==================== design 1
File: config.mk
export PLATFORM = sky130hd
export DESIGN_NAME = fifo_fill_ctrl_flat
export DESIGN_NICKNAME = d
export VERILOG_FILES = /design/src/rtl/fifo_fill_ctrl_if.sv /design/src/rtl/fifo_fill_ctrl.sv /design/src/flat_wrapper.sv
export SDC_FILE = /design/constraint.sdc
export NUM_CORES = 1
export LEC_CHECK = 0
export CORE_UTILIZATION = 39
export CTS_CLUSTER_SIZE = 8
export DETAILED_ROUTE_END_ITERATION = 16
export PLACE_DENSITY_LB_ADDON = 0.1
export SETUP_SLACK_MARGIN = 0.15
export SYNTH_ARGS = -nofsm -noshare
export SYNTH_HDL_FRONTEND = slang
export SYNTH_SLANG_ARGS = --single-unit
File: constraint.sdc
create_clock -name clk -period 1.7 [get_ports clk]
set_input_delay 0.34 -clock clk [delete_from_list [all_inputs] [get_ports clk]]
set_output_delay 0.34 -clock clk [all_outputs]
set_load 0.02 [all_outputs]
File: src/rtl/fifo_fill_ctrl_if.sv
// fifo_fill_ctrl_if: producer-controller to downstream FIFO signal bundle.
interface fifo_fill_ctrl_if #(
  parameter int DATA_W = 8,
  parameter int CNT_W  = 4
);
  logic              enable;
  logic              fifo_full;
  logic [CNT_W-1:0]  fifo_words;
  logic              wr_en;
  logic [DATA_W-1:0] fifo_data;
  logic [1:0]        state_o;
  logic [15:0]       wr_count;
  modport master (input enable, fifo_full, fifo_words, output wr_en, fifo_data, state_o, wr_count);
  modport slave  (output enable, fifo_full, fifo_words, input wr_en, fifo_data, state_o, wr_count);
endinterface

File: src/rtl/fifo_fill_ctrl.sv
// fifo_fill_ctrl: FIFO producer with watermark hysteresis, full gating and a saturating write counter.
module fifo_fill_ctrl #(
  parameter int                DATA_W      = 8,
  parameter int                CNT_W       = 4,
  parameter int                HIGH_MARK   = 5,
  parameter int                LOW_MARK    = 2,
  parameter logic [DATA_W-1:0] PATTERN     = 8'hAA,
  parameter int                MODE        = 0,
  parameter int                WAIT_CYCLES = 1
) (
  input logic             clk,
  input logic             rst_n,
  fifo_fill_ctrl_if.master bus
);
  typedef enum logic [1:0] {IDLE, WRITING, WAIT_STOP, WAIT_DRAIN} state_t;
  localparam int WW = (WAIT_CYCLES > 1) ? $clog2(WAIT_CYCLES) : 1;
  localparam logic [CNT_W-1:0] HI = CNT_W'(HIGH_MARK);
  localparam logic [CNT_W-1:0] LO = CNT_W'(LOW_MARK);
  localparam logic [WW-1:0] WLOAD = WW'(WAIT_CYCLES - 1);
  state_t state, state_nx;
  logic [WW-1:0] wcnt, wcnt_nx;
  logic [DATA_W-1:0] data;
  logic [15:0] cnt;
  logic at_high;
  assign at_high = bus.fifo_words >= HI;
  // Gating on the live count keeps the write from overshooting HIGH_MARK.
  assign bus.wr_en = (state == WRITING) && !bus.fifo_full && !at_high;
  assign bus.fifo_data = data;
  assign bus.state_o = state;
  assign bus.wr_count = cnt;
  always_comb begin
    state_nx = state;
    wcnt_nx = wcnt;
    if (!bus.enable) state_nx = IDLE;
    else
      case (state)
        IDLE: state_nx = WRITING;
        WRITING:
          if (at_high) begin
            state_nx = WAIT_STOP;
            wcnt_nx = WLOAD;
          end
        WAIT_STOP:
          if (wcnt == '0) state_nx = WAIT_DRAIN;
          else wcnt_nx = wcnt - 1'b1;
        WAIT_DRAIN: state_nx = (bus.fifo_words <= LO) ? WRITING : WAIT_DRAIN;
        default: state_nx = IDLE;
      endcase
  end
  always_ff @(posedge clk or negedge rst_n) begin
    if (!rst_n) begin
      state <= IDLE;
      wcnt <= '0;
      data <= PATTERN;
      cnt <= '0;
    end else begin
      state <= state_nx;
      wcnt <= wcnt_nx;
      if (bus.wr_en) begin
        data <= data + DATA_W'(MODE == 1);
        cnt <= cnt + 16'(cnt != 16'hFFFF);
      end
    end
  end
endmodule

File: src/flat_wrapper.sv
// flat-port wrapper written by rule: the top's interface ports become plain ports
module fifo_fill_ctrl_flat 
#(
  parameter int                DATA_W      = 8,
  parameter int                CNT_W       = 4,
  parameter int                HIGH_MARK   = 5,
  parameter int                LOW_MARK    = 2,
  parameter logic [DATA_W-1:0] PATTERN     = 8'hAA,
  parameter int                MODE        = 0,
  parameter int                WAIT_CYCLES = 1
)
  (clk, rst_n, bus_enable, bus_fifo_full, bus_fifo_words, bus_wr_en, bus_fifo_data, bus_state_o, bus_wr_count);
  fifo_fill_ctrl_if #(.DATA_W(DATA_W), .CNT_W(CNT_W)) bus_i ();
  input logic clk;
  input logic rst_n;
  input wire logic [$bits(bus_i.enable)-1:0] bus_enable;
  input wire logic [$bits(bus_i.fifo_full)-1:0] bus_fifo_full;
  input wire logic [$bits(bus_i.fifo_words)-1:0] bus_fifo_words;
  output wire logic [$bits(bus_i.wr_en)-1:0] bus_wr_en;
  output wire logic [$bits(bus_i.fifo_data)-1:0] bus_fifo_data;
  output wire logic [$bits(bus_i.state_o)-1:0] bus_state_o;
  output wire logic [$bits(bus_i.wr_count)-1:0] bus_wr_count;
  assign bus_i.enable = bus_enable;
  assign bus_i.fifo_full = bus_fifo_full;
  assign bus_i.fifo_words = bus_fifo_words;
  assign bus_wr_en = bus_i.wr_en;
  assign bus_fifo_data = bus_i.fifo_data;
  assign bus_state_o = bus_i.state_o;
  assign bus_wr_count = bus_i.wr_count;
  fifo_fill_ctrl #(.DATA_W(DATA_W), .CNT_W(CNT_W), .HIGH_MARK(HIGH_MARK), .LOW_MARK(LOW_MARK), .PATTERN(PATTERN), .MODE(MODE), .WAIT_CYCLES(WAIT_CYCLES)) u_core (.clk(clk), .rst_n(rst_n), .bus(bus_i));
endmodule
==================== design 2
<file path="config.mk">
export PLATFORM = sky130hd
export DESIGN_NAME = stage_controller
export DESIGN_NICKNAME = d
export VERILOG_FILES = /design/src/rtl/stage_controller.sv
export SDC_FILE = /design/constraint.sdc
export NUM_CORES = 1
export LEC_CHECK = 0
export CORE_ASPECT_RATIO = 0.9
export CORE_MARGIN = 2
export CORE_UTILIZATION = 44
export CTS_BUF_LIST = sky130_fd_sc_hd__clkbuf_8
export CTS_CLUSTER_SIZE = 24
export DETAILED_ROUTE_END_ITERATION = 10
export PLACE_DENSITY = 0.78
export REMOVE_ABC_BUFFERS = 1
export SKIP_LAST_GASP = 1
export SLEW_MARGIN = 15
export SYNTH_ARGS = -nofsm -noshare
export SYNTH_HDL_FRONTEND = slang
export SYNTH_SLANG_ARGS = --single-unit
</file>
<file path="constraint.sdc">
create_clock -name clk -period 2.2 [get_ports clk]
set_input_delay 0.55 -clock clk [delete_from_list [all_inputs] [get_ports clk]]
set_output_delay 0.55 -clock clk [all_outputs]
set_load 0.03 [all_outputs]
</file>
<file path="src/rtl/stage_controller.sv">
// stage_controller
//   Multi-cycle instruction sequencer: IDLE -> IF -> ID -> EX -> (MEM) -> (WB) -> IF.
//   Only the state, the sticky illegal flag and the retired-instruction counter
//   are registered; every strobe is decoded combinationally from the current
//   state and the live inputs.
//
// Ports
//   clk           sole clock, rising edge
//   rst           synchronous, active-high reset
//   start         leave IDLE and begin fetching
//   pc_halt       program counter out of bounds (checked in IF)
//   opcode        opcode field of the instruction register, held stable per instruction
//   branch_taken  branch comparator result, valid in EX
//   imem_ready    instruction fetch complete
//   dmem_ready    data access complete
//   imem_req      instruction fetch request
//   dmem_req      data access request
//   dmem_we       data access is a store (only while dmem_req)
//   pc_we         program counter update (one per retired instruction)
//   pc_imm        program counter takes the jump/branch target
//   ir_we         instruction register load
//   rf_we         register file write
//   stage         current state encoding
//   halted        sequencer parked in HALT
//   illegal       HALT was entered on an undecodable opcode
//   instret       retired-instruction count, wraps silently

module stage_controller #(
   parameter int unsigned OPW = 7
) (
   input  logic           clk,
   input  logic           rst,
   input  logic           start,
   input  logic           pc_halt,
   input  logic [OPW-1:0] opcode,
   input  logic           branch_taken,
   input  logic           imem_ready,
   input  logic           dmem_ready,
   output logic           imem_req,
   output logic           dmem_req,
   output logic           dmem_we,
   output logic           pc_we,
   output logic           pc_imm,
   output logic           ir_we,
   output logic           rf_we,
   output logic [2:0]     stage,
   output logic           halted,
   output logic           illegal,
   output logic [31:0]    instret
);

   typedef enum logic [2:0] {
      S_IDLE = 3'd0,
      S_IF   = 3'd1,
      S_ID   = 3'd2,
      S_EX   = 3'd3,
      S_MEM  = 3'd4,
      S_WB   = 3'd5,
      S_HALT = 3'd6,
      S_BAD  = 3'd7
   } state_t;

   localparam logic [6:0] OP_LOAD   = 7'b0000011;
   localparam logic [6:0] OP_STORE  = 7'b0100011;
   localparam logic [6:0] OP_OP     = 7'b0110011;
   localparam logic [6:0] OP_OPIMM  = 7'b0010011;
   localparam logic [6:0] OP_LUI    = 7'b0110111;
   localparam logic [6:0] OP_AUIPC  = 7'b0010111;
   localparam logic [6:0] OP_JAL    = 7'b1101111;
   localparam logic [6:0] OP_JALR   = 7'b1100111;
   localparam logic [6:0] OP_BRANCH = 7'b1100011;
   localparam logic [6:0] OP_FENCE  = 7'b0001111;
   localparam logic [6:0] OP_SYSTEM = 7'b1110011;

   state_t      state_q;
   state_t      state_d;
   logic        illegal_q;
   logic [31:0] instret_q;

   logic [6:0]  op7;
   logic        is_load;
   logic        is_store;
   logic        is_wb_class;
   logic        is_jump;
   logic        is_branch;
   logic        is_ex_retire;
   logic        is_system;

   logic        retire;
   logic        set_illegal;

   assign op7 = opcode[6:0];

   assign is_load      = (op7 == OP_LOAD);
   assign is_store     = (op7 == OP_STORE);
   assign is_jump      = (op7 == OP_JAL) || (op7 == OP_JALR);
   assign is_branch    = (op7 == OP_BRANCH);
   assign is_wb_class  = (op7 == OP_OP) || (op7 == OP_OPIMM) || (op7 == OP_LUI) ||
                         (op7 == OP_AUIPC) || is_jump;
   assign is_ex_retire = is_branch || (op7 == OP_FENCE);
   assign is_system    = (op7 == OP_SYSTEM);

   always_ff @(posedge clk) begin
      if (rst) begin
         state_q   <= S_IDLE;
         illegal_q <= 1'b0;
         instret_q <= '0;
      end else begin
         state_q <= state_d;
         if (set_illegal) begin
            illegal_q <= 1'b1;
         end
         if (retire) begin
            instret_q <= instret_q + 32'd1;
         end
      end
   end

   always_comb begin
      state_d     = state_q;
      imem_req    = 1'b0;
      dmem_req    = 1'b0;
      dmem_we     = 1'b0;
      ir_we       = 1'b0;
      rf_we       = 1'b0;
      retire      = 1'b0;
      set_illegal = 1'b0;

      unique case (state_q)
         S_IDLE: begin
            if (start) begin
               state_d = S_IF;
            end
         end

         S_IF: begin
            // An out-of-bounds PC wins over any fetch in the same cycle.
            if (pc_halt) begin
               state_d = S_HALT;
            end else begin
               imem_req = 1'b1;
               if (imem_ready) begin
                  ir_we   = 1'b1;
                  state_d = S_ID;
               end
            end
         end

         S_ID: begin
            state_d = S_EX;
         end

         S_EX: begin
            if (is_load || is_store) begin
               state_d = S_MEM;
            end else if (is_wb_class) begin
               state_d = S_WB;
            end else if (is_ex_retire) begin
               retire  = 1'b1;
               state_d = S_IF;
            end else if (is_system) begin
               state_d = S_HALT;
            end else begin
               set_illegal = 1'b1;
               state_d     = S_HALT;
            end
         end

         S_MEM: begin
            dmem_req = 1'b1;
            dmem_we  = is_store;
            if (dmem_ready) begin
               if (is_store) begin
                  retire  = 1'b1;
                  state_d = S_IF;
               end else begin
                  state_d = S_WB;
               end
            end
         end

         S_WB: begin
            rf_we   = 1'b1;
            retire  = 1'b1;
            state_d = S_IF;
         end

         S_HALT: begin
            state_d = S_HALT;
         end

         default: begin
            state_d = S_HALT;
         end
      endcase

      // Strobes are forced quiet during reset so an abandoned request never
      // completes or updates architectural state.
      if (rst) begin
         imem_req = 1'b0;
         dmem_req = 1'b0;
         dmem_we  = 1'b0;
         ir_we    = 1'b0;
         rf_we    = 1'b0;
         retire   = 1'b0;
      end
   end

   assign pc_we   = retire;
   assign pc_imm  = retire && (is_jump || (is_branch && branch_taken));
   assign stage   = state_q;
   assign halted  = (state_q == S_HALT);
   assign illegal = illegal_q;
   assign instret = instret_q;

endmodule

</file>
==================== design 3
--- src/rtl/calc_pkg.sv ---
// Shared calculator definitions: 7-segment glyphs (active-low, bit0=a..bit6=g),
// the display driver FSM state type and a small power-of-ten helper.
package calc_pkg;

    typedef enum logic [1:0] {
        IDLE   = 2'd0,
        SHIFT  = 2'd1,
        FORMAT = 2'd2
    } state_t;

    localparam logic [6:0] SEG_0     = 7'h40;
    localparam logic [6:0] SEG_1     = 7'h79;
    localparam logic [6:0] SEG_2     = 7'h24;
    localparam logic [6:0] SEG_3     = 7'h30;
    localparam logic [6:0] SEG_4     = 7'h19;
    localparam logic [6:0] SEG_5     = 7'h12;
    localparam logic [6:0] SEG_6     = 7'h02;
    localparam logic [6:0] SEG_7     = 7'h78;
    localparam logic [6:0] SEG_8     = 7'h00;
    localparam logic [6:0] SEG_9     = 7'h10;
    localparam logic [6:0] SEG_BLANK = 7'h7F;
    localparam logic [6:0] SEG_DASH  = 7'h3F;

    function automatic logic [6:0] bcd_to_seg(input logic [3:0] bcd);
        logic [6:0] seg;
        case (bcd)
            4'd0:    seg = SEG_0;
            4'd1:    seg = SEG_1;
            4'd2:    seg = SEG_2;
            4'd3:    seg = SEG_3;
            4'd4:    seg = SEG_4;
            4'd5:    seg = SEG_5;
            4'd6:    seg = SEG_6;
            4'd7:    seg = SEG_7;
            4'd8:    seg = SEG_8;
            4'd9:    seg = SEG_9;
            default: seg = SEG_BLANK;
        endcase
        return seg;
    endfunction

    function automatic logic [63:0] pow10(input int n);
        logic [63:0] r;
        r = 64'd1;
        for (int i = 0; i < n; i++) begin
            r = r * 64'd10;
        end
        return r;
    endfunction

endpackage

--- src/rtl/seg7_encode.sv ---
// Combinational BCD digit to active-low 7-segment pattern; non-decimal codes go blank.
module seg7_encode
    import calc_pkg::*;
(
    input  logic [3:0] bcd_i,
    output logic [6:0] seg_o
);

    always_comb begin
        seg_o = bcd_to_seg(bcd_i);
    end

endmodule

--- src/rtl/display_bcd_driver.sv ---
// Converts a latched signed-magnitude result to BCD by double-dabble and drives
// a row of 7-segment digits with leading-zero blanking, minus sign and error dash.
module display_bcd_driver
    import calc_pkg::*;
#(
    parameter int VALUE_W = 27,
    parameter int DIGITS  = 8
) (
    input  logic                         clock,
    input  logic                         reset,
    input  logic                         start,
    input  logic [VALUE_W-1:0]           value,
    input  logic                         negative,
    input  logic                         error,
    output logic [DIGITS-1:0][6:0]       displays,
    output logic                         busy,
    output logic                         done
);

    localparam int          BCD_W   = 4 * DIGITS;
    localparam int          CNT_W   = $clog2(VALUE_W + 1);
    localparam logic [63:0] MAX_ALL = pow10(DIGITS) - 64'd1;
    localparam logic [63:0] MAX_NEG = pow10(DIGITS - 1) - 64'd1;

    state_t                   state_q;
    logic [CNT_W-1:0]         cnt_q;
    logic                     busy_q;
    logic                     done_q;
    logic [DIGITS-1:0][6:0]   disp_q;

    logic [VALUE_W-1:0]       bin_q;
    logic [BCD_W-1:0]         bcd_q;
    logic                     neg_q;
    logic                     dash_q;

    logic [BCD_W-1:0]         bcd_adj;
    logic [DIGITS-1:0][6:0]   seg_w;
    logic [DIGITS-1:0][6:0]   disp_d;
    int                       msd;

    // Double-dabble correction: nibbles >= 5 get +3 before the left shift.
    always_comb begin
        bcd_adj = bcd_q;
        for (int i = 0; i < DIGITS; i++) begin
            if (bcd_q[4*i +: 4] >= 4'd5) begin
                bcd_adj[4*i +: 4] = bcd_q[4*i +: 4] + 4'd3;
            end
        end
    end

    // Operands are captured once at start; out-of-range cases collapse to one dash flag.
    always_ff @(posedge clock) begin
        if (state_q == IDLE && start) begin
            bin_q  <= value;
            bcd_q  <= '0;
            neg_q  <= negative;
            dash_q <= error
                    | (64'(value) > MAX_ALL)
                    | (negative & (64'(value) > MAX_NEG));
        end else if (state_q == SHIFT) begin
            bcd_q <= BCD_W'({bcd_adj, bin_q[VALUE_W-1]});
            bin_q <= {bin_q[VALUE_W-2:0], 1'b0};
        end
    end

    for (genvar g = 0; g < DIGITS; g++) begin : g_seg
        seg7_encode u_seg (
            .bcd_i (bcd_q[4*g +: 4]),
            .seg_o (seg_w[g])
        );
    end

    always_comb begin
        msd = 0;
        for (int i = 0; i < DIGITS; i++) begin
            if (bcd_q[4*i +: 4] != 4'd0) begin
                msd = i;
            end
        end
        disp_d = {DIGITS{SEG_BLANK}};
        for (int i = 0; i < DIGITS; i++) begin
            if (dash_q) begin
                disp_d[i] = SEG_DASH;
            end else if (i <= msd) begin
                disp_d[i] = seg_w[i];
            end else if (neg_q && i == msd + 1) begin
                disp_d[i] = SEG_DASH;
            end
        end
    end

    always_ff @(posedge clock) begin
        if (reset) begin
            state_q <= IDLE;
            cnt_q   <= '0;
            busy_q  <= 1'b0;
            done_q  <= 1'b0;
            disp_q  <= {DIGITS{SEG_BLANK}};
        end else begin
            done_q <= 1'b0;
            case (state_q)
                IDLE: begin
                    if (start) begin
                        state_q <= SHIFT;
                        cnt_q   <= '0;
                        busy_q  <= 1'b1;
                    end
                end
                SHIFT: begin
                    cnt_q <= cnt_q + CNT_W'(1);
                    if (cnt_q == CNT_W'(VALUE_W - 1)) begin
                        state_q <= FORMAT;
                    end
                end
                FORMAT: begin
                    disp_q  <= disp_d;
                    done_q  <= 1'b1;
                    busy_q  <= 1'b0;
                    state_q <= IDLE;
                end
                default: begin
                    state_q <= IDLE;
                    busy_q  <= 1'b0;
                end
            endcase
        end
    end

    assign displays = disp_q;
    assign busy     = busy_q;
    assign done     = done_q;

endmodule

--- config.mk ---
export PLATFORM = sky130hd
export DESIGN_NAME = display_bcd_driver
export DESIGN_NICKNAME = d
export VERILOG_FILES = /design/src/rtl/calc_pkg.sv /design/src/rtl/seg7_encode.sv /design/src/rtl/display_bcd_driver.sv
export SDC_FILE = /design/constraint.sdc
export NUM_CORES = 1
export LEC_CHECK = 0
export ABC_AREA = 1
export CORE_ASPECT_RATIO = 1.5
export CORE_MARGIN = 2
export CORE_UTILIZATION = 42
export CTS_CLUSTER_DIAMETER = 100
export CTS_CLUSTER_SIZE = 28
export DETAILED_ROUTE_END_ITERATION = 12
export SLEW_MARGIN = 20
export SYNTH_ARGS = -nofsm -noshare
export SYNTH_HDL_FRONTEND = slang
export SYNTH_SLANG_ARGS = --single-unit
--- constraint.sdc ---
create_clock -name clock -period 2.3 [get_ports clock]
set_input_delay 0.46 -clock clock [delete_from_list [all_inputs] [get_ports clock]]
set_output_delay 0.46 -clock clock [all_outputs]
set_load 0.1 [all_outputs]
==================== design 4
### src/rtl/mem_port_arbiter.sv
// ---------------------------------------------------------------------------
// mem_port_arbiter
//
// Shares the single-port 2K x 16 data memory between the fetch stage
// (read-only) and the memory stage (read/write). Each granted transaction
// drives the memory port for LATENCY cycles, then pulses the owner's valid
// with its read data. The memory stage wins by default because it holds the
// older instruction.
//
// Build option:
//   ARB_FAIRNESS_EN  - compiles in a 3-bit fetch wait counter. After MAX_WAIT
//                      consecutive losses to the memory stage, fetch is
//                      forced to win the next contested arbitration.
//                      Undefined: strict memory-stage priority.
//
// Ports:
//   clk, rst                 clock, asynchronous active-low reset
//   if_req/if_addr           fetch read request, held until if_valid
//   if_rdata/if_valid        fetch read data and one-cycle completion pulse
//   mem_req/we/addr/wdata    memory-stage request, held until mem_valid
//   mem_rdata/mem_valid      memory-stage read data and completion pulse
//   stall_if, stall_mem      per-stage stalls (req & ~valid)
//   ram_en/we/addr/wdata     registered memory port controls
//   ram_rdata                memory read data, sampled on last access cycle
// ---------------------------------------------------------------------------
module mem_port_arbiter #(
  parameter int ADDR_W   = 11,
  parameter int DATA_W   = 16,
  parameter int LATENCY  = 1,
  parameter int MAX_WAIT = 3
) (
  input  logic              clk,
  input  logic              rst,
  input  logic              if_req,
  input  logic [ADDR_W-1:0] if_addr,
  output logic [DATA_W-1:0] if_rdata,
  output logic              if_valid,
  input  logic              mem_req,
  input  logic              mem_we,
  input  logic [ADDR_W-1:0] mem_addr,
  input  logic [DATA_W-1:0] mem_wdata,
  output logic [DATA_W-1:0] mem_rdata,
  output logic              mem_valid,
  output logic              stall_if,
  output logic              stall_mem,
  output logic              ram_en,
  output logic              ram_we,
  output logic [ADDR_W-1:0] ram_addr,
  output logic [DATA_W-1:0] ram_wdata,
  input  logic [DATA_W-1:0] ram_rdata
);

  typedef enum logic {IDLE = 1'b0, ACCESS = 1'b1} state_t;
  typedef enum logic {OWN_IF = 1'b0, OWN_MEM = 1'b1} owner_t;

  state_t     state_q, state_d;
  owner_t     owner_q;
  logic [2:0] cnt_q, cnt_d;
  logic       grant_mem, grant_if, last_beat;

`ifdef ARB_FAIRNESS_EN
  logic [2:0] wait_q, wait_d;
  logic       fetch_forced;

  assign fetch_forced = (wait_q == 3'(MAX_WAIT));
`endif

  // Stalls use only the live requests and the registered valids, so there is
  // no combinational path from the memory read data.
  assign stall_if  = if_req  & ~if_valid;
  assign stall_mem = mem_req & ~mem_valid;

  // Next-state, arbitration and access counter.
  always_comb begin
    // NOTE: every variable gets a default first so no path leaves it
    // unassigned, which would otherwise infer a latch.
    state_d   = state_q;
    cnt_d     = cnt_q;
    grant_mem = 1'b0;
    grant_if  = 1'b0;
    last_beat = 1'b0;
`ifdef ARB_FAIRNESS_EN
    wait_d    = wait_q;
`endif
    case (state_q)
      IDLE: begin
        if (mem_req || if_req) begin
`ifdef ARB_FAIRNESS_EN
          if (if_req && (!mem_req || fetch_forced)) grant_if = 1'b1;
          else                                       grant_mem = 1'b1;
          // Count only contested losses; any fetch grant clears the count.
          if (grant_if)    wait_d = '0;
          else if (if_req) wait_d = wait_q + 3'd1;
`else
          grant_mem = mem_req;
          grant_if  = ~mem_req;
`endif
          cnt_d   = 3'(LATENCY);
          state_d = ACCESS;
        end
      end
      ACCESS: begin
        cnt_d = cnt_q - 3'd1;
        if (cnt_q == 3'd1) begin
          last_beat = 1'b1;
          state_d   = IDLE;
        end
      end
      default: state_d = IDLE;
    endcase
  end

  // NOTE: sequential state uses non-blocking assignments so every register
  // samples the pre-edge values regardless of statement order.
  always_ff @(posedge clk or negedge rst) begin
    if (!rst) begin
      state_q <= IDLE;
      cnt_q   <= '0;
    end else begin
      state_q <= state_d;
      cnt_q   <= cnt_d;
    end
  end

`ifdef ARB_FAIRNESS_EN
  always_ff @(posedge clk or negedge rst) begin
    if (!rst) wait_q <= '0;
    else      wait_q <= wait_d;
  end
`endif

  // Memory port and return-data registers. Grants occur only in IDLE and the
  // last beat only in ACCESS, so the two branches never collide.
  always_ff @(posedge clk or negedge rst) begin
    if (!rst) begin
      owner_q   <= OWN_IF;
      ram_en    <= 1'b0;
      ram_we    <= 1'b0;
      ram_addr  <= '0;
      ram_wdata <= '0;
      if_rdata  <= '0;
      if_valid  <= 1'b0;
      mem_rdata <= '0;
      mem_valid <= 1'b0;
    end else begin
      if_valid  <= 1'b0;
      mem_valid <= 1'b0;
      if (grant_mem || grant_if) begin
        owner_q  <= grant_mem ? OWN_MEM : OWN_IF;
        ram_en   <= 1'b1;
        ram_we   <= grant_mem & mem_we;
        ram_addr <= grant_mem ? mem_addr : if_addr;
        if (grant_mem) ram_wdata <= mem_wdata;
      end else if (last_beat) begin
        ram_en <= 1'b0;
        ram_we <= 1'b0;
        if (owner_q == OWN_MEM) begin
          mem_valid <= 1'b1;
          // A write completes without disturbing the previous read data.
          if (!ram_we) mem_rdata <= ram_rdata;
        end else begin
          if_valid <= 1'b1;
          if_rdata <= ram_rdata;
        end
      end
    end
  end

endmodule

### config.mk
export PLATFORM = sky130hd
export DESIGN_NAME = mem_port_arbiter
export DESIGN_NICKNAME = d
export VERILOG_FILES = /design/src/rtl/mem_port_arbiter.sv
export SDC_FILE = /design/constraint.sdc
export NUM_CORES = 1
export LEC_CHECK = 0
export CORE_UTILIZATION = 43
export CTS_BUF_LIST = sky130_fd_sc_hd__clkbuf_4
export DETAILED_ROUTE_END_ITERATION = 8
export GPL_TIMING_DRIVEN = 0
export PLACE_DENSITY = 0.82
export SYNTH_ARGS = -nofsm -noshare
export SYNTH_HDL_FRONTEND = slang
export SYNTH_SLANG_ARGS = --single-unit
### constraint.sdc
create_clock -name clk -period 1.8 [get_ports clk]
set_input_delay 0.45 -clock clk [delete_from_list [all_inputs] [get_ports clk]]
set_output_delay 0.45 -clock clk [all_outputs]
set_load 0.03 [all_outputs]

## Gallery

Local utilization.
Plate I
The die is cut into 12 by 18 equal tiles; white is low, dark blue is high, 0 to 100% covered.
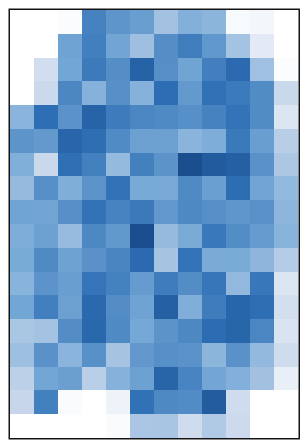
Plate II
The die is cut into 8 by 7 equal tiles; white is low, dark blue is high, 0 to 100% covered.
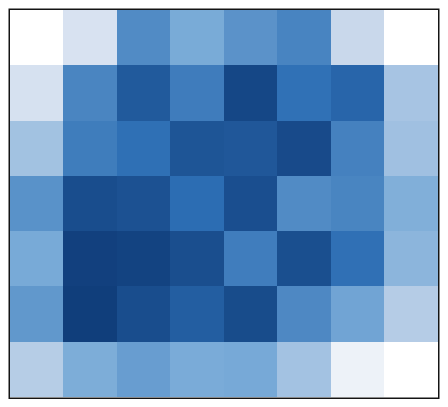
Plate III
The die is cut into 8 by 8 equal tiles; white is low, dark blue is high, 0 to 100% covered.
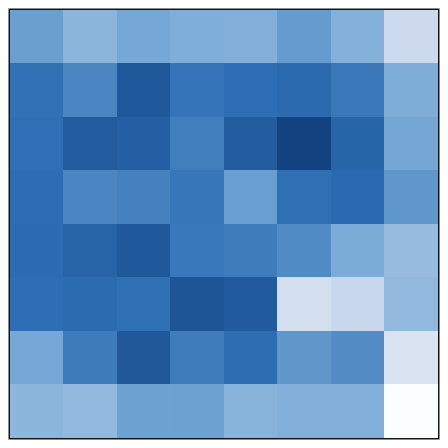
Plate IV
The die is cut into 10 by 10 equal tiles; white is low, dark blue is high, 0 to 100% covered.
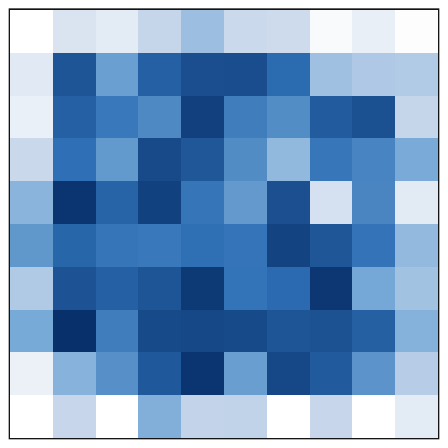
Design 1 is Plate IV.
Design 4 is Plate III.
Design 3 is Plate I.
Design 2 is Plate II.
Of these, lowest utilization: Plate I

Key to Plate I:
mean over tiles: 49%
nearly empty tiles: 8.8%
tiles over 75% full: 8.8%

Design 4, the metal 2 layer:
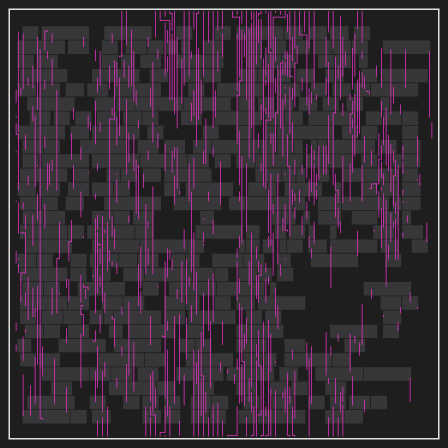
share of all routed wire: 48%
wire length on this layer: 3030 um
main direction: vertical
longest straight run: 70.5 um
vias after detailed routing: 2017
total wire length: 6333 um

==> GITHUB_STEP_SUMMARY, design 4 <==
### Yosys + OpenROAD results

| Metric | Value |
|---|---|
| Status | finished clean |
| CTS buffer count | 9 |
| Final TNS setup | 0 ns |
| MI comb cells | 104 |
| Compound-gate portion of the synthesized area | 0.07289 |
| Wirelength per Cell | 15.71 um |
| ClkCell Share | 0.03779 |
| Fill cells | 475 |
| Min Tclk post-route | 1.715 ns |
| Seq share, synth | 0.6196 |
| Logic area | 975.9 um2 |
| # resized after CTS | 85 |
| Fa+ha+maj area frac | 0.009112 |
| Fin Clk Skew | 0.01487 ns |
| Metal3 WL | 565 um |
| Remaining DRCs | 0 |
| Critical path's slowest cell | dlygate4sd2_1 |
| Slew Limit Fails | 0 |
| Global route hottest layer | met2 |
| Power Combinational | 3.98 mW |
| Reg-to-Reg End | mem_rdata[12] |
| Met3 GRT Util | 0.08333 |
| WL met1 | 2613 um |
| Number of synthesized register bits | 68 |
| Area leader, netlist | dfrtp_1 |
| Cell area after layout | 4205 um2 |
| Internal | 4.468 mW |
| Log Warnings | 27 |
| Net Sw Frac | 0.4240 |
| Setup WS post-layout | 0.08484 ns |
| Combinational power share | 0.513 |
| Pwr top | combinational cells |
| Non-clock buffer share of cell area | 0.2996 |
| Clock share of power | 0.143 |
| Mux frac, synth | 0.2005 |
| Yosys stat area | 2746 um2 |
| Data required, critical path | 1.35 ns |
| Pre-CTS setup slack | -1.183 ns |
| Die area | 6711 um2 |
| Layout Area Growth over Synthesis | 53.12% |
| Leading cell kind | flip-flops and latches |
| First-pass GRT wire length | 10060 um |
| Routing usage on met1 | 0.2462 |
| Initial Utilization | 0.4558 |
| Final period util | 0.9529 |
| Sequential Power Share | 0.344 |
| Yosys top cell by instances | dfrtp_1 |
| Input/output buffers | 123 |
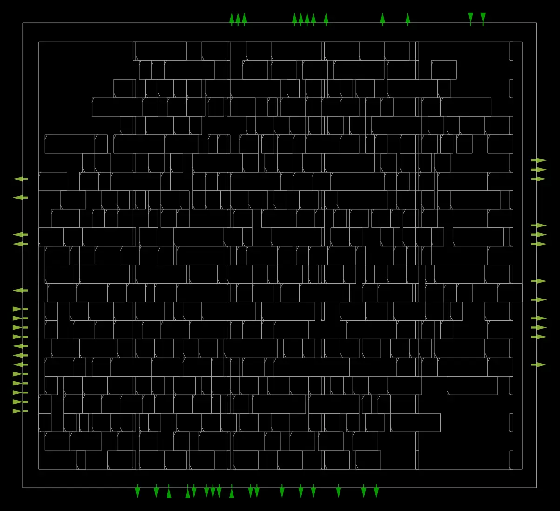
Design 2: cell outlines without signal wires
sequential portion of the cell area: 0.2308
Well Taps: 62
Non-Filler Instances: 416
Placeable Area: 4432 um2

==> GITHUB_STEP_SUMMARY, design 2 <==
### Yosys + OpenROAD results

| Metric | Value |
|---|---|
| Data required, critical path | 1.65 ns |
| Number of synthesized register bits | 36 |
| Failing checks | setup timing |
| Worst r2r path cells | 7 |
| Fin. Hold Viols | 0 |
| Yosys stat area | 2008 um2 |
| Net Sw Frac | 0.2401 |
| RSZ-0062 raised after global routing | yes |
| Ys cells | 254 |
| Setup WS post-layout | -0.003604 ns |
| Most used cell, CP | buf_6 |
| Log Warnings | 26 |
| # resized after CTS | 44 |
| Remaining DRCs | 0 |
| Top_reg_cell synth | dfxtp_1 |
| Fin Clk Skew | 0.01324 ns |
| Max_cap viols | 0 |
| Dpl hpwl | 4218 um |
| Mux frac, synth | 0.01620 |
| Placed instance area | 2853 um2 |
| Leak Pwr | 1.118 nW |
| Max incr delay on CP | 0.22 ns |
| Cell family with most CP delay | buffers and inverters |
| First-pass GRT wire length | 10270 um |
| Sw Pwr | 367.5 uW |
| Fraction of area in multi-input gates | 0.4037 |
| Buffers, non-clock | 104 |
| Hold-critical path endpoint | instret[24] |
| Status | finished with violations |
| Reg2reg start | stage[1] |
| Power per cell area | 487.5 nW/um2 |
| Logic area | 1267 um2 |
| Asr flop ratio synth | 0 |
| Vertical die size | 68.09 um |
| Metal3 WL | 283 um |
| Vias per inst | 5.731 |
| DRT iter0 DRCs | 165 |
| Largest net degree at the start of global routing | 36 |
| Compound-gate portion of the synthesized area | 0.2131 |
| Yosys top cell by instances | dfxtp_1 |
| Met2 wire len | 3021 um |
| # setup viols final | 1 |
| Max Used Layer | met4 |
| Total power | 1.530 mW |
| Mapped Cells | 254 |
| Share of post-route cells with drive strength above 1 | 0.2712 |
| Final hold slack | 0.4945 ns |
| Dominant comb cell | simple AND/OR/NAND/NOR gates |
| Clock transition at path regs | 0.07 ns |
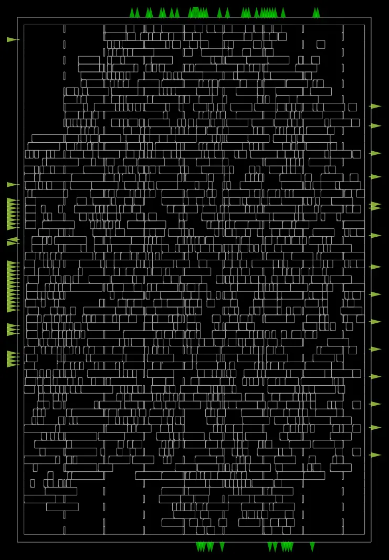
Design 3: cell outlines without signal wires
Layout Utilization: 0.5426
Placeable Area: 20900 um2

==> GITHUB_STEP_SUMMARY, design 3 <==
### Yosys + OpenROAD results

| Metric | Value |
|---|---|
| Clk power | 3.07 mW |
| Cell Chain, Critical Path | inv_1 > ha_1 > nand2_1 > nor2_2 > nand2_1 > nand2_1 > nand2_1 > nand2_2 > nand2_2 > nand2_2 > nand2_2 > buf_4 > ha_1 > nor2_1 > buf_4 > nand2_4 > o22ai_1 > nand2_1 |
| Met2 wire len | 11610 um |
| Final TNS setup | 0 ns |
| Vias in the first global route | 7555 |
| Setup WS post-layout | 0.1669 ns |
| Root buf cell | clkbuf_16 |
| Critical-path maximum fanout | 6 |
| Die area | 22360 um2 |
| Registers | 182 |
| Number of clock buffers in the layout | 21 |
| R2R Setup Slk | 0.17 ns |
| Synth top area cells | dfxtp_1 (34%), nand2_1 (10%), edfxtp_1 (9.8%), ha_1 (9.7%), o21ai_0 (5.7%) |
| HP Class | reg2reg |
| 1st-pass router iterations | 4 |
| # resized after CTS | 1 |
| Routing usage on met2 | 0.3786 |
| Initial antenna violation count | 0 |
| Status | finished clean |
| Total wire length | 20680 um |
| Grt ovf | 0 |
| Final period util | 0.9275 |
| Asr flop ratio synth | 0 |
| Worst Hold Launch | g_seg[0].u_seg.seg_o[6] |
| Simple Share, Synth | 0.1879 |
| # diodes | 0 |
| Fill cells | 1979 |
| Layout Area Growth over Synthesis | 27.61% |
| CTS buffer count | 17 |
| Mean Syn Cell Area | 8.260 um2 |
| CP endpoint kind | register |
| F_max | 0.4688 GHz |
| Vias after detailed routing | 7552 |
| Distinct lib cells | 46 |
| Internal | 5.521 mW |
| Non-clock buffer share of cell area | 0.1348 |
| Log Warnings | 77 |
| Number of synthesized register bits | 182 |
| Critical path class | reg2reg |
| Vias per inst | 4.920 |
| Routing usage on met1 | 0.1943 |
| Largest net degree at the start of global routing | 48 |
| # setup viols final | 0 |
| Stages on worst setup path | 18 |
| Synth warn | 0 |
| Hold-critical path endpoint | displays[6] |
| Critical path's slowest cell | dfxtp_2 |
| Pwr top | registers |
| Final nets | 1356 |
| Max incr delay on CP | 0.32 ns |
| Top_reg_cell synth | dfxtp_1 |
| Worst Setup EP | displays[24] |
| Sw Pwr | 1.764 mW |
| Post-CTS Hold Buffers | 0 |
| GPL Wtd Cong | 0.9121 |
| Metal3 WL | 479 um |
| Met3 GRT Util | 0.03375 |
| Min Tclk post-route | 2.133 ns |
| Cell family with most CP delay | simple AND/OR/NAND/NOR gates |
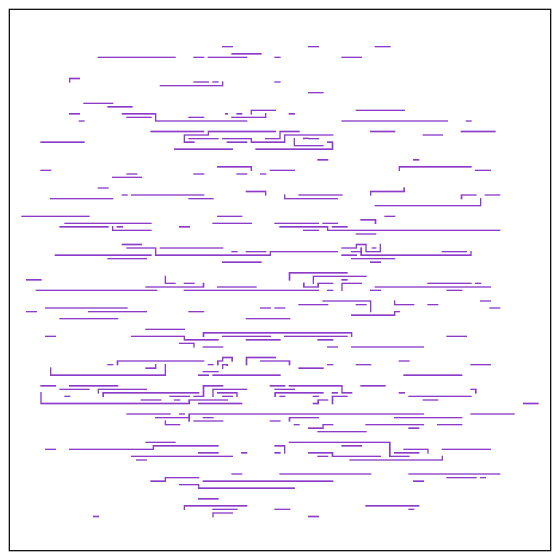
Design 1: metal 1
nets with wire on the layer: 130
longest straight run: 22.5 um
wire length on this layer: 892 um
share of all routed wire: 42%
main direction: horizontal
vias after detailed routing: 835
routing usage on met1: 0.2289
total wire length: 2146 um

==> GITHUB_STEP_SUMMARY, design 1 <==
### Yosys + OpenROAD results

| Metric | Value |
|---|---|
| Status | finished with violations |
| Failing checks | setup timing |
| CTS Buffer Depth | 2 |
| Storage cell area | 460.4 um2 |
| Reg-to-Reg End | u_core.bus.wr_count[1] |
| Leading cell kind | combinational gates |
| Seq share, synth | 0.4621 |
| Slew Limit Fails | 0 |
| Placed instance area | 1433 um2 |
| Number of clock buffers in the layout | 4 |
| Share of post-route cells with drive strength above 1 | 0.4214 |
| Reg2reg start | u_core.bus.wr_count[7] |
| Most frequent logic cell in the layout | buf_4 |
| Pre-CTS setup slack | -0.5445 ns |
| H-tree levels | 1 |
| Number of nets with antenna violations after routing | 0 |
| Setup WS post-layout | -0.08797 ns |
| Yosys stat area | 974.7 um2 |
| First-pass GRT wire length | 3560 um |
| ClkCell Share | 0.02327 |
| Max_cap viols | 0 |
| Most used cell, CP | ha_4 |
| Routing usage on met2 | 0.2991 |
| Internal | 893.9 uW |
| Net Sw Frac | 0.3383 |
| Ys cells | 88 |
| Metal3 WL | 147 um |
| Mux frac, synth | 0.02311 |
| Clock share of power | 0.192 |
| Max FFs per register | 16 |
| Total power | 1.351 mW |
| Sequential portion of the cell area | 0.2953 |
| Final nets | 152 |
| P_seq | 518 uW |
| Mapped Area | 974.7 um2 |
| CTS buffer count | 3 |
| VDD IR max | 0.6715 mV |
| Simple Share, Synth | 0.2439 |
| CTS tree | done |
| Critical path buffers and inverters | 0 |
| Max incr delay on CP | 0.37 ns |
| R2R Setup Slk | -0.09 ns |
| Distinct lib cells | 26 |
| Combinational power share | 0.425 |
| Clock Sinks | 18 |
| Most frequent cells in the layout | buf_4 (24), dlygate4sd2_1 (11), dfrtp_1 (10) |
| Fa+ha+maj area frac | 0.03851 |
| # setup viols final | 10 |
| Well Taps | 28 |
| Worst-Skew Late Latency | 0.30 ns |
| Layout Area Growth over Synthesis | 59.95% |
| Final hold slack | 0.3491 ns |
| Input/output buffers | 26 |
| CP Launch Point | u_core.bus.wr_count[7] |
| # resized after CTS | 34 |
| Buffers, non-clock | 51 |
| Dominant comb cell | simple AND/OR/NAND/NOR gates |
| Clock transition at path regs | 0.10 ns |

==================== design 5
Design 5, local utilization:
The die is cut into 30 by 30 equal tiles; white is low, dark blue is high, 0 to 100% covered.
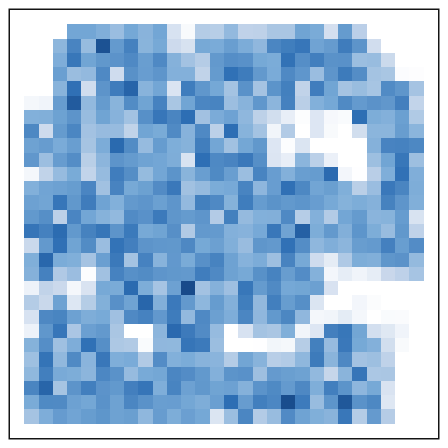

$ cat src/rtl/stepper_pkg.sv
// Shared definitions for the coordinated multi-channel stepper mover.
// State encoding and timing constants used by the top and its channels.
package stepper_pkg;

    typedef enum logic [1:0] {
        S_IDLE,
        S_SETUP,
        S_RUN,
        S_DONE
    } state_t;

    localparam int DIR_SETUP_DEF = 25;
    localparam int MIN_PERIOD    = 2;

endpackage

$ cat src/rtl/stepper_multi_mover_channel.sv
// One step/dir channel: remaining-step count, phase counter, direction
// latch and signed position counter.
module stepper_channel #(
    parameter int STEP_W   = 16,
    parameter int PERIOD_W = 16,
    parameter int POS_W    = 24
) (
    input  logic                clock,
    input  logic                reset,
    input  logic                load,
    input  logic                abort,
    input  logic                run,
    input  logic                en,
    input  logic [STEP_W-1:0]   steps,
    input  logic [PERIOD_W-1:0] period,
    output logic                ch_idle,
    output logic                step,
    output logic                dir,
    output logic [POS_W-1:0]    pos
);

    logic [STEP_W-1:0]   rem_q, rem_d, mag;
    logic [PERIOD_W-1:0] ph_q, ph_d, hi, last;
    logic [POS_W-1:0]    pos_q, pos_d;
    logic                dir_q, dir_d;
    logic                fire;

    assign hi   = period >> 1;
    assign last = period - PERIOD_W'(1);
    assign mag  = steps[STEP_W-1] ? (~steps + STEP_W'(1)) : steps;
    assign fire = run && (ph_q == '0) && (rem_q != '0);

    always_comb begin
        rem_d = rem_q;
        ph_d  = ph_q;
        pos_d = pos_q;
        dir_d = dir_q;
        // A step counts at its rising edge, even if abort truncates it.
        if (fire) begin
            pos_d = dir_q ? pos_q - POS_W'(1) : pos_q + POS_W'(1);
        end
        if (load) begin
            rem_d = en ? mag : '0;
            dir_d = en ? steps[STEP_W-1] : dir_q;
            ph_d  = '0;
        end else if (abort) begin
            rem_d = '0;
            ph_d  = '0;
        end else if (run) begin
            if (fire) begin
                rem_d = rem_q - STEP_W'(1);
            end
            if (ph_q == last) begin
                ph_d = '0;
            end else if (ph_q != '0 || fire) begin
                ph_d = ph_q + PERIOD_W'(1);
            end
        end
    end

    always_ff @(posedge clock or negedge reset) begin
        if (!reset) begin
            rem_q <= '0;
            ph_q  <= '0;
            pos_q <= '0;
            dir_q <= 1'b0;
        end else begin
            rem_q <= rem_d;
            ph_q  <= ph_d;
            pos_q <= pos_d;
            dir_q <= dir_d;
        end
    end

    // Idle once no steps remain and the last low phase ends this cycle.
    assign ch_idle = (rem_q == '0) && (ph_q == '0 || ph_q == last);
    assign step    = run && ((ph_q == '0) ? (rem_q != '0) : (ph_q < hi));
    assign dir     = dir_q;
    assign pos     = pos_q;

endmodule

$ cat src/rtl/stepper_multi_mover.sv
// Coordinated move controller: start/setup/run/done sequencing for
// NUM_CH step/dir channels with runtime period and abort.
module stepper_multi_mover
    import stepper_pkg::*;
#(
    parameter int NUM_CH    = 6,
    parameter int STEP_W    = 16,
    parameter int PERIOD_W  = 16,
    parameter int POS_W     = 24,
    parameter int DIR_SETUP = DIR_SETUP_DEF
) (
    input  logic                     clock,
    input  logic                     reset,
    input  logic                     move_start,
    input  logic [NUM_CH*STEP_W-1:0] move_steps,
    input  logic [PERIOD_W-1:0]      step_period,
    input  logic [NUM_CH-1:0]        ch_enable,
    input  logic                     abort,
    output logic                     move_busy,
    output logic                     move_done,
    output logic                     move_aborted,
    output logic [NUM_CH-1:0]        dir_pin,
    output logic [NUM_CH-1:0]        step_pin,
    output logic [NUM_CH*POS_W-1:0]  position
);

    localparam int CNT_W = $clog2(DIR_SETUP + 1);
    localparam logic [CNT_W-1:0] SETUP_LAST = CNT_W'(DIR_SETUP - 1);
    localparam logic [PERIOD_W-1:0] PMIN = PERIOD_W'(MIN_PERIOD);

    state_t              state_q, state_d;
    logic [CNT_W-1:0]    cnt_q, cnt_d;
    logic [PERIOD_W-1:0] period_q, period_d;
    logic                aborted_q, aborted_d;
    logic                accept, abort_act, run, all_idle;
    logic [NUM_CH-1:0]   idle;

    assign accept    = move_start && (state_q == S_IDLE);
    assign abort_act = abort && (state_q == S_SETUP || state_q == S_RUN);
    assign all_idle  = &idle;

    always_ff @(posedge clock or negedge reset) begin
        if (!reset) begin
            state_q <= S_IDLE;
        end else begin
            state_q <= state_d;
        end
    end

    always_comb begin
        state_d = state_q;
        unique case (state_q)
            S_IDLE:  if (move_start) state_d = S_SETUP;
            S_SETUP: begin
                if (abort) state_d = S_DONE;
                else if (cnt_q == SETUP_LAST) state_d = S_RUN;
            end
            S_RUN:   if (abort || all_idle) state_d = S_DONE;
            S_DONE:  state_d = S_IDLE;
            default: state_d = S_IDLE;
        endcase
    end

    always_comb begin
        move_busy = (state_q == S_SETUP) || (state_q == S_RUN);
        move_done = (state_q == S_DONE);
        run       = (state_q == S_RUN);
    end

    always_comb begin
        cnt_d     = (state_q == S_SETUP) ? cnt_q + CNT_W'(1) : '0;
        period_d  = period_q;
        aborted_d = aborted_q;
        if (accept) begin
            period_d  = (step_period < PMIN) ? PMIN : step_period;
            aborted_d = 1'b0;
        end else if (abort_act) begin
            aborted_d = 1'b1;
        end
    end

    always_ff @(posedge clock or negedge reset) begin
        if (!reset) begin
            cnt_q     <= '0;
            period_q  <= '0;
            aborted_q <= 1'b0;
        end else begin
            cnt_q     <= cnt_d;
            period_q  <= period_d;
            aborted_q <= aborted_d;
        end
    end

    assign move_aborted = aborted_q;

    for (genvar i = 0; i < NUM_CH; i++) begin : g_ch
        stepper_channel #(
            .STEP_W  (STEP_W),
            .PERIOD_W(PERIOD_W),
            .POS_W   (POS_W)
        ) u_ch (
            .clock  (clock),
            .reset  (reset),
            .load   (accept),
            .abort  (abort_act),
            .run    (run),
            .en     (ch_enable[i]),
            .steps  (move_steps[i*STEP_W +: STEP_W]),
            .period (period_q),
            .ch_idle(idle[i]),
            .step   (step_pin[i]),
            .dir    (dir_pin[i]),
            .pos    (position[i*POS_W +: POS_W])
        );
    end

endmodule

$ cat config.mk
export PLATFORM = sky130hd
export DESIGN_NAME = stepper_multi_mover
export DESIGN_NICKNAME = d
export VERILOG_FILES = /design/src/rtl/stepper_pkg.sv /design/src/rtl/stepper_multi_mover_channel.sv /design/src/rtl/stepper_multi_mover.sv
export SDC_FILE = /design/constraint.sdc
export NUM_CORES = 1
export LEC_CHECK = 0
export CORE_MARGIN = 10
export CORE_UTILIZATION = 40
export CTS_CLUSTER_SIZE = 24
export DETAILED_ROUTE_END_ITERATION = 12
export GPL_TIMING_DRIVEN = 1
export SLEW_MARGIN = 20
export SYNTH_ARGS = -nofsm -noshare
export SYNTH_HDL_FRONTEND = slang
export SYNTH_HIERARCHICAL = 1
export SYNTH_SLANG_ARGS = --single-unit
$ cat constraint.sdc
create_clock -name clock -period 9.8 [get_ports clock]
set_input_delay 1.47 -clock clock [delete_from_list [all_inputs] [get_ports clock]]
set_output_delay 1.47 -clock clock [all_outputs]
set_load 0.01 [all_outputs]
==================== design 6
File: src/rtl/mem_access_unit.sv
// Load/store initiator between execute and data memory; 2-3 cycles per request (4 for sub-word RMW stores).
// Backpressure: req_ready is high only in IDLE, so one request is in flight at a time with no queuing.
module mem_access_unit (
  input  logic        clk,
  input  logic        rst_n,
  input  logic        req_valid,
  output logic        req_ready,
  input  logic        req_we,
  input  logic [1:0]  req_size,
  input  logic        req_signed,
  input  logic [31:0] req_addr,
  input  logic [31:0] req_wdata,
  output logic        resp_valid,
  output logic [31:0] resp_rdata,
  output logic        resp_err,
  output logic        mem_ce,
  output logic        mem_we,
  output logic        mem_memRr,
  output logic [31:0] mem_addr,
  output logic [31:0] mem_wtData,
  output logic [3:0]  mem_w_mask,
  output logic [3:0]  mem_r_mask,
  input  logic [31:0] mem_rdData
);

  typedef enum logic [2:0] {S_IDLE, S_LOAD, S_RMW_RD, S_WRITE, S_RESP} state_t;

  state_t      state_q, state_d;
  logic        we_q, signed_q, err_q, rmw_q;
  logic [1:0]  size_q;
  logic [31:0] addr_q, wdata_q, data_q;

  logic        accept, req_err, req_rmw;
  logic [4:0]  lane_sh;
  logic [31:0] lane_mask, merged, load_val;
  logic [7:0]  load_byte;
  logic [15:0] load_half;

  assign accept  = req_valid && (state_q == S_IDLE);
  assign req_err = (req_size == 2'd3) ||
                   ((req_size == 2'd1) && req_addr[0]) ||
                   ((req_size == 2'd2) && (req_addr[1:0] != 2'b00));
  // Memory writes only low lanes, so sub-word stores at a non-zero offset need a read first
  assign req_rmw = req_we && !req_err && (req_size != 2'd2) && (req_addr[1:0] != 2'b00);

  always_ff @(posedge clk or negedge rst_n) begin
    if (!rst_n) begin
      state_q  <= S_IDLE;
      we_q     <= 1'b0;
      signed_q <= 1'b0;
      err_q    <= 1'b0;
      rmw_q    <= 1'b0;
      size_q   <= 2'd0;
      addr_q   <= 32'd0;
      wdata_q  <= 32'd0;
      data_q   <= 32'd0;
    end else begin
      state_q <= state_d;
      if (accept) begin
        we_q     <= req_we;
        signed_q <= req_signed;
        err_q    <= req_err;
        rmw_q    <= req_rmw;
        size_q   <= req_size;
        addr_q   <= req_addr;
        wdata_q  <= req_wdata;
      end
      if ((state_q == S_LOAD) || (state_q == S_RMW_RD)) begin
        data_q <= mem_rdData;
      end
    end
  end

  always_comb begin
    state_d = state_q;
    case (state_q)
      S_IDLE: begin
        if (accept) begin
          if (req_err)      state_d = S_RESP;
          else if (!req_we) state_d = S_LOAD;
          else if (req_rmw) state_d = S_RMW_RD;
          else              state_d = S_WRITE;
        end
      end
      S_LOAD:   state_d = S_RESP;
      S_RMW_RD: state_d = S_WRITE;
      S_WRITE:  state_d = S_RESP;
      S_RESP:   state_d = S_IDLE;
      default:  state_d = S_IDLE;
    endcase
  end

  // Lane extraction and merge work from the captured word and the latched offset
  always_comb begin
    lane_sh   = {addr_q[1:0], 3'b000};
    lane_mask = (size_q == 2'd0) ? (32'h0000_00FF << lane_sh) : (32'h0000_FFFF << lane_sh);
    merged    = (size_q == 2'd0) ?
                ((data_q & ~lane_mask) | ({24'd0, wdata_q[7:0]} << lane_sh)) :
                ((data_q & ~lane_mask) | ({16'd0, wdata_q[15:0]} << lane_sh));
    case (addr_q[1:0])
      2'd0:    load_byte = data_q[7:0];
      2'd1:    load_byte = data_q[15:8];
      2'd2:    load_byte = data_q[23:16];
      default: load_byte = data_q[31:24];
    endcase
    load_half = addr_q[1] ? data_q[31:16] : data_q[15:0];
    case (size_q)
      2'd0:    load_val = {{24{signed_q & load_byte[7]}}, load_byte};
      2'd1:    load_val = {{16{signed_q & load_half[15]}}, load_half};
      default: load_val = data_q;
    endcase
  end

  always_comb begin
    req_ready  = (state_q == S_IDLE);
    resp_valid = 1'b0;
    resp_rdata = 32'd0;
    resp_err   = 1'b0;
    mem_ce     = 1'b0;
    mem_we     = 1'b0;
    mem_memRr  = 1'b0;
    mem_addr   = 32'd0;
    mem_wtData = 32'd0;
    mem_w_mask = 4'b0000;
    mem_r_mask = 4'b0000;
    case (state_q)
      S_LOAD, S_RMW_RD: begin
        mem_ce     = 1'b1;
        mem_memRr  = 1'b1;
        mem_r_mask = 4'b1111;
        mem_addr   = {addr_q[31:2], 2'b00};
      end
      S_WRITE: begin
        mem_ce   = 1'b1;
        mem_we   = 1'b1;
        mem_addr = {addr_q[31:2], 2'b00};
        if (rmw_q) begin
          mem_wtData = merged;
          mem_w_mask = 4'b1111;
        end else begin
          mem_wtData = wdata_q;
          case (size_q)
            2'd0:    mem_w_mask = 4'b0001;
            2'd1:    mem_w_mask = 4'b0011;
            default: mem_w_mask = 4'b1111;
          endcase
        end
      end
      S_RESP: begin
        resp_valid = 1'b1;
        resp_err   = err_q;
        resp_rdata = (err_q || we_q) ? 32'd0 : load_val;
      end
      default: ;
    endcase
  end

endmodule

File: config.mk
export PLATFORM = sky130hd
export DESIGN_NAME = mem_access_unit
export DESIGN_NICKNAME = d
export VERILOG_FILES = /design/src/rtl/mem_access_unit.sv
export SDC_FILE = /design/constraint.sdc
export NUM_CORES = 1
export LEC_CHECK = 0
export ABC_AREA = 1
export CELL_PAD_IN_SITES_DETAIL_PLACEMENT = 2
export CELL_PAD_IN_SITES_GLOBAL_PLACEMENT = 2
export CORE_ASPECT_RATIO = 0.5
export CORE_MARGIN = 3
export CORE_UTILIZATION = 24
export CTS_CLUSTER_SIZE = 16
export DETAILED_ROUTE_END_ITERATION = 10
export HOLD_SLACK_MARGIN = 0.12
export PLACE_DENSITY_LB_ADDON = 0.1
export SLEW_MARGIN = 20
export SYNTH_ARGS = -nofsm -noshare
export SYNTH_HDL_FRONTEND = slang
export SYNTH_SLANG_ARGS = --single-unit
File: constraint.sdc
create_clock -name clk -period 1.6 [get_ports clk]
set_input_delay 0.16 -clock clk [delete_from_list [all_inputs] [get_ports clk]]
set_output_delay 0.16 -clock clk [all_outputs]
set_load 0.01 [all_outputs]
==================== design 7
File: config.mk
export PLATFORM = sky130hd
export DESIGN_NAME = div_arbiter
export DESIGN_NICKNAME = d
export VERILOG_FILES = /design/src/rtl/div_pkg.sv /design/src/rtl/rr_arb2.sv /design/src/rtl/div_arbiter.sv
export SDC_FILE = /design/constraint.sdc
export NUM_CORES = 1
export LEC_CHECK = 0
export CAP_MARGIN = 15
export CORE_AREA = 2 2 258 260
export CTS_BUF_LIST = sky130_fd_sc_hd__clkbuf_4 sky130_fd_sc_hd__clkbuf_8 sky130_fd_sc_hd__clkbuf_16
export DETAILED_ROUTE_END_ITERATION = 16
export DIE_AREA = 0 0 260 262
export PLACE_DENSITY_LB_ADDON = 0.1
export SETUP_SLACK_MARGIN = 0.5
export SYNTH_ARGS = -nofsm -noshare
export SYNTH_HDL_FRONTEND = slang
export SYNTH_HIERARCHICAL = 1
export SYNTH_SLANG_ARGS = --single-unit
File: constraint.sdc
create_clock -name clk -period 2.9 [get_ports clk]
set_input_delay 0.725 -clock clk [delete_from_list [all_inputs] [get_ports clk]]
set_output_delay 0.725 -clock clk [all_outputs]
set_load 0.05 [all_outputs]
File: src/rtl/div_pkg.sv
// Shared FSM encoding and constants for the divider request arbiter.
package div_pkg;

    typedef enum logic [1:0] {
        ST_IDLE  = 2'd0,
        ST_ISSUE = 2'd1,
        ST_WAIT  = 2'd2,
        ST_RESP  = 2'd3
    } div_state_e;

    // Divide-by-zero quotient is all ones; replicated to the operand width at use.
    localparam logic DBZ_QUOT_BIT = 1'b1;

endpackage

File: src/rtl/rr_arb2.sv
// Two-way round-robin grant with a last-grant pointer; requester 0 wins first after reset.
module rr_arb2 (
    input  logic clk,
    input  logic rst,
    input  logic req0,
    input  logic req1,
    input  logic take,
    output logic gnt0,
    output logic gnt1
);

    logic last_gnt;

    // Pointer only moves on an accepted grant, so a withdrawn request leaves it alone.
    always_ff @(posedge clk or negedge rst) begin
        if (!rst) begin
            last_gnt <= 1'b1;
        end else if (take) begin
            last_gnt <= gnt1;
        end
    end

    always_comb begin
        gnt0 = 1'b0;
        gnt1 = 1'b0;
        if (req0 && req1) begin
            gnt0 = last_gnt;
            gnt1 = !last_gnt;
        end else begin
            gnt0 = req0;
            gnt1 = req1;
        end
    end

endmodule

File: src/rtl/div_arbiter.sv
// Arbitrates two requesters onto one external divider, one operation in flight,
// with divide-by-zero bypass and a bounded wait for the divider result.
//
// state    | meaning
// ST_IDLE  | accept one request from the round-robin winner
// ST_ISSUE | one-cycle div_valid pulse to the divider
// ST_WAIT  | wait for div_ready or TMO cycles, whichever comes first
// ST_RESP  | hold response until resp_ready
module div_arbiter
    import div_pkg::*;
#(
    parameter int WID = 64,
    parameter int TMO = 255
) (
    input  logic           clk,
    input  logic           rst,
    input  logic           req0_valid,
    output logic           req0_ready,
    input  logic [WID-1:0] req0_dividend,
    input  logic [WID-1:0] req0_divisor,
    input  logic           req1_valid,
    output logic           req1_ready,
    input  logic [WID-1:0] req1_dividend,
    input  logic [WID-1:0] req1_divisor,
    output logic           resp_valid,
    input  logic           resp_ready,
    output logic           resp_id,
    output logic [WID-1:0] resp_quotient,
    output logic [WID-1:0] resp_remainder,
    output logic           resp_dbz,
    output logic           resp_tmo,
    output logic           div_valid,
    output logic [WID-1:0] div_dividend,
    output logic [WID-1:0] div_divisor,
    input  logic           div_ready,
    input  logic [WID-1:0] div_quotient,
    input  logic [WID-1:0] div_remainder
);

    localparam int            CW       = $clog2(TMO + 1);
    localparam logic [CW-1:0] TMO_LAST = CW'(TMO - 1);

    div_state_e     state, state_nx;
    logic           idle, xfer, sel_id, sel_dbz, tmo_hit;
    logic [WID-1:0] sel_dvd, sel_dvs, dvd_q, dvs_q;
    logic           id_q;
    logic [CW-1:0]  wait_cnt;

    assign idle = (state == ST_IDLE);

    rr_arb2 u_arb (
        .clk  (clk),
        .rst  (rst),
        .req0 (req0_valid && idle),
        .req1 (req1_valid && idle),
        .take (xfer),
        .gnt0 (req0_ready),
        .gnt1 (req1_ready)
    );

    assign xfer    = (req0_valid && req0_ready) || (req1_valid && req1_ready);
    assign sel_id  = req1_valid && req1_ready;
    assign sel_dvd = sel_id ? req1_dividend : req0_dividend;
    assign sel_dvs = sel_id ? req1_divisor  : req0_divisor;
    assign sel_dbz = (sel_dvs == '0);
    // wait_cnt counts completed WAIT cycles; the last allowed one is TMO-1.
    assign tmo_hit = (wait_cnt == TMO_LAST);

    assign div_valid    = (state == ST_ISSUE);
    assign div_dividend = dvd_q;
    assign div_divisor  = dvs_q;
    assign resp_valid   = (state == ST_RESP);
    assign resp_id      = id_q;

    always_ff @(posedge clk or negedge rst) begin
        if (!rst) begin
            state <= ST_IDLE;
        end else begin
            state <= state_nx;
        end
    end

    always_comb begin
        state_nx = state;
        case (state)
            ST_IDLE:  if (xfer) state_nx = sel_dbz ? ST_RESP : ST_ISSUE;
            ST_ISSUE: state_nx = ST_WAIT;
            ST_WAIT:  if (div_ready || tmo_hit) state_nx = ST_RESP;
            ST_RESP:  if (resp_ready) state_nx = ST_IDLE;
            default:  state_nx = ST_IDLE;
        endcase
    end

    always_ff @(posedge clk or negedge rst) begin
        if (!rst) begin
            dvd_q          <= '0;
            dvs_q          <= '0;
            id_q           <= 1'b0;
            wait_cnt       <= '0;
            resp_quotient  <= '0;
            resp_remainder <= '0;
            resp_dbz       <= 1'b0;
            resp_tmo       <= 1'b0;
        end else begin
            case (state)
                ST_IDLE: begin
                    if (xfer) begin
                        dvd_q <= sel_dvd;
                        dvs_q <= sel_dvs;
                        id_q  <= sel_id;
                        if (sel_dbz) begin
                            resp_quotient  <= {WID{DBZ_QUOT_BIT}};
                            resp_remainder <= sel_dvd;
                            resp_dbz       <= 1'b1;
                            resp_tmo       <= 1'b0;
                        end
                    end
                end
                ST_ISSUE: wait_cnt <= '0;
                ST_WAIT: begin
                    if (div_ready) begin
                        resp_quotient  <= div_quotient;
                        resp_remainder <= div_remainder;
                        resp_dbz       <= 1'b0;
                        resp_tmo       <= 1'b0;
                    end else if (tmo_hit) begin
                        resp_quotient  <= '0;
                        resp_remainder <= '0;
                        resp_dbz       <= 1'b0;
                        resp_tmo       <= 1'b1;
                    end else begin
                        wait_cnt <= wait_cnt + 1'b1;
                    end
                end
                default: ;
            endcase
        end
    end

endmodule

==================== design 8
File: config.mk
export PLATFORM = sky130hd
export DESIGN_NAME = instr_compressor_flat
export DESIGN_NICKNAME = d
export VERILOG_FILES = /design/src/rtl/compress_pkg.sv /design/src/rtl/instr_compressor_if.sv /design/src/rtl/pair_cam.sv /design/src/rtl/instr_compressor.sv /design/src/flat_wrapper.sv
export SDC_FILE = /design/constraint.sdc
export NUM_CORES = 2
export LEC_CHECK = 0
export ABC_AREA = 1
export CELL_PAD_IN_SITES_DETAIL_PLACEMENT = 0
export CELL_PAD_IN_SITES_GLOBAL_PLACEMENT = 1
export CORE_MARGIN = 4
export CORE_UTILIZATION = 30
export CTS_CLUSTER_DIAMETER = 40
export CTS_CLUSTER_SIZE = 24
export DETAILED_ROUTE_END_ITERATION = 7
export PLACE_DENSITY_LB_ADDON = 0.08
export SYNTH_ARGS = -nofsm -noshare
export SYNTH_HDL_FRONTEND = slang
export SYNTH_HIERARCHICAL = 1
export SYNTH_SLANG_ARGS = --single-unit
File: constraint.sdc
create_clock -name clk -period 53.5 [get_ports clk]
set_input_delay 16.05 -clock clk [delete_from_list [all_inputs] [get_ports clk]]
set_output_delay 16.05 -clock clk [all_outputs]
set_load 0.01 [all_outputs]
File: src/rtl/compress_pkg.sv
// compress_pkg: shared sizes, FSM/table types and token builder for instr_compressor.
package compress_pkg;
  localparam int WIDTH = 32;
  localparam int ENCODE_LEN = 4;
  localparam logic [ENCODE_LEN-1:0] OPCODE = 4'b1111;
  localparam int ENTRIES = 16;
  localparam int CNT_W = 16;
  localparam int IDX_W = $clog2(ENTRIES);
  typedef enum logic {PEND_EMPTY, PEND_FULL} pend_state_t;
  typedef struct packed {
    logic valid;
    logic [WIDTH-1:0] first;
    logic [WIDTH-1:0] second;
  } pair_entry_t;
  // Entry i lives at byte address i*8 in the decompressor's table.
  function automatic logic [WIDTH-1:0] make_token(input logic [IDX_W-1:0] idx);
    return {OPCODE, {(WIDTH-ENCODE_LEN-IDX_W-3){1'b0}}, idx, 3'b000};
  endfunction
  function automatic logic is_escape(input logic [WIDTH-1:0] w);
    return w[WIDTH-1 -: ENCODE_LEN] == OPCODE;
  endfunction
endpackage

File: src/rtl/instr_compressor_if.sv
// instr_compressor_if: instruction streams, table write port and status of the compressor.
interface instr_compressor_if;
  import compress_pkg::*;
  logic in_valid, in_ready, flush, out_valid, out_ready, wme, wr_en_bit, esc_err;
  logic [WIDTH-1:0] in_instr, out_instr, wr_first, wr_second;
  logic [IDX_W-1:0] wr_idx;
  logic [CNT_W-1:0] tok_count;
  modport master (
    output in_valid, in_instr, flush, out_ready, wme, wr_idx, wr_en_bit, wr_first, wr_second,
    input  in_ready, out_valid, out_instr, esc_err, tok_count
  );
  modport slave (
    input  in_valid, in_instr, flush, out_ready, wme, wr_idx, wr_en_bit, wr_first, wr_second,
    output in_ready, out_valid, out_instr, esc_err, tok_count
  );
endinterface

File: src/rtl/pair_cam.sv
// pair_cam: pair table with one write port and parallel first/pair compare, lowest index wins.
module pair_cam
  import compress_pkg::*;
(
  input  logic             clk,
  input  logic             rst,
  input  logic             i_we,
  input  logic [IDX_W-1:0] i_wr_idx,
  input  pair_entry_t      i_wr_entry,
  input  logic [WIDTH-1:0] i_p,
  input  logic [WIDTH-1:0] i_y,
  output logic             o_first_hit_any,
  output logic             o_pair_hit,
  output logic [IDX_W-1:0] o_pair_idx
);
  pair_entry_t r_tab [ENTRIES];
  always_ff @(posedge clk or posedge rst)
    if (rst) for (int k = 0; k < ENTRIES; k++) r_tab[k] <= '0;
    else if (i_we) r_tab[i_wr_idx] <= i_wr_entry;
  always_comb begin
    o_first_hit_any = 1'b0;
    o_pair_hit = 1'b0;
    o_pair_idx = '0;
    for (int k = ENTRIES - 1; k >= 0; k--) begin
      if (r_tab[k].valid && r_tab[k].first == i_p) o_first_hit_any = 1'b1;
      if (r_tab[k].valid && r_tab[k].first == i_p && r_tab[k].second == i_y) begin
        o_pair_hit = 1'b1;
        o_pair_idx = IDX_W'(k);
      end
    end
  end
endmodule

File: src/rtl/instr_compressor.sv
// instr_compressor: replaces adjacent instruction pairs found in the pair table with token words.
module instr_compressor
  import compress_pkg::*;
(
  input logic clk,
  input logic reset,
  instr_compressor_if.slave bus
);
  pend_state_t r_state, w_state_nx;
  logic [WIDTH-1:0] r_pend, r_out_instr, w_word;
  logic [CNT_W-1:0] r_cnt;
  logic [IDX_W-1:0] w_pair_idx;
  logic r_out_valid, w_slot, w_acc, w_emit, w_load, w_tok, w_cand, w_hit, w_first_hit, w_pair_hit;
  pair_entry_t w_wr_entry;

  assign w_wr_entry = '{valid: bus.wr_en_bit, first: bus.wr_first, second: bus.wr_second};

  pair_cam u_cam (
    .clk(clk), .rst(reset), .i_we(bus.wme), .i_wr_idx(bus.wr_idx), .i_wr_entry(w_wr_entry),
    .i_p(r_pend), .i_y(bus.in_instr),
    .o_first_hit_any(w_first_hit), .o_pair_hit(w_pair_hit), .o_pair_idx(w_pair_idx)
  );

  assign w_slot = !r_out_valid || bus.out_ready;
  assign bus.in_ready = !reset && w_slot && !(bus.flush && r_state == PEND_FULL);
  assign w_acc = bus.in_valid && bus.in_ready;
  // Escape words are never part of a pair on either side.
  assign w_cand = w_first_hit && !is_escape(r_pend);
  assign w_hit = w_pair_hit && !is_escape(r_pend) && !is_escape(bus.in_instr);
  assign bus.esc_err = w_acc && is_escape(bus.in_instr);
  assign bus.out_valid = r_out_valid;
  assign bus.out_instr = r_out_instr;
  assign bus.tok_count = r_cnt;

  always_comb begin
    w_state_nx = r_state;
    w_emit = 1'b0;
    w_word = r_pend;
    w_load = 1'b0;
    w_tok = 1'b0;
    if (r_state == PEND_EMPTY) begin
      w_load = w_acc;
      w_state_nx = w_acc ? PEND_FULL : PEND_EMPTY;
    end else if (bus.flush && w_slot) begin
      w_emit = 1'b1;
      w_state_nx = PEND_EMPTY;
    end else if (w_acc && w_hit) begin
      w_emit = 1'b1;
      w_word = make_token(w_pair_idx);
      w_tok = 1'b1;
      w_state_nx = PEND_EMPTY;
    end else if (w_acc) begin
      w_emit = 1'b1;
      w_load = 1'b1;
    end else if (!w_cand && w_slot) begin
      w_emit = 1'b1;
      w_state_nx = PEND_EMPTY;
    end
  end

  always_ff @(posedge clk or posedge reset)
    if (reset) r_state <= PEND_EMPTY;
    else r_state <= w_state_nx;

  always_ff @(posedge clk or posedge reset)
    if (reset) begin
      r_pend <= '0;
      r_out_valid <= 1'b0;
      r_out_instr <= '0;
      r_cnt <= '0;
    end else begin
      if (w_load) r_pend <= bus.in_instr;
      if (w_slot) r_out_valid <= w_emit;
      if (w_slot && w_emit) r_out_instr <= w_word;
      if (w_tok && ~&r_cnt) r_cnt <= r_cnt + CNT_W'(1);
    end
endmodule
File: src/flat_wrapper.sv
// flat-port wrapper written by rule: the top's interface ports become plain ports
module instr_compressor_flat import compress_pkg::*;
  (clk, reset, bus_in_valid, bus_in_instr, bus_flush, bus_out_ready, bus_wme, bus_wr_idx, bus_wr_en_bit, bus_wr_first, bus_wr_second, bus_in_ready, bus_out_valid, bus_out_instr, bus_esc_err, bus_tok_count);
  instr_compressor_if bus_i ();
  input logic clk;
  input logic reset;
  input wire logic [$bits(bus_i.in_valid)-1:0] bus_in_valid;
  input wire logic [$bits(bus_i.in_instr)-1:0] bus_in_instr;
  input wire logic [$bits(bus_i.flush)-1:0] bus_flush;
  input wire logic [$bits(bus_i.out_ready)-1:0] bus_out_ready;
  input wire logic [$bits(bus_i.wme)-1:0] bus_wme;
  input wire logic [$bits(bus_i.wr_idx)-1:0] bus_wr_idx;
  input wire logic [$bits(bus_i.wr_en_bit)-1:0] bus_wr_en_bit;
  input wire logic [$bits(bus_i.wr_first)-1:0] bus_wr_first;
  input wire logic [$bits(bus_i.wr_second)-1:0] bus_wr_second;
  output wire logic [$bits(bus_i.in_ready)-1:0] bus_in_ready;
  output wire logic [$bits(bus_i.out_valid)-1:0] bus_out_valid;
  output wire logic [$bits(bus_i.out_instr)-1:0] bus_out_instr;
  output wire logic [$bits(bus_i.esc_err)-1:0] bus_esc_err;
  output wire logic [$bits(bus_i.tok_count)-1:0] bus_tok_count;
  assign bus_i.in_valid = bus_in_valid;
  assign bus_i.in_instr = bus_in_instr;
  assign bus_i.flush = bus_flush;
  assign bus_i.out_ready = bus_out_ready;
  assign bus_i.wme = bus_wme;
  assign bus_i.wr_idx = bus_wr_idx;
  assign bus_i.wr_en_bit = bus_wr_en_bit;
  assign bus_i.wr_first = bus_wr_first;
  assign bus_i.wr_second = bus_wr_second;
  assign bus_in_ready = bus_i.in_ready;
  assign bus_out_valid = bus_i.out_valid;
  assign bus_out_instr = bus_i.out_instr;
  assign bus_esc_err = bus_i.esc_err;
  assign bus_tok_count = bus_i.tok_count;
  instr_compressor u_core (.clk(clk), .reset(reset), .bus(bus_i));
endmodule
Design 6, metal 1:
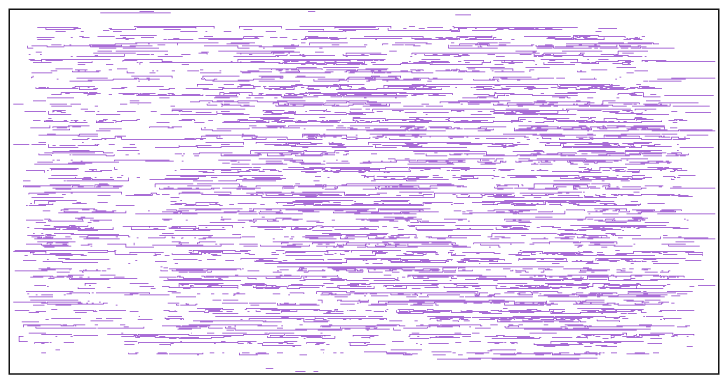
share of all routed wire: 40%
nets with wire on the layer: 1275
vias after detailed routing: 8084
total wire length: 43820 um

==> GITHUB_STEP_SUMMARY, design 6 <==
### Yosys + OpenROAD results

| Metric | Value |
|---|---|
| VDD IR max | 0.7315 mV |
| Failing checks | setup timing |
| Met2 wire len | 22360 um |
| Yosys top cell area share | 0.4282 |
| Reg-to-Reg End | data_q[16] |
| F_max | 0.4435 GHz |
| Power per cell area | 2225 nW/um2 |
| Routing usage on met1 | 0.3034 |
| Dominant comb cell | simple AND/OR/NAND/NOR gates |
| Sequential Power Share | 0.180 |
| GPL Wtd Cong | 0.8099 |
| Fill cells | 2536 |
| Slew Limit Fails | 0 |
| Fa+ha+maj area frac | 0 |
| Pre-CTS setup slack | -0.6363 ns |
| Sequential portion of the cell area | 0.2035 |
| Initial Utilization | 0.2497 |
| Combinational power share | 0.732 |
| Mean Syn Cell Area | 6.973 um2 |
| Reg2reg start | state_q[1] |
| Asr flop ratio synth | 1.000 |
| Internal | 14.56 mW |
| List of most frequent post-synthesis cells | nand2_1 (295), o21ai_0 (120), dfrtp_1 (105) |
| Status | finished with violations |
| Mapped Area | 6136 um2 |
| Max Used Layer | met4 |
| CTS Buffer Depth | 2 |
| Cell area after layout | 12940 um2 |
| Power Combinational | 21.1 mW |
| Cell family with most CP delay | buffers and inverters |
| Leading cell kind | non-clock buffers |
| Non-clock buffer share of cell area | 0.3641 |
| Remaining DRCs | 0 |
| # diodes | 1 |
| CTS buffer count | 9 |
| Buffers, non-clock | 432 |
| Setup WS post-layout | -0.6548 ns |
| Final hold slack | 0.2891 ns |
| Placed instance area | 9263 um2 |
| Largest net degree at the start of global routing | 73 |
| Post-CTS Hold Buffers | 2 |
| Final nets | 1371 |
| Stages on worst setup path | 10 |
| Worst-Skew Late Latency | 0.39 ns |
| Dpl hpwl | 21730 um |
| Yosys top cell by instances | nand2_1 |
| Synth warn | 0 |
| Vias per inst | 5.021 |
| Routing usage on met2 | 0.4179 |
| Min Tclk post-route | 2.255 ns |
| Grt ovf | 0 |
| # setup viols final | 210 |
| Vias in the first global route | 8298 |
| Synth top area cells | dfrtp_1 (43%), nand2_1 (18%), o21ai_0 (9.8%), nor2_1 (5.0%), inv_1 (5.0%) |
| Top_reg_cell synth | dfrtp_1 |
| Critical path's slowest cell | dfrtp_2 |
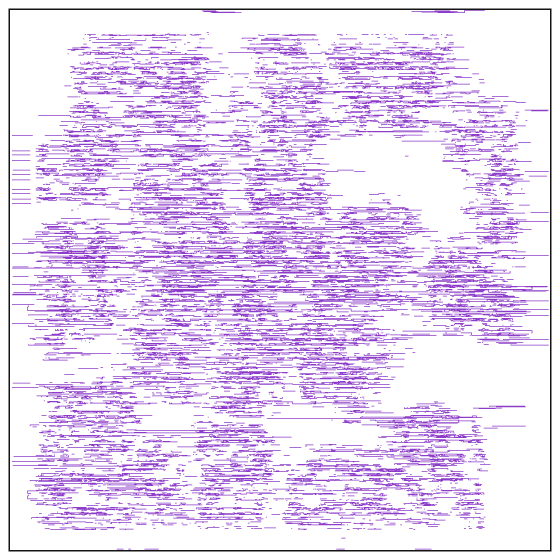
Design 5: metal 1
longest straight run: 78.2 um
main direction: horizontal
share of all routed wire: 47%
wire length on this layer: 43.1 mm
total wire length: 91250 um
vias after detailed routing: 29130
routing usage on met1: 0.2615

## Picture notes: 'local utilization' of design 5
fullest tile: 89%
emptiest ninth of the die: lower right
densest ninth of the die: center
nearly empty tiles: 20%
Layout Utilization: 0.4723
Placeable Area: 79260 um2
Initial Utilization: 0.4050

==> GITHUB_STEP_SUMMARY, design 5 <==
### Yosys + OpenROAD results

| Metric | Value |
|---|---|
| Status | finished clean |
| Total power | 12.12 mW |
| Worst-Skew Late Latency | 0.61 ns |
| Max_slew headroom | 0.2609 |
| Worst r2r path cells | 12 |
| Critical-path maximum fanout | 59 |
| Metal3 WL | 4068 um |
| Number of synthesized register bits | 366 |
| Area leader, netlist | dfrtp_1 |
| Worst Setup EP | step_pin[4] |
| Yosys stat area | 32100 um2 |
| Pwr top | combinational cells |
| CP Launch Point | g_ch[4].u_ch/rem_q[0] |
| Reg-to-Reg End | state_q[1] |
| # resized after CTS | 0 |
| Post-CTS Hold Buffers | 0 |
| Critical path buffers and inverters | 2 |
| Registers | 366 |
| Vias per inst | 5.611 |
| Final period util | 0.5887 |
| Compound-gate portion of the synthesized area | 0.2150 |
| Global route hottest layer | met2 |
| CTS Buffer Depth | 3 |
| Top_reg_cell synth | dfrtp_1 |
| Final TNS setup | 0 ns |
| CTS tree | done |
| Most used cell, CP | and3_1 |
| Cell area after layout | 37430 um2 |
| MI comb cells | 3164 |
| Distinct lib cells | 92 |
| Met3 GRT Util | 0.02956 |
| Setup WS post-layout | 4.031 ns |
| Log Warnings | 37 |
| Vias in the first global route | 28360 |
| Fill cells | 7773 |
| Simple Share, Synth | 0.2328 |
| Internal | 6.343 mW |
| Non-clock buffer share of cell area | 0.08163 |
| Sw Pwr | 5.773 mW |
| Non-Filler Instances | 5192 |
| Largest net degree at the start of global routing | 76 |
| Remaining DRCs | 0 |
| Max_cap viols | 0 |
| Fraction of area in multi-input gates | 0.5748 |
| CP endpoint kind | output pin |
| Power Combinational | 7.68 mW |
| Ys cells | 3882 |
| # diodes | 1 |
| Routing usage on met2 | 0.3238 |
| Met2 wire len | 42410 um |
| Well Taps | 1050 |
| Final hold slack | 0.4714 ns |
| Synth warn | 6 |
| Most frequent cells in the layout | nand2_1 (364), dfrtp_1 (364), clkdlybuf4s50_1 (279) |
| First-pass GRT wire length | 150000 um |
| Rows | 103 |
| 1st-pass router iterations | 5 |
| GPL Wtd Cong | 0.8445 |
| Max FFs per register | 144 |
| Share of post-route cells with drive strength above 1 | 0.06786 |
| Logic area | 21520 um2 |
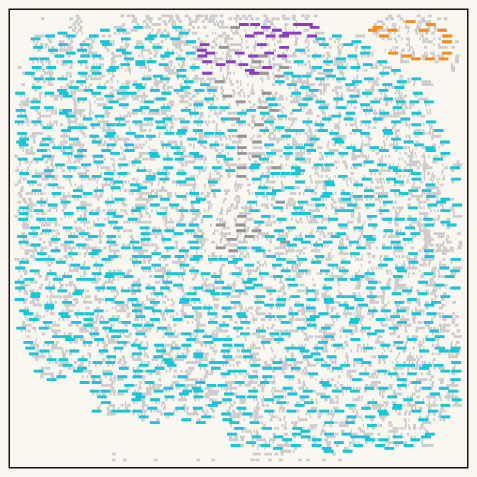
Design 8: register map, names as in the netlist
Other sequential cells in the stronger gray, the rest of the logic in the fainter gray.
| color | signal | sequential cells | where |
|---|---|---|---|
| cyan | `u_core/u_cam/r_tab` | 1040 | spread over the die |
| orange | `u_core/bus.tok_count` | 16 | upper right |
| purple | `u_core/bus.out_instr` | 32 | top center |
not colored: 34
Layout Utilization: 0.3695
sequential portion of the cell area: 0.4209
P_seq: 1.17 mW
Storage cell area: 28080 um2

==> GITHUB_STEP_SUMMARY, design 8 <==
### Yosys + OpenROAD results

| Metric | Value |
|---|---|
| Status | finished clean |
| Final hold slack | 0.4713 ns |
| ClkCell Share | 0.1282 |
| Non-Filler Instances | 9075 |
| Reg2reg start | u_core/r_pend[24] |
| Fin Clk Skew | 0.02995 ns |
| Worst Hold Launch | u_core/r_pend[23] |
| Non-clock buffer share of cell area | 0.03950 |
| Power per cell area | 51.65 nW/um2 |
| Global route hottest layer | met2 |
| Final TNS setup | 0 ns |
| Setup WS post-layout | 19.41 ns |
| CTS tree | done |
| Max_cap viols | 0 |
| List of most frequent post-synthesis cells | nand2_1 (1713), dfrtp_1 (1122), o21ai_0 (1002) |
| Yosys stat area | 54450 um2 |
| VDD IR max | 0.02735 mV |
| GPL Wtd Cong | 0.8658 |
| DRT iter0 DRCs | 4248 |
| Logic area | 23070 um2 |
| Fill cells | 18810 |
| Vias in the first global route | 44340 |
| EDFF count, synth | 0 |
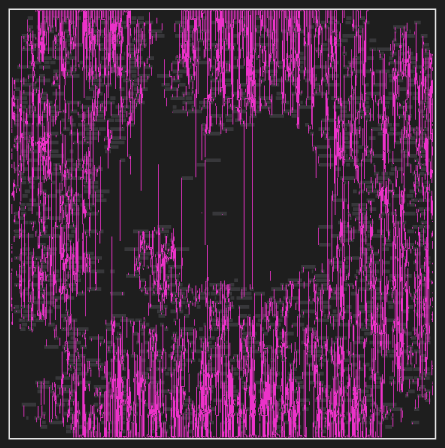
Design 7: the metal 2 layer
longest straight run: 112 um
main direction: vertical
total wire length: 63470 um
vias after detailed routing: 12460
routing usage on met2: 0.3062

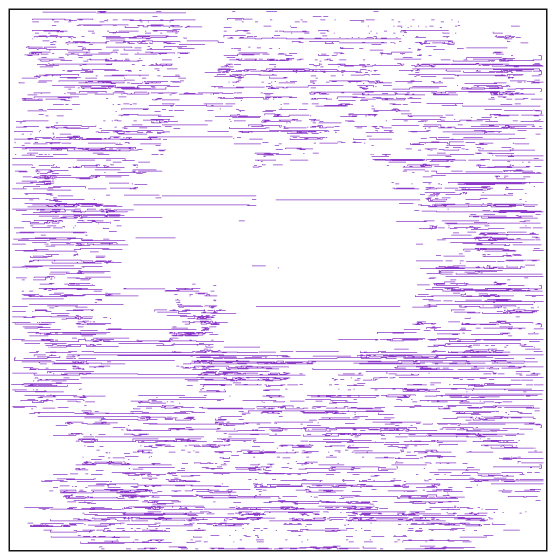
Design 7: metal 1
share of all routed wire: 40%
main direction: horizontal
wire length on this layer: 25.4 mm
routing usage on met1: 0.1978

==> GITHUB_STEP_SUMMARY, design 7 <==
### Yosys + OpenROAD results

| Metric | Value |
|---|---|
| Status | finished clean |
| Critical-path maximum fanout | 8 |
| Layout Utilization | 0.3803 |
| Max_cap viols | 0 |
| # setup viols final | 0 |
| Clk power | 4.91 mW |
| # resized after CTS | 182 |
| H-tree levels | 2 |
| Well Taps | 864 |
| CTS Buffer Depth | 3 |
| Number of nets with antenna violations after routing | 0 |
| Grt ovf | 0 |
| Placeable Area | 65280 um2 |
| Log Warnings | 35 |
| Fin. Hold Viols | 0 |
| CTS tree | done |
| Number of synthesized register bits | 270 |
| Fin Clk Skew | 0.01194 ns |
| Pre-CTS setup slack | -0.8200 ns |
| R2R Setup Slk | 0.27 ns |
| XOR Share, Synth | 0.003449 |
| Reg2reg start | state[1] |
| Non-Filler Instances | 2901 |
| Non-clock buffer share of cell area | 0.3814 |
| Yosys stat area | 12700 um2 |
| Buffers, non-clock | 865 |
| Area leader, netlist | dfrtp_1 |
| Seq share, synth | 0.5322 |
| Power Combinational | 16.5 mW |
| Top_reg_cell synth | dfrtp_1 |
| CP endpoint kind | register |
| Met2 wire len | 32610 um |
| Max_slew headroom | 0.5661 |
| 1st-pass router iterations | 5 |

==> notes/layouts.md <==
Pictures saved along the way, in no particular order.

Local utilization.
picture 1
The die is cut into 26 by 26 equal tiles; white is low, dark blue is high, 0 to 100% covered.
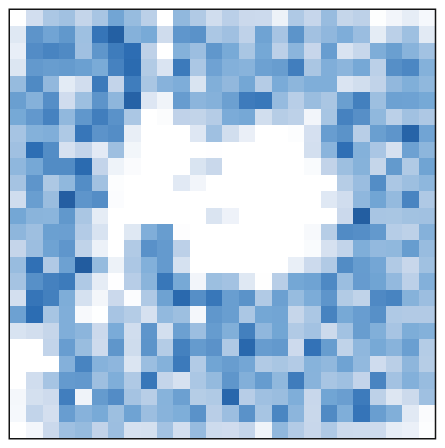
picture 2
The die is cut into 23 by 12 equal tiles; white is low, dark blue is high, 0 to 100% covered.
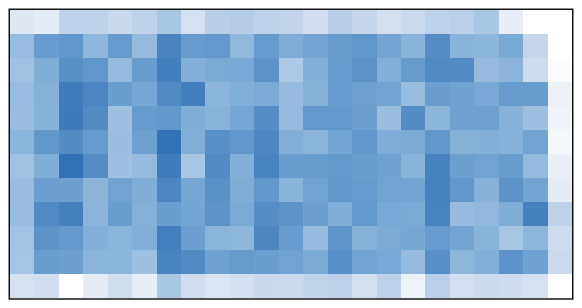
picture 3
The die is cut into 22 by 22 equal tiles; white is low, dark blue is high, 0 to 100% covered.
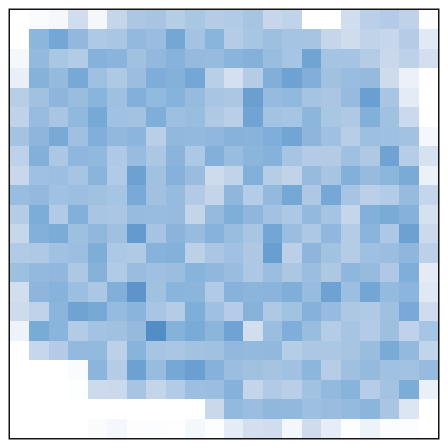
The one with the highest utilization is picture 2.
For design 7, see picture 1.
For design 6, see picture 2.
For design 8, see picture 3.

Key to picture 3:
fullest tile: 62%
mean over tiles: 34%
nearly empty tiles: 7.9%
emptiest ninth of the die: lower left


==================== design 9
Design 9, register map, names as in the netlist:
Other sequential cells in the stronger gray, the rest of the logic in the fainter gray.
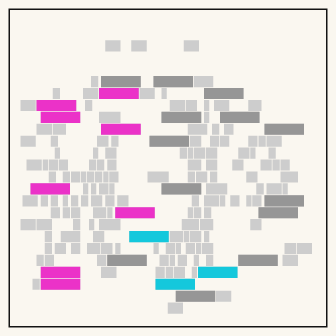

$ cat src/rtl/slv_guard_rst_ctrl.sv
// Sequences isolate -> reset -> settle on the guarded subordinate and reports completion.
// Optional SLV_GUARD_RST_CTRL_IRQ_RST_EN lets irq_i trigger a sequence as well.
module slv_guard_rst_ctrl #(
    parameter int IsoCycles    = 4,
    parameter int HoldCycles   = 16,
    parameter int SettleCycles = 8,
    parameter int MaxResets    = 3,
    parameter int CntWidth     = 8
) (
    input  logic                clk_i,
    input  logic                rst_ni,
    input  logic                rst_req_i,
    input  logic                irq_i,
    input  logic                sw_clear_i,
    output logic                slv_rst_no,
    output logic                isolate_o,
    output logic                rst_stat_o,
    output logic                busy_o,
    output logic                lockout_o,
    output logic [CntWidth-1:0] rst_cnt_o
);

    typedef enum logic [2:0] {IDLE, ISO, ASSERT, SETTLE, DONE, WAIT} state_t;

    localparam logic [CntWidth-1:0] ISO_LD    = CntWidth'(IsoCycles - 1);
    localparam logic [CntWidth-1:0] HOLD_LD   = CntWidth'(HoldCycles - 1);
    localparam logic [CntWidth-1:0] SETTLE_LD = CntWidth'(SettleCycles - 1);
    localparam logic [CntWidth-1:0] MAX_RST   = CntWidth'(MaxResets);
    localparam logic [CntWidth-1:0] CNT_MAX   = '1;

    state_t              state_q, state_d;
    logic [CntWidth-1:0] cnt_q, cnt_d;
    logic [CntWidth-1:0] rst_cnt_inc;
    logic                trig;

`ifdef SLV_GUARD_RST_CTRL_IRQ_RST_EN
    assign trig = rst_req_i | irq_i;
`else
    logic unused_irq;
    assign unused_irq = irq_i;
    assign trig       = rst_req_i;
`endif

    assign rst_cnt_inc = (rst_cnt_o == CNT_MAX) ? rst_cnt_o : rst_cnt_o + 1'b1;

    always_comb begin
        state_d = state_q;
        cnt_d   = cnt_q;
        case (state_q)
            IDLE: begin
                if (trig && !lockout_o) begin
                    state_d = ISO;
                    cnt_d   = ISO_LD;
                end
            end
            ISO: begin
                if (cnt_q == '0) begin
                    state_d = ASSERT;
                    cnt_d   = HOLD_LD;
                end else begin
                    cnt_d = cnt_q - 1'b1;
                end
            end
            ASSERT: begin
                if (cnt_q == '0) begin
                    state_d = SETTLE;
                    cnt_d   = SETTLE_LD;
                end else begin
                    cnt_d = cnt_q - 1'b1;
                end
            end
            SETTLE: begin
                if (cnt_q == '0) state_d = DONE;
                else             cnt_d   = cnt_q - 1'b1;
            end
            // A request already gone by DONE needs no WAIT cycle to debounce.
            DONE:    state_d = trig ? WAIT : IDLE;
            WAIT:    if (!trig) state_d = IDLE;
            default: state_d = IDLE;
        endcase
    end

    // Outputs are decoded from the next state so they line up with the state itself.
    always_ff @(posedge clk_i or negedge rst_ni) begin
        if (!rst_ni) begin
            state_q    <= IDLE;
            cnt_q      <= '0;
            slv_rst_no <= 1'b0;
            isolate_o  <= 1'b0;
            rst_stat_o <= 1'b0;
            busy_o     <= 1'b0;
            lockout_o  <= 1'b0;
            rst_cnt_o  <= '0;
        end else begin
            state_q    <= state_d;
            cnt_q      <= cnt_d;
            slv_rst_no <= (state_d != ASSERT);
            isolate_o  <= (state_d inside {ISO, ASSERT, SETTLE});
            rst_stat_o <= (state_d == DONE);
            busy_o     <= (state_d != IDLE);
            if (sw_clear_i) begin
                rst_cnt_o <= '0;
                lockout_o <= 1'b0;
            end else if (state_d == DONE) begin
                rst_cnt_o <= rst_cnt_inc;
                if (MaxResets != 0 && rst_cnt_inc >= MAX_RST) lockout_o <= 1'b1;
            end
        end
    end

endmodule

$ cat config.mk
export PLATFORM = sky130hd
export DESIGN_NAME = slv_guard_rst_ctrl
export DESIGN_NICKNAME = d
export VERILOG_FILES = /design/src/rtl/slv_guard_rst_ctrl.sv
export SDC_FILE = /design/constraint.sdc
export NUM_CORES = 1
export LEC_CHECK = 0
export CORE_MARGIN = 2
export CORE_UTILIZATION = 30
export CTS_CLUSTER_SIZE = 28
export DETAILED_ROUTE_END_ITERATION = 16
export PLACE_DENSITY = 0.57
export SLEW_MARGIN = 20
export SYNTH_ARGS = -nofsm -noshare
export SYNTH_HDL_FRONTEND = slang
export SYNTH_SLANG_ARGS = --single-unit
$ cat constraint.sdc
create_clock -name clk_i -period 3 [get_ports clk_i]
set_input_delay 0.75 -clock clk_i [delete_from_list [all_inputs] [get_ports clk_i]]
set_output_delay 0.75 -clock clk_i [all_outputs]
set_load 0.01 [all_outputs]
==================== design 10
File: src/rtl/mem_pkg.sv
// Shared encodings for the data-memory access path: funct3 codes, FSM states,
// base byte enables and the legality/split helpers used by mem_access_unit.
package mem_pkg;

  localparam logic [2:0] F3_B  = 3'b000;
  localparam logic [2:0] F3_H  = 3'b001;
  localparam logic [2:0] F3_W  = 3'b010;
  localparam logic [2:0] F3_BU = 3'b100;
  localparam logic [2:0] F3_HU = 3'b101;

  localparam logic [3:0] BE_B = 4'b0001;
  localparam logic [3:0] BE_H = 4'b0011;
  localparam logic [3:0] BE_W = 4'b1111;

  typedef enum logic [1:0] {
    IDLE = 2'd0,
    ACC1 = 2'd1,
    ACC2 = 2'd2,
    RESP = 2'd3
  } state_t;

  function automatic logic funct3_legal(input logic [2:0] f3);
    return (f3 == F3_B) || (f3 == F3_H) || (f3 == F3_W) ||
           (f3 == F3_BU) || (f3 == F3_HU);
  endfunction

  function automatic logic [3:0] base_be(input logic [2:0] f3);
    logic [3:0] be;
    case (f3)
      F3_B, F3_BU: be = BE_B;
      F3_H, F3_HU: be = BE_H;
      default:     be = BE_W;
    endcase
    return be;
  endfunction

  // True when the access touches bytes in the following word as well.
  function automatic logic is_split(input logic [2:0] f3, input logic [1:0] off);
    logic s;
    case (f3)
      F3_H, F3_HU: s = (off == 2'd3);
      F3_W:        s = (off != 2'd0);
      default:     s = 1'b0;
    endcase
    return s;
  endfunction

endpackage

File: src/rtl/load_align_ext.sv
// Merges the two fetched words of a load, shifts the addressed bytes down to
// lane 0 and sign- or zero-extends according to funct3.
module load_align_ext
  import mem_pkg::*;
(
  input  logic [31:0] i_w1,
  input  logic [31:0] i_w2,
  input  logic [1:0]  i_off,
  input  logic [2:0]  i_funct3,
  output logic [31:0] o_data
);

  logic [5:0]  w_sh;
  logic [31:0] w_raw;

  assign w_sh  = {1'b0, i_off, 3'b000};
  // ({w2,w1} >> 8*off)[31:0]; the w2 term vanishes when off is 0.
  assign w_raw = (i_w1 >> w_sh) | (i_w2 << (6'd32 - w_sh));

  always_comb begin
    o_data = w_raw;
    case (i_funct3)
      F3_B:    o_data = {{24{w_raw[7]}}, w_raw[7:0]};
      F3_H:    o_data = {{16{w_raw[15]}}, w_raw[15:0]};
      F3_BU:   o_data = {24'd0, w_raw[7:0]};
      F3_HU:   o_data = {16'd0, w_raw[15:0]};
      default: o_data = w_raw;
    endcase
  end

endmodule

File: src/rtl/mem_access_unit.sv
// RV32I load/store initiator for a word-organised data memory; splits
// word-crossing accesses. Define MISALIGN_TRAP_EN to trap them instead.
module mem_access_unit
  import mem_pkg::*;
#(
  parameter int ADDR_W = 32,
  parameter int XLEN   = 32
) (
  input  logic              clk,
  input  logic              rst_n,
  input  logic              req_valid,
  output logic              req_ready,
  input  logic              req_we,
  input  logic [2:0]        req_funct3,
  input  logic [ADDR_W-1:0] req_addr,
  input  logic [XLEN-1:0]   req_wdata,
  output logic              rsp_valid,
  output logic [XLEN-1:0]   rsp_rdata,
  output logic              rsp_err,
`ifdef MISALIGN_TRAP_EN
  output logic              rsp_misalign,
`endif
  output logic [ADDR_W-1:0] mem_addr,
  output logic              mem_rd_en,
  output logic              mem_wr_en,
  output logic [3:0]        mem_be,
  output logic [XLEN-1:0]   mem_wdata,
  input  logic [XLEN-1:0]   mem_rdata
);

  state_t              r_state, w_state_next;
  logic                r_we, r_err;
  logic [2:0]          r_funct3;
  logic [ADDR_W-1:0]   r_addr;
  logic [XLEN-1:0]     r_wdata, r_w1, r_rdata;

  logic                w_accept, w_split;
  logic [1:0]          w_off;
  logic [5:0]          w_sh;
  logic [7:0]          w_be_wide;
  logic [ADDR_W-1:0]   w_base;
  logic [XLEN-1:0]     w_rot, w_ld_w1, w_ld_w2, w_ld_data, w_rdata_next;

  assign w_accept  = req_valid && (r_state == IDLE);
  assign w_off     = r_addr[1:0];
  assign w_split   = is_split(r_funct3, w_off);
  assign w_be_wide = {4'b0000, base_be(r_funct3)} << w_off;
  assign w_base    = {r_addr[ADDR_W-1:2], 2'b00};
  assign w_sh      = {1'b0, w_off, 3'b000};
  assign w_rot     = (r_wdata << w_sh) | (r_wdata >> (6'd32 - w_sh));

  // The word being read this cycle feeds the merge directly so the result
  // can be registered on the edge into RESP.
  assign w_ld_w1 = (r_state == ACC1) ? mem_rdata : r_w1;
  assign w_ld_w2 = (r_state == ACC2) ? mem_rdata : '0;

  load_align_ext u_load_align_ext (
    .i_w1     (w_ld_w1),
    .i_w2     (w_ld_w2),
    .i_off    (w_off),
    .i_funct3 (r_funct3),
    .o_data   (w_ld_data)
  );

  always_comb begin
    w_state_next = r_state;
    w_rdata_next = '0;
    mem_addr     = '0;
    mem_be       = '0;
    mem_wdata    = '0;
    mem_rd_en    = 1'b0;
    mem_wr_en    = 1'b0;
    case (r_state)
      IDLE: begin
        if (req_valid) begin
          if (!funct3_legal(req_funct3)) w_state_next = RESP;
`ifdef MISALIGN_TRAP_EN
          else if (is_split(req_funct3, req_addr[1:0])) w_state_next = RESP;
`endif
          else w_state_next = ACC1;
        end
      end
      ACC1: begin
        w_state_next = w_split ? ACC2 : RESP;
        if (!w_split && !r_we) w_rdata_next = w_ld_data;
        mem_addr  = w_base;
        mem_be    = w_be_wide[3:0];
        mem_wdata = w_rot;
        mem_rd_en = !r_we;
        mem_wr_en = r_we;
      end
      ACC2: begin
        w_state_next = RESP;
        if (!r_we) w_rdata_next = w_ld_data;
        mem_addr  = w_base + ADDR_W'(4);
        mem_be    = w_be_wide[7:4];
        mem_wdata = w_rot;
        mem_rd_en = !r_we;
        mem_wr_en = r_we;
      end
      RESP:    w_state_next = IDLE;
      default: w_state_next = IDLE;
    endcase
  end

  assign req_ready = (r_state == IDLE);
  assign rsp_valid = (r_state == RESP);
  assign rsp_err   = (r_state == RESP) && r_err;
  assign rsp_rdata = r_rdata;

`ifdef MISALIGN_TRAP_EN
  logic r_misalign;
  assign rsp_misalign = (r_state == RESP) && r_misalign;

  always_ff @(posedge clk) begin
    if (!rst_n) r_misalign <= 1'b0;
    else if (w_accept)
      r_misalign <= funct3_legal(req_funct3) && is_split(req_funct3, req_addr[1:0]);
  end
`endif

  always_ff @(posedge clk) begin
    if (!rst_n) begin
      r_state  <= IDLE;
      r_we     <= 1'b0;
      r_err    <= 1'b0;
      r_funct3 <= '0;
      r_addr   <= '0;
      r_wdata  <= '0;
      r_w1     <= '0;
      r_rdata  <= '0;
    end else begin
      r_state <= w_state_next;
      r_rdata <= w_rdata_next;
      if (w_accept) begin
        r_we     <= req_we;
        r_funct3 <= req_funct3;
        r_addr   <= req_addr;
        r_wdata  <= req_wdata;
        r_err    <= !funct3_legal(req_funct3);
      end
      if (r_state == ACC1) r_w1 <= mem_rdata;
    end
  end

endmodule

File: config.mk
export PLATFORM = sky130hd
export DESIGN_NAME = mem_access_unit
export DESIGN_NICKNAME = d
export VERILOG_FILES = /design/src/rtl/mem_pkg.sv /design/src/rtl/load_align_ext.sv /design/src/rtl/mem_access_unit.sv
export SDC_FILE = /design/constraint.sdc
export NUM_CORES = 1
export LEC_CHECK = 0
export ABC_AREA = 0
export CAP_MARGIN = 20
export CORE_MARGIN = 2
export CORE_UTILIZATION = 45
export CTS_CLUSTER_DIAMETER = 80
export DETAILED_ROUTE_END_ITERATION = 8
export GPL_TIMING_DRIVEN = 0
export PLACE_DENSITY = 0.76
export SETUP_SLACK_MARGIN = 0.05
export SYNTH_ARGS = -nofsm -noshare
export SYNTH_HDL_FRONTEND = slang
export SYNTH_SLANG_ARGS = --single-unit
File: constraint.sdc
create_clock -name clk -period 3.1 [get_ports clk]
set_input_delay 0.62 -clock clk [delete_from_list [all_inputs] [get_ports clk]]
set_output_delay 0.62 -clock clk [all_outputs]
set_load 0.02 [all_outputs]
==================== design 11
File: src/rtl/execute_shift_multi.sv
// Multi-cycle shifter for SLL/SRL/SRA (and optional ROL/ROR), shifting at most STEP bits per cycle.
// Latency: result and valid appear max(1, ceil(shamt/STEP)) cycles after the accepting edge.
// Backpressure: ready is low while BUSY; read_valid seen then is dropped. Define EXECUTE_SHIFT_ROTATE_EN to add rotates.
module execute_shift_multi #(
  parameter int XLEN = 32,
  parameter int STEP = 8
) (
  input  logic            clk,
  input  logic            reset,
  input  logic            flush,
  input  logic [6:0]      decode_opcode,
  input  logic [2:0]      decode_funct3,
  input  logic [6:0]      decode_funct7,
  input  logic [31:0]     decode_imm,
  input  logic [XLEN-1:0] read_rs1_val,
  input  logic [XLEN-1:0] read_rs2_val,
  input  logic            read_valid,
  output logic            ready,
  output logic            processing,
  output logic            valid,
  output logic [XLEN-1:0] rd_val_out
);

  localparam int SHW = $clog2(XLEN);

  // One extra bit so that STEP == XLEN still fits in the per-cycle amount.
  typedef logic [SHW:0] amt_t;
  localparam amt_t STEP_A = amt_t'(STEP);

  localparam logic [6:0] OPC_IMM = 7'b0010011;
  localparam logic [6:0] OPC_REG = 7'b0110011;

  typedef enum logic {S_IDLE, S_BUSY} state_t;
  typedef enum logic [2:0] {OP_NONE, OP_SLL, OP_SRL, OP_SRA, OP_ROL, OP_ROR} op_t;

  state_t            state_q;
  op_t               op_q;
  logic [XLEN-1:0]   val_q;
  logic [SHW-1:0]    rem_q;
  logic              sign_q;
  logic              valid_q;
  logic [XLEN-1:0]   rd_val_q;

  logic              is_imm;
  logic              is_reg;
  logic [6:0]        f7_cmp;
  op_t               dec_op;
  logic [SHW-1:0]    dec_shamt;

  amt_t              rem_ext;
  amt_t              amt;
  logic              last_step;
  logic [2*XLEN-1:0] dbl_l;
  logic [2*XLEN-1:0] dbl_r;
  logic [XLEN-1:0]   step_val_d;

  // Upper operand bits are architecturally ignored by a shift.
  logic unused_bits;
  assign unused_bits = ^{decode_imm[31:SHW], read_rs2_val[XLEN-1:SHW]};

  // Decode the op and pick the shift amount source.
  always_comb begin
    is_imm = (decode_opcode == OPC_IMM);
    is_reg = (decode_opcode == OPC_REG);
    f7_cmp = decode_funct7;
    // On RV64 the immediate form carries shamt[5] in funct7[0].
    if (XLEN == 64 && is_imm) f7_cmp[0] = 1'b0;
    dec_op = OP_NONE;
    if (is_imm || is_reg) begin
      case ({f7_cmp, decode_funct3})
        10'b0000000_001: dec_op = OP_SLL;
        10'b0000000_101: dec_op = OP_SRL;
        10'b0100000_101: dec_op = OP_SRA;
`ifdef EXECUTE_SHIFT_ROTATE_EN
        10'b0110000_001: dec_op = is_reg ? OP_ROL : OP_NONE;
        10'b0110000_101: dec_op = OP_ROR;
`endif
        default:         dec_op = OP_NONE;
      endcase
    end
    dec_shamt = is_imm ? decode_imm[SHW-1:0] : read_rs2_val[SHW-1:0];
  end

  // One shift step of at most STEP bits on the working value.
  always_comb begin
    rem_ext    = {1'b0, rem_q};
    last_step  = (rem_ext <= STEP_A);
    amt        = last_step ? rem_ext : STEP_A;
    dbl_l      = '0;
    dbl_r      = '0;
    step_val_d = val_q;
    case (op_q)
      OP_SLL: step_val_d = val_q << amt;
      OP_SRL: step_val_d = val_q >> amt;
      OP_SRA: begin
        // Fill from the sign captured at acceptance, not the running MSB.
        dbl_r      = {{XLEN{sign_q}}, val_q} >> amt;
        step_val_d = dbl_r[XLEN-1:0];
      end
`ifdef EXECUTE_SHIFT_ROTATE_EN
      OP_ROL: begin
        dbl_l      = {val_q, val_q} << amt;
        step_val_d = dbl_l[2*XLEN-1:XLEN];
      end
      OP_ROR: begin
        dbl_r      = {val_q, val_q} >> amt;
        step_val_d = dbl_r[XLEN-1:0];
      end
`endif
      default: step_val_d = val_q;
    endcase
  end

  // Control FSM plus operand/result registers; valid is a one-cycle pulse.
  always_ff @(posedge clk or posedge reset) begin
    if (reset) begin
      state_q  <= S_IDLE;
      op_q     <= OP_NONE;
      val_q    <= '0;
      rem_q    <= '0;
      sign_q   <= 1'b0;
      valid_q  <= 1'b0;
      rd_val_q <= '0;
    end else begin
      valid_q <= 1'b0;
      case (state_q)
        S_IDLE: begin
          if (read_valid && !flush && (dec_op != OP_NONE)) begin
            val_q   <= read_rs1_val;
            rem_q   <= dec_shamt;
            op_q    <= dec_op;
            sign_q  <= read_rs1_val[XLEN-1];
            state_q <= S_BUSY;
          end
        end
        S_BUSY: begin
          if (flush) begin
            // Abort: result register deliberately left untouched.
            rem_q   <= '0;
            state_q <= S_IDLE;
          end else if (last_step) begin
            rd_val_q <= step_val_d;
            valid_q  <= 1'b1;
            rem_q    <= '0;
            state_q  <= S_IDLE;
          end else begin
            val_q <= step_val_d;
            rem_q <= rem_q - amt[SHW-1:0];
          end
        end
        default: state_q <= S_IDLE;
      endcase
    end
  end

  assign ready      = (state_q == S_IDLE);
  assign processing = (state_q == S_BUSY);
  assign valid      = valid_q;
  assign rd_val_out = rd_val_q;

endmodule

File: config.mk
export PLATFORM = sky130hd
export DESIGN_NAME = execute_shift_multi
export DESIGN_NICKNAME = d
export VERILOG_FILES = /design/src/rtl/execute_shift_multi.sv
export SDC_FILE = /design/constraint.sdc
export NUM_CORES = 1
export LEC_CHECK = 0
export CAP_MARGIN = 10
export CORE_UTILIZATION = 52
export CTS_BUF_LIST = sky130_fd_sc_hd__clkbuf_16
export DETAILED_ROUTE_END_ITERATION = 16
export PLACE_DENSITY_LB_ADDON = 0.15
export SLEW_MARGIN = 15
export SYNTH_ARGS = -nofsm -noshare
export SYNTH_HDL_FRONTEND = slang
export SYNTH_SLANG_ARGS = --single-unit
File: constraint.sdc
create_clock -name clk -period 2.9 [get_ports clk]
set_input_delay 0.435 -clock clk [delete_from_list [all_inputs] [get_ports clk]]
set_output_delay 0.435 -clock clk [all_outputs]
set_load 0.02 [all_outputs]
==================== design 12
===== config.mk =====
export PLATFORM = sky130hd
export DESIGN_NAME = i2s_tx
export DESIGN_NICKNAME = d
export VERILOG_FILES = /design/src/rtl/i2s_tx.sv
export SDC_FILE = /design/constraint.sdc
export NUM_CORES = 1
export LEC_CHECK = 0
export CORE_MARGIN = 3
export CORE_UTILIZATION = 40
export CTS_BUF_LIST = sky130_fd_sc_hd__clkbuf_4 sky130_fd_sc_hd__clkbuf_8 sky130_fd_sc_hd__clkbuf_16
export DETAILED_ROUTE_END_ITERATION = 16
export GPL_ROUTABILITY_DRIVEN = 0
export SETUP_SLACK_MARGIN = 0.5
export SYNTH_ARGS = -nofsm -noshare
export SYNTH_HDL_FRONTEND = slang
export SYNTH_SLANG_ARGS = --single-unit

===== constraint.sdc =====
create_clock -name clk -period 7.3 [get_ports clk]
set_clock_uncertainty 0.2 [all_clocks]
set_input_delay 1.46 -clock clk [delete_from_list [all_inputs] [get_ports clk]]
set_output_delay 1.46 -clock clk [all_outputs]
set_load 0.01 [all_outputs]

===== src/rtl/i2s_tx.sv =====
// I2S (Philips) transmitter: a small input FIFO feeds a 2*SAMPLE_W-bit shifter, and each mono sample is sent on both channels.
// Optional I2S_TX_HOLD_EN: on underrun, repeat the last popped word instead of sending silence.
module i2s_tx #(
    parameter int SAMPLE_W   = 16,
    parameter int BCLK_DIV   = 4,
    parameter int FIFO_DEPTH = 4
) (
    input  logic                             clk,
    input  logic                             rst,
    input  logic [SAMPLE_W-1:0]              s_data,
    input  logic                             s_valid,
    output logic                             s_ready,
    output logic [$clog2(FIFO_DEPTH+1)-1:0]  fifo_level,
    output logic                             bclk,
    output logic                             lrclk,
    output logic                             sdata,
    output logic                             underrun
);

    localparam int PTR_W  = $clog2(FIFO_DEPTH);
    localparam int LVL_W  = $clog2(FIFO_DEPTH + 1);
    localparam int SLOTS  = 2 * SAMPLE_W;
    localparam int SLOT_W = $clog2(SLOTS);
    localparam int DIV_W  = (BCLK_DIV > 1) ? $clog2(BCLK_DIV) : 1;
    localparam int SH_W   = 2 * SAMPLE_W;

    logic [SAMPLE_W-1:0] r_mem [FIFO_DEPTH];
    logic [PTR_W-1:0]    r_wr_ptr;
    logic [PTR_W-1:0]    r_rd_ptr;
    logic [LVL_W-1:0]    r_level;
    logic                r_ready;
    logic [DIV_W-1:0]    r_div;
    logic [SLOT_W-1:0]   r_slot;
    logic                r_bclk;
    logic                r_lrclk;
    logic                r_sdata;
    logic                r_underrun;
    logic [SH_W-1:0]     r_shift;
`ifdef I2S_TX_HOLD_EN
    logic [SAMPLE_W-1:0] r_last;
`endif

    logic                w_push;
    logic                w_tick;
    logic                w_fall;
    logic                w_load;
    logic                w_pop;
    logic [SAMPLE_W-1:0] w_head;
    logic [SLOT_W-1:0]   w_slot_next;
    logic [LVL_W-1:0]    w_level_next;
    logic [SH_W-1:0]     w_shift_next;

    assign w_push      = s_valid && r_ready;
    assign w_tick      = (r_div == DIV_W'(BCLK_DIV - 1));
    assign w_fall      = w_tick && r_bclk;
    // The load happens on the falling edge that enters slot 1 (one-bclk I2S delay).
    assign w_load      = w_fall && (r_slot == '0);
    assign w_pop       = w_load && (r_level != '0);
    assign w_head      = r_mem[r_rd_ptr];
    assign w_slot_next = (r_slot == SLOT_W'(SLOTS - 1)) ? '0 : r_slot + 1'b1;

    always_comb begin
        w_level_next = r_level;
        case ({w_push, w_pop})
            2'b10:   w_level_next = r_level + 1'b1;
            2'b01:   w_level_next = r_level - 1'b1;
            default: w_level_next = r_level;
        endcase
    end

    always_comb begin
        w_shift_next = r_shift;
        if (w_load) begin
            if (w_pop) begin
                w_shift_next = {w_head, w_head};
            end else begin
`ifdef I2S_TX_HOLD_EN
                w_shift_next = {r_last, r_last};
`else
                w_shift_next = '0;
`endif
            end
        end else if (w_fall) begin
            w_shift_next = {r_shift[SH_W-2:0], 1'b0};
        end
    end

    // Storage has no reset; validity is tracked entirely by the pointers and level.
    always_ff @(posedge clk) begin
        if (!rst && w_push) begin
            r_mem[r_wr_ptr] <= s_data;
        end
    end

    always_ff @(posedge clk) begin
        if (rst) begin
            r_wr_ptr   <= '0;
            r_rd_ptr   <= '0;
            r_level    <= '0;
            r_ready    <= 1'b0;
            r_div      <= '0;
            r_slot     <= '0;
            r_bclk     <= 1'b0;
            r_lrclk    <= 1'b0;
            r_sdata    <= 1'b0;
            r_underrun <= 1'b0;
            r_shift    <= '0;
`ifdef I2S_TX_HOLD_EN
            r_last     <= '0;
`endif
        end else begin
            r_level    <= w_level_next;
            r_ready    <= (w_level_next != LVL_W'(FIFO_DEPTH));
            r_underrun <= w_load && !w_pop;
            r_shift    <= w_shift_next;
            if (w_push) begin
                r_wr_ptr <= r_wr_ptr + 1'b1;
            end
            if (w_pop) begin
                r_rd_ptr <= r_rd_ptr + 1'b1;
            end
            r_div <= w_tick ? '0 : r_div + 1'b1;
            if (w_tick) begin
                r_bclk <= ~r_bclk;
            end
            // Slot, word select and data all advance together on falling bclk.
            if (w_fall) begin
                r_slot  <= w_slot_next;
                r_lrclk <= (w_slot_next >= SLOT_W'(SAMPLE_W));
                r_sdata <= w_shift_next[SH_W-1];
            end
`ifdef I2S_TX_HOLD_EN
            if (w_pop) begin
                r_last <= w_head;
            end
`endif
        end
    end

    assign s_ready    = r_ready;
    assign fifo_level = r_level;
    assign bclk       = r_bclk;
    assign lrclk      = r_lrclk;
    assign sdata      = r_sdata;
    assign underrun   = r_underrun;

endmodule


Design 11, local utilization:
The die is cut into 12 by 12 equal tiles; white is low, dark blue is high, 0 to 100% covered.
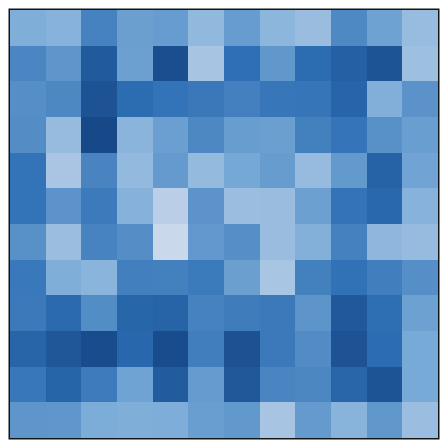
emptiest ninth of the die: center
fullest tile: 90%
mean over tiles: 61%
tiles over 75% full: 19%
Layout Utilization: 0.6703
Placeable Area: 12720 um2
Initial Utilization: 0.5359

==> GITHUB_STEP_SUMMARY, design 11 <==
### Yosys + OpenROAD results

| Metric | Value |
|---|---|
| Max_slew headroom | 0.3865 |
| Mux frac, synth | 0.06093 |
| Tot GR Track Use | 0.4514 |
| Layout Area Growth over Synthesis | 25.09% |
| Remaining DRCs | 0 |
| Clock share of power | 0.497 |
| Vertical die size | 116.5 um |
| Die area | 13570 um2 |
| # resized after CTS | 0 |
| Mapped Nets | 1008 |
| WL met1 | 10930 um |
| Wirelength per Cell | 25.69 um |
| Non-Filler Instances | 1146 |
| DRT iter0 DRCs | 1304 |
| Pre-CTS setup slack | 0.2551 ns |
| Routing usage on met1 | 0.5396 |
| Compound-gate portion of the synthesized area | 0.3450 |
| P_seq | 1.04 mW |
| R2R Setup Slk | 0.11 ns |
| Grt ovf | 0 |
| Sequential portion of the cell area | 0.2173 |
| Number of nets with antenna violations after routing | 0 |
| CTS tree | done |
| Post-CTS setup buffer count | 0 |
| Power per cell area | 273.5 nW/um2 |
| CP arrival | 2.99 ns |
| VDD IR max | 0.2127 mV |
| Status | finished clean |
| Data required, critical path | 3.10 ns |
| Vias after detailed routing | 8215 |
| Metal3 WL | 3849 um |
| Vias per inst | 7.168 |
| Final TNS setup | 0 ns |
| Setup WS post-layout | 0.1103 ns |
| Non-clock buffer share of cell area | 0.1948 |
| Logic area | 4447 um2 |
| Cell area after layout | 8528 um2 |
| Internal | 1.786 mW |
| Stages on worst setup path | 8 |
| Final hold slack | 0.4761 ns |
| Fraction of area in multi-input gates | 0.5214 |
| Met2 wire len | 12530 um |
| Root buf cell | clkbuf_16 |
| Well Taps | 172 |
| Critical path buffers and inverters | 3 |
| Mapped Area | 6818 um2 |
| List of most frequent post-synthesis cells | o21ai_0 (79), nand2_1 (77), dfrtp_1 (74) |
| Synth warn | 0 |
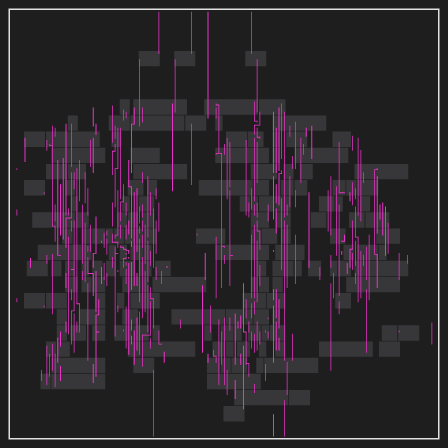
Design 9: the metal 2 layer
longest straight run: 23.5 um
nets with wire on the layer: 150
wire length on this layer: 1580 um
main direction: vertical
share of all routed wire: 48%
total wire length: 3276 um
routing usage on met2: 0.2273
vias after detailed routing: 1280

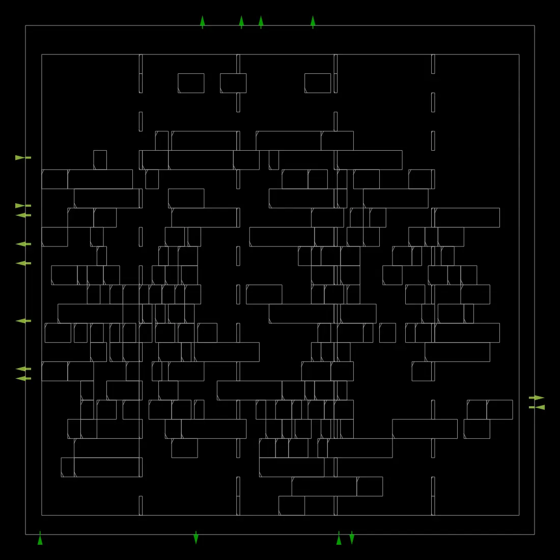
Design 9: cell outlines without signal wires
Well Taps: 52
sequential portion of the cell area: 0.3625
Fill cells: 441
Rows: 24

About 'register map, names as in the netlist' of design 9:
| color | signal | sequential cells |
|---|---|---|
| cyan | `state_q` | 3 |
| magenta | `rst_cnt_o` | 8 |
Storage cell area: 600.6 um2
P_seq: 486 uW
Layout Utilization: 0.3753

==> GITHUB_STEP_SUMMARY, design 9 <==
### Yosys + OpenROAD results

| Metric | Value |
|---|---|
| Status | finished clean |
| Compound-gate portion of the synthesized area | 0.1673 |
| Pwr top | registers |
| Slew Limit Fails | 0 |
| Critical-path maximum fanout | 10 |
| Io pins | 18 |
| Die Wd | 72.10 um |
| Number of synthesized register bits | 24 |
| Slew of the pin with the lowest slew margin | 0.7107 ns |
| Yosys stat area | 1391 um2 |
| Top_reg_cell synth | dfrtp_1 |
| Registers | 24 |
| F_max | 0.4139 GHz |
| Met2 wire len | 1575 um |
| Placed instance area | 1602 um2 |
| WL met1 | 1518 um |
| Post-CTS Hold Buffers | 0 |
| Met3 GRT Util | 0.03750 |
| CP Launch Point | cnt_q[0] |
| Dpl hpwl | 2336 um |
| GPL Wtd Cong | 0.8717 |
| Max incr delay on CP | 0.59 ns |
| Global route hottest layer | met2 |
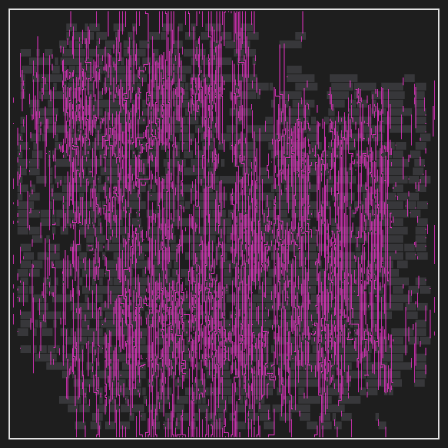
Design 10: the metal 2 layer
share of all routed wire: 45%
longest straight run: 62.9 um
total wire length: 29750 um
routing usage on met2: 0.4912
vias after detailed routing: 9018

==> GITHUB_STEP_SUMMARY, design 10 <==
### Yosys + OpenROAD results

| Metric | Value |
|---|---|
| Worst-Skew Late Latency | 0.44 ns |
| Logic area | 5185 um2 |
| Inst Count DP | 1433 |
| Wirelength per Cell | 19.90 um |
| Sw Pwr | 3.707 mW |
| Synth top area cells | dfxtp_1 (34%), nand2_1 (9.4%), mux2i_1 (8.9%), a21boi_0 (6.6%), nor2b_1 (3.4%) |
| CTS Buffer Depth | 2 |
| WL met1 | 11770 um |
| Cell area after layout | 11700 um2 |
| Mapped Cells | 1001 |
| Worst setup SP type | register |
| Fin Clk Skew | 0.01239 ns |
| Vias in the first global route | 8219 |
| Leak Pwr | 4.412 nW |
| Fraction of area in multi-input gates | 0.4432 |
| First-pass GRT wire length | 44560 um |
| Status | finished clean |
| P_seq | 2.38 mW |
| Pre-CTS setup slack | -1.277 ns |
| Most frequent cells in the layout | nand2_1 (199), clkdlybuf4s50_1 (139), dfxtp_1 (122) |
| Clk power | 2.35 mW |
| Fa+ha+maj area frac | 0.01092 |
| Fill cells | 1458 |
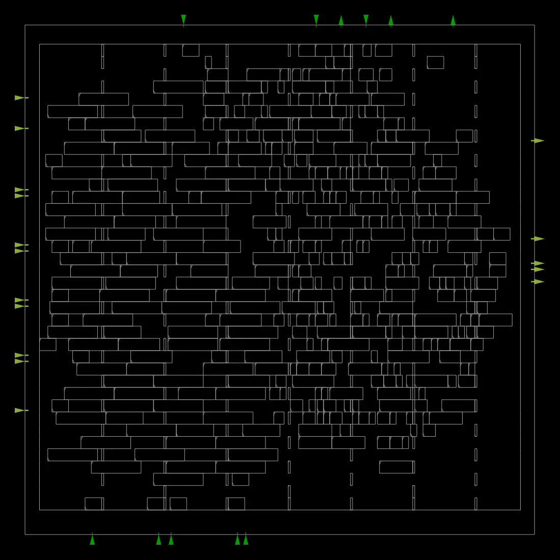
Design 12: cell outlines without signal wires
Well Taps: 140
Fill cells: 971

==> GITHUB_STEP_SUMMARY, design 12 <==
### Yosys + OpenROAD results

| Metric | Value |
|---|---|
| Area leader, netlist | edfxtp_1 |
| Fa+ha+maj area frac | 0.02893 |
| Data required, critical path | 7.44 ns |
| Layout Utilization | 0.4997 |
| Mean Syn Cell Area | 13.02 um2 |
| Met2 wire len | 3833 um |
| Worst Setup EP | s_ready |
| Share of post-route cells with drive strength above 1 | 0.1462 |
| First-pass GRT wire length | 13860 um |
| Number of synthesized register bits | 115 |
| List of most frequent post-synthesis cells | edfxtp_1 (64), dfxtp_1 (51), nor2_1 (39) |
| Max_slew headroom | 0.3641 |
| Initial Utilization | 0.4156 |
| Number of nets with antenna violations after routing | 0 |
| Die area | 12780 um2 |
| H-tree levels | 4 |
| CTS buffer count | 17 |
| Synth top area cells | edfxtp_1 (42%), dfxtp_1 (22%), mux4_2 (7.9%), a211oi_1 (5.1%), nor2_1 (3.2%) |
| Yosys stat area | 4584 um2 |
| Vertical die size | 113.1 um |
| Io pins | 27 |
| Fraction of area in multi-input gates | 0.2726 |
| Final TNS setup | 0 ns |
| CP arrival | 3.56 ns |
| Clock Sinks | 115 |
| CP endpoint kind | register |
| Mapped Area | 4584 um2 |
| CTS Buffer Depth | 2 |
| # diodes | 0 |
| Total wire length | 8292 um |
| Routing usage on met2 | 0.2038 |
| Yosys top cell area share | 0.4192 |
| Inverters | 7 |
| Status | finished clean |
| Combinational power share | 0.044 |
| XOR Share, Synth | 0.007642 |
| Power Combinational | 68.4 uW |
| EDFF count, synth | 64 |
| R2R Setup Slk | 4.01 ns |
| Met3 GRT Util | 0.04545 |
| Tot GR Track Use | 0.1399 |
| Max_cap viols | 0 |
| RSZ-0062 raised after global routing | no |
| Biggest register | r_mem |
| Post-CTS setup buffer count | 0 |
| Worst-Skew Late Latency | 0.41 ns |
| Buffers, non-clock | 31 |


==> notes/layouts.md <==
Pictures saved along the way, in no particular order.

Local utilization.
panel A
The die is cut into 14 by 14 equal tiles; white is low, dark blue is high, 0 to 100% covered.
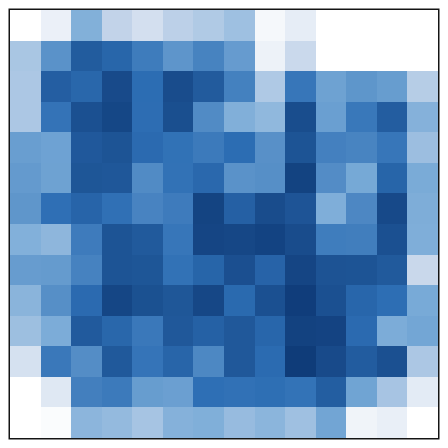
panel B
The die is cut into 7 by 7 equal tiles; white is low, dark blue is high, 0 to 100% covered.
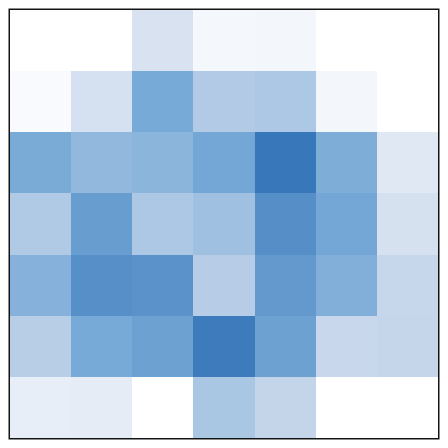
panel C
The die is cut into 11 by 11 equal tiles; white is low, dark blue is high, 0 to 100% covered.
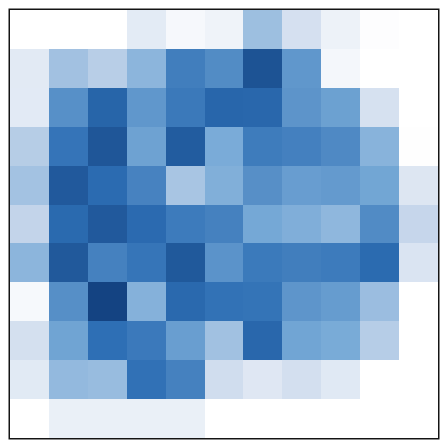
Of these, highest utilization: panel A
Of these, lowest utilization: panel B
For design 12, see panel C.
For design 10, see panel A.
For design 9, see panel B.

Key to panel C:
fullest tile: 92%
tiles over 75% full: 14%
nearly empty tiles: 17%
emptiest ninth of the die: lower right
mean over tiles: 42%


## Gallery

Register map, names as in the netlist.
(a)
Other sequential cells in the stronger gray, the rest of the logic in the fainter gray.
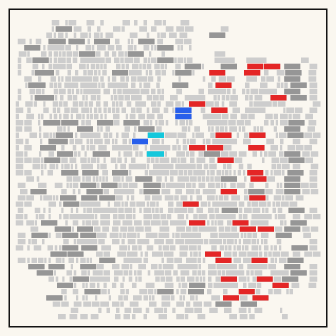
(b)
Other sequential cells in the stronger gray, the rest of the logic in the fainter gray.
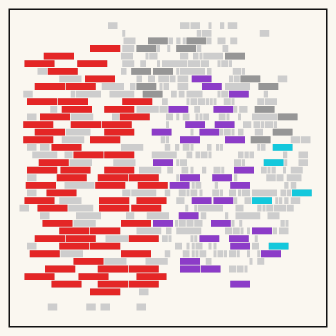
(c)
Other sequential cells in the stronger gray, the rest of the logic in the fainter gray.
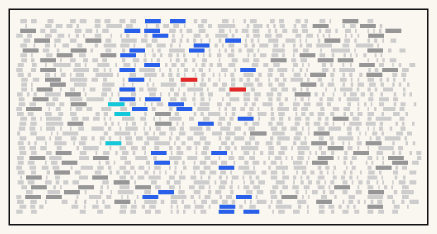
(d)
Other sequential cells in the stronger gray, the rest of the logic in the fainter gray.
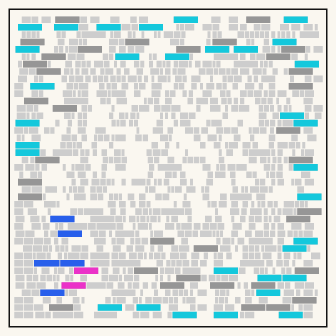
(e)
Other sequential cells in the stronger gray, the rest of the logic in the fainter gray.
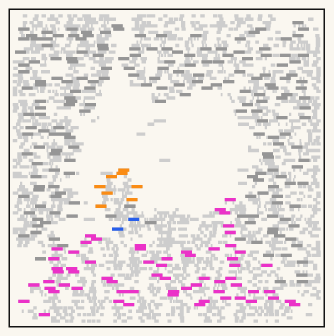
(f)
Other cells in gray.
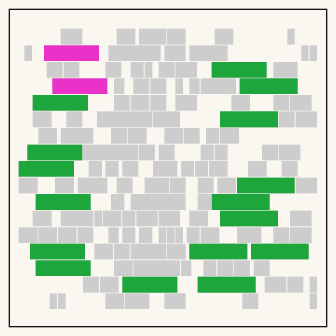
Of these, most sequential cells: (e)
Of these, most cells: (e)
design 10 -> (a)
design 6 -> (c)
design 7 -> (e)
design 11 -> (d)
design 12 -> (b)
design 1 -> (f)

Key to (c):
| color | signal | sequential cells |
|---|---|---|
| cyan | `state_q` | 3 |
| red | `size_q` | 2 |
| blue | `wdata_q` | 32 |

Power is estimated from default activity; no workload was simulated.
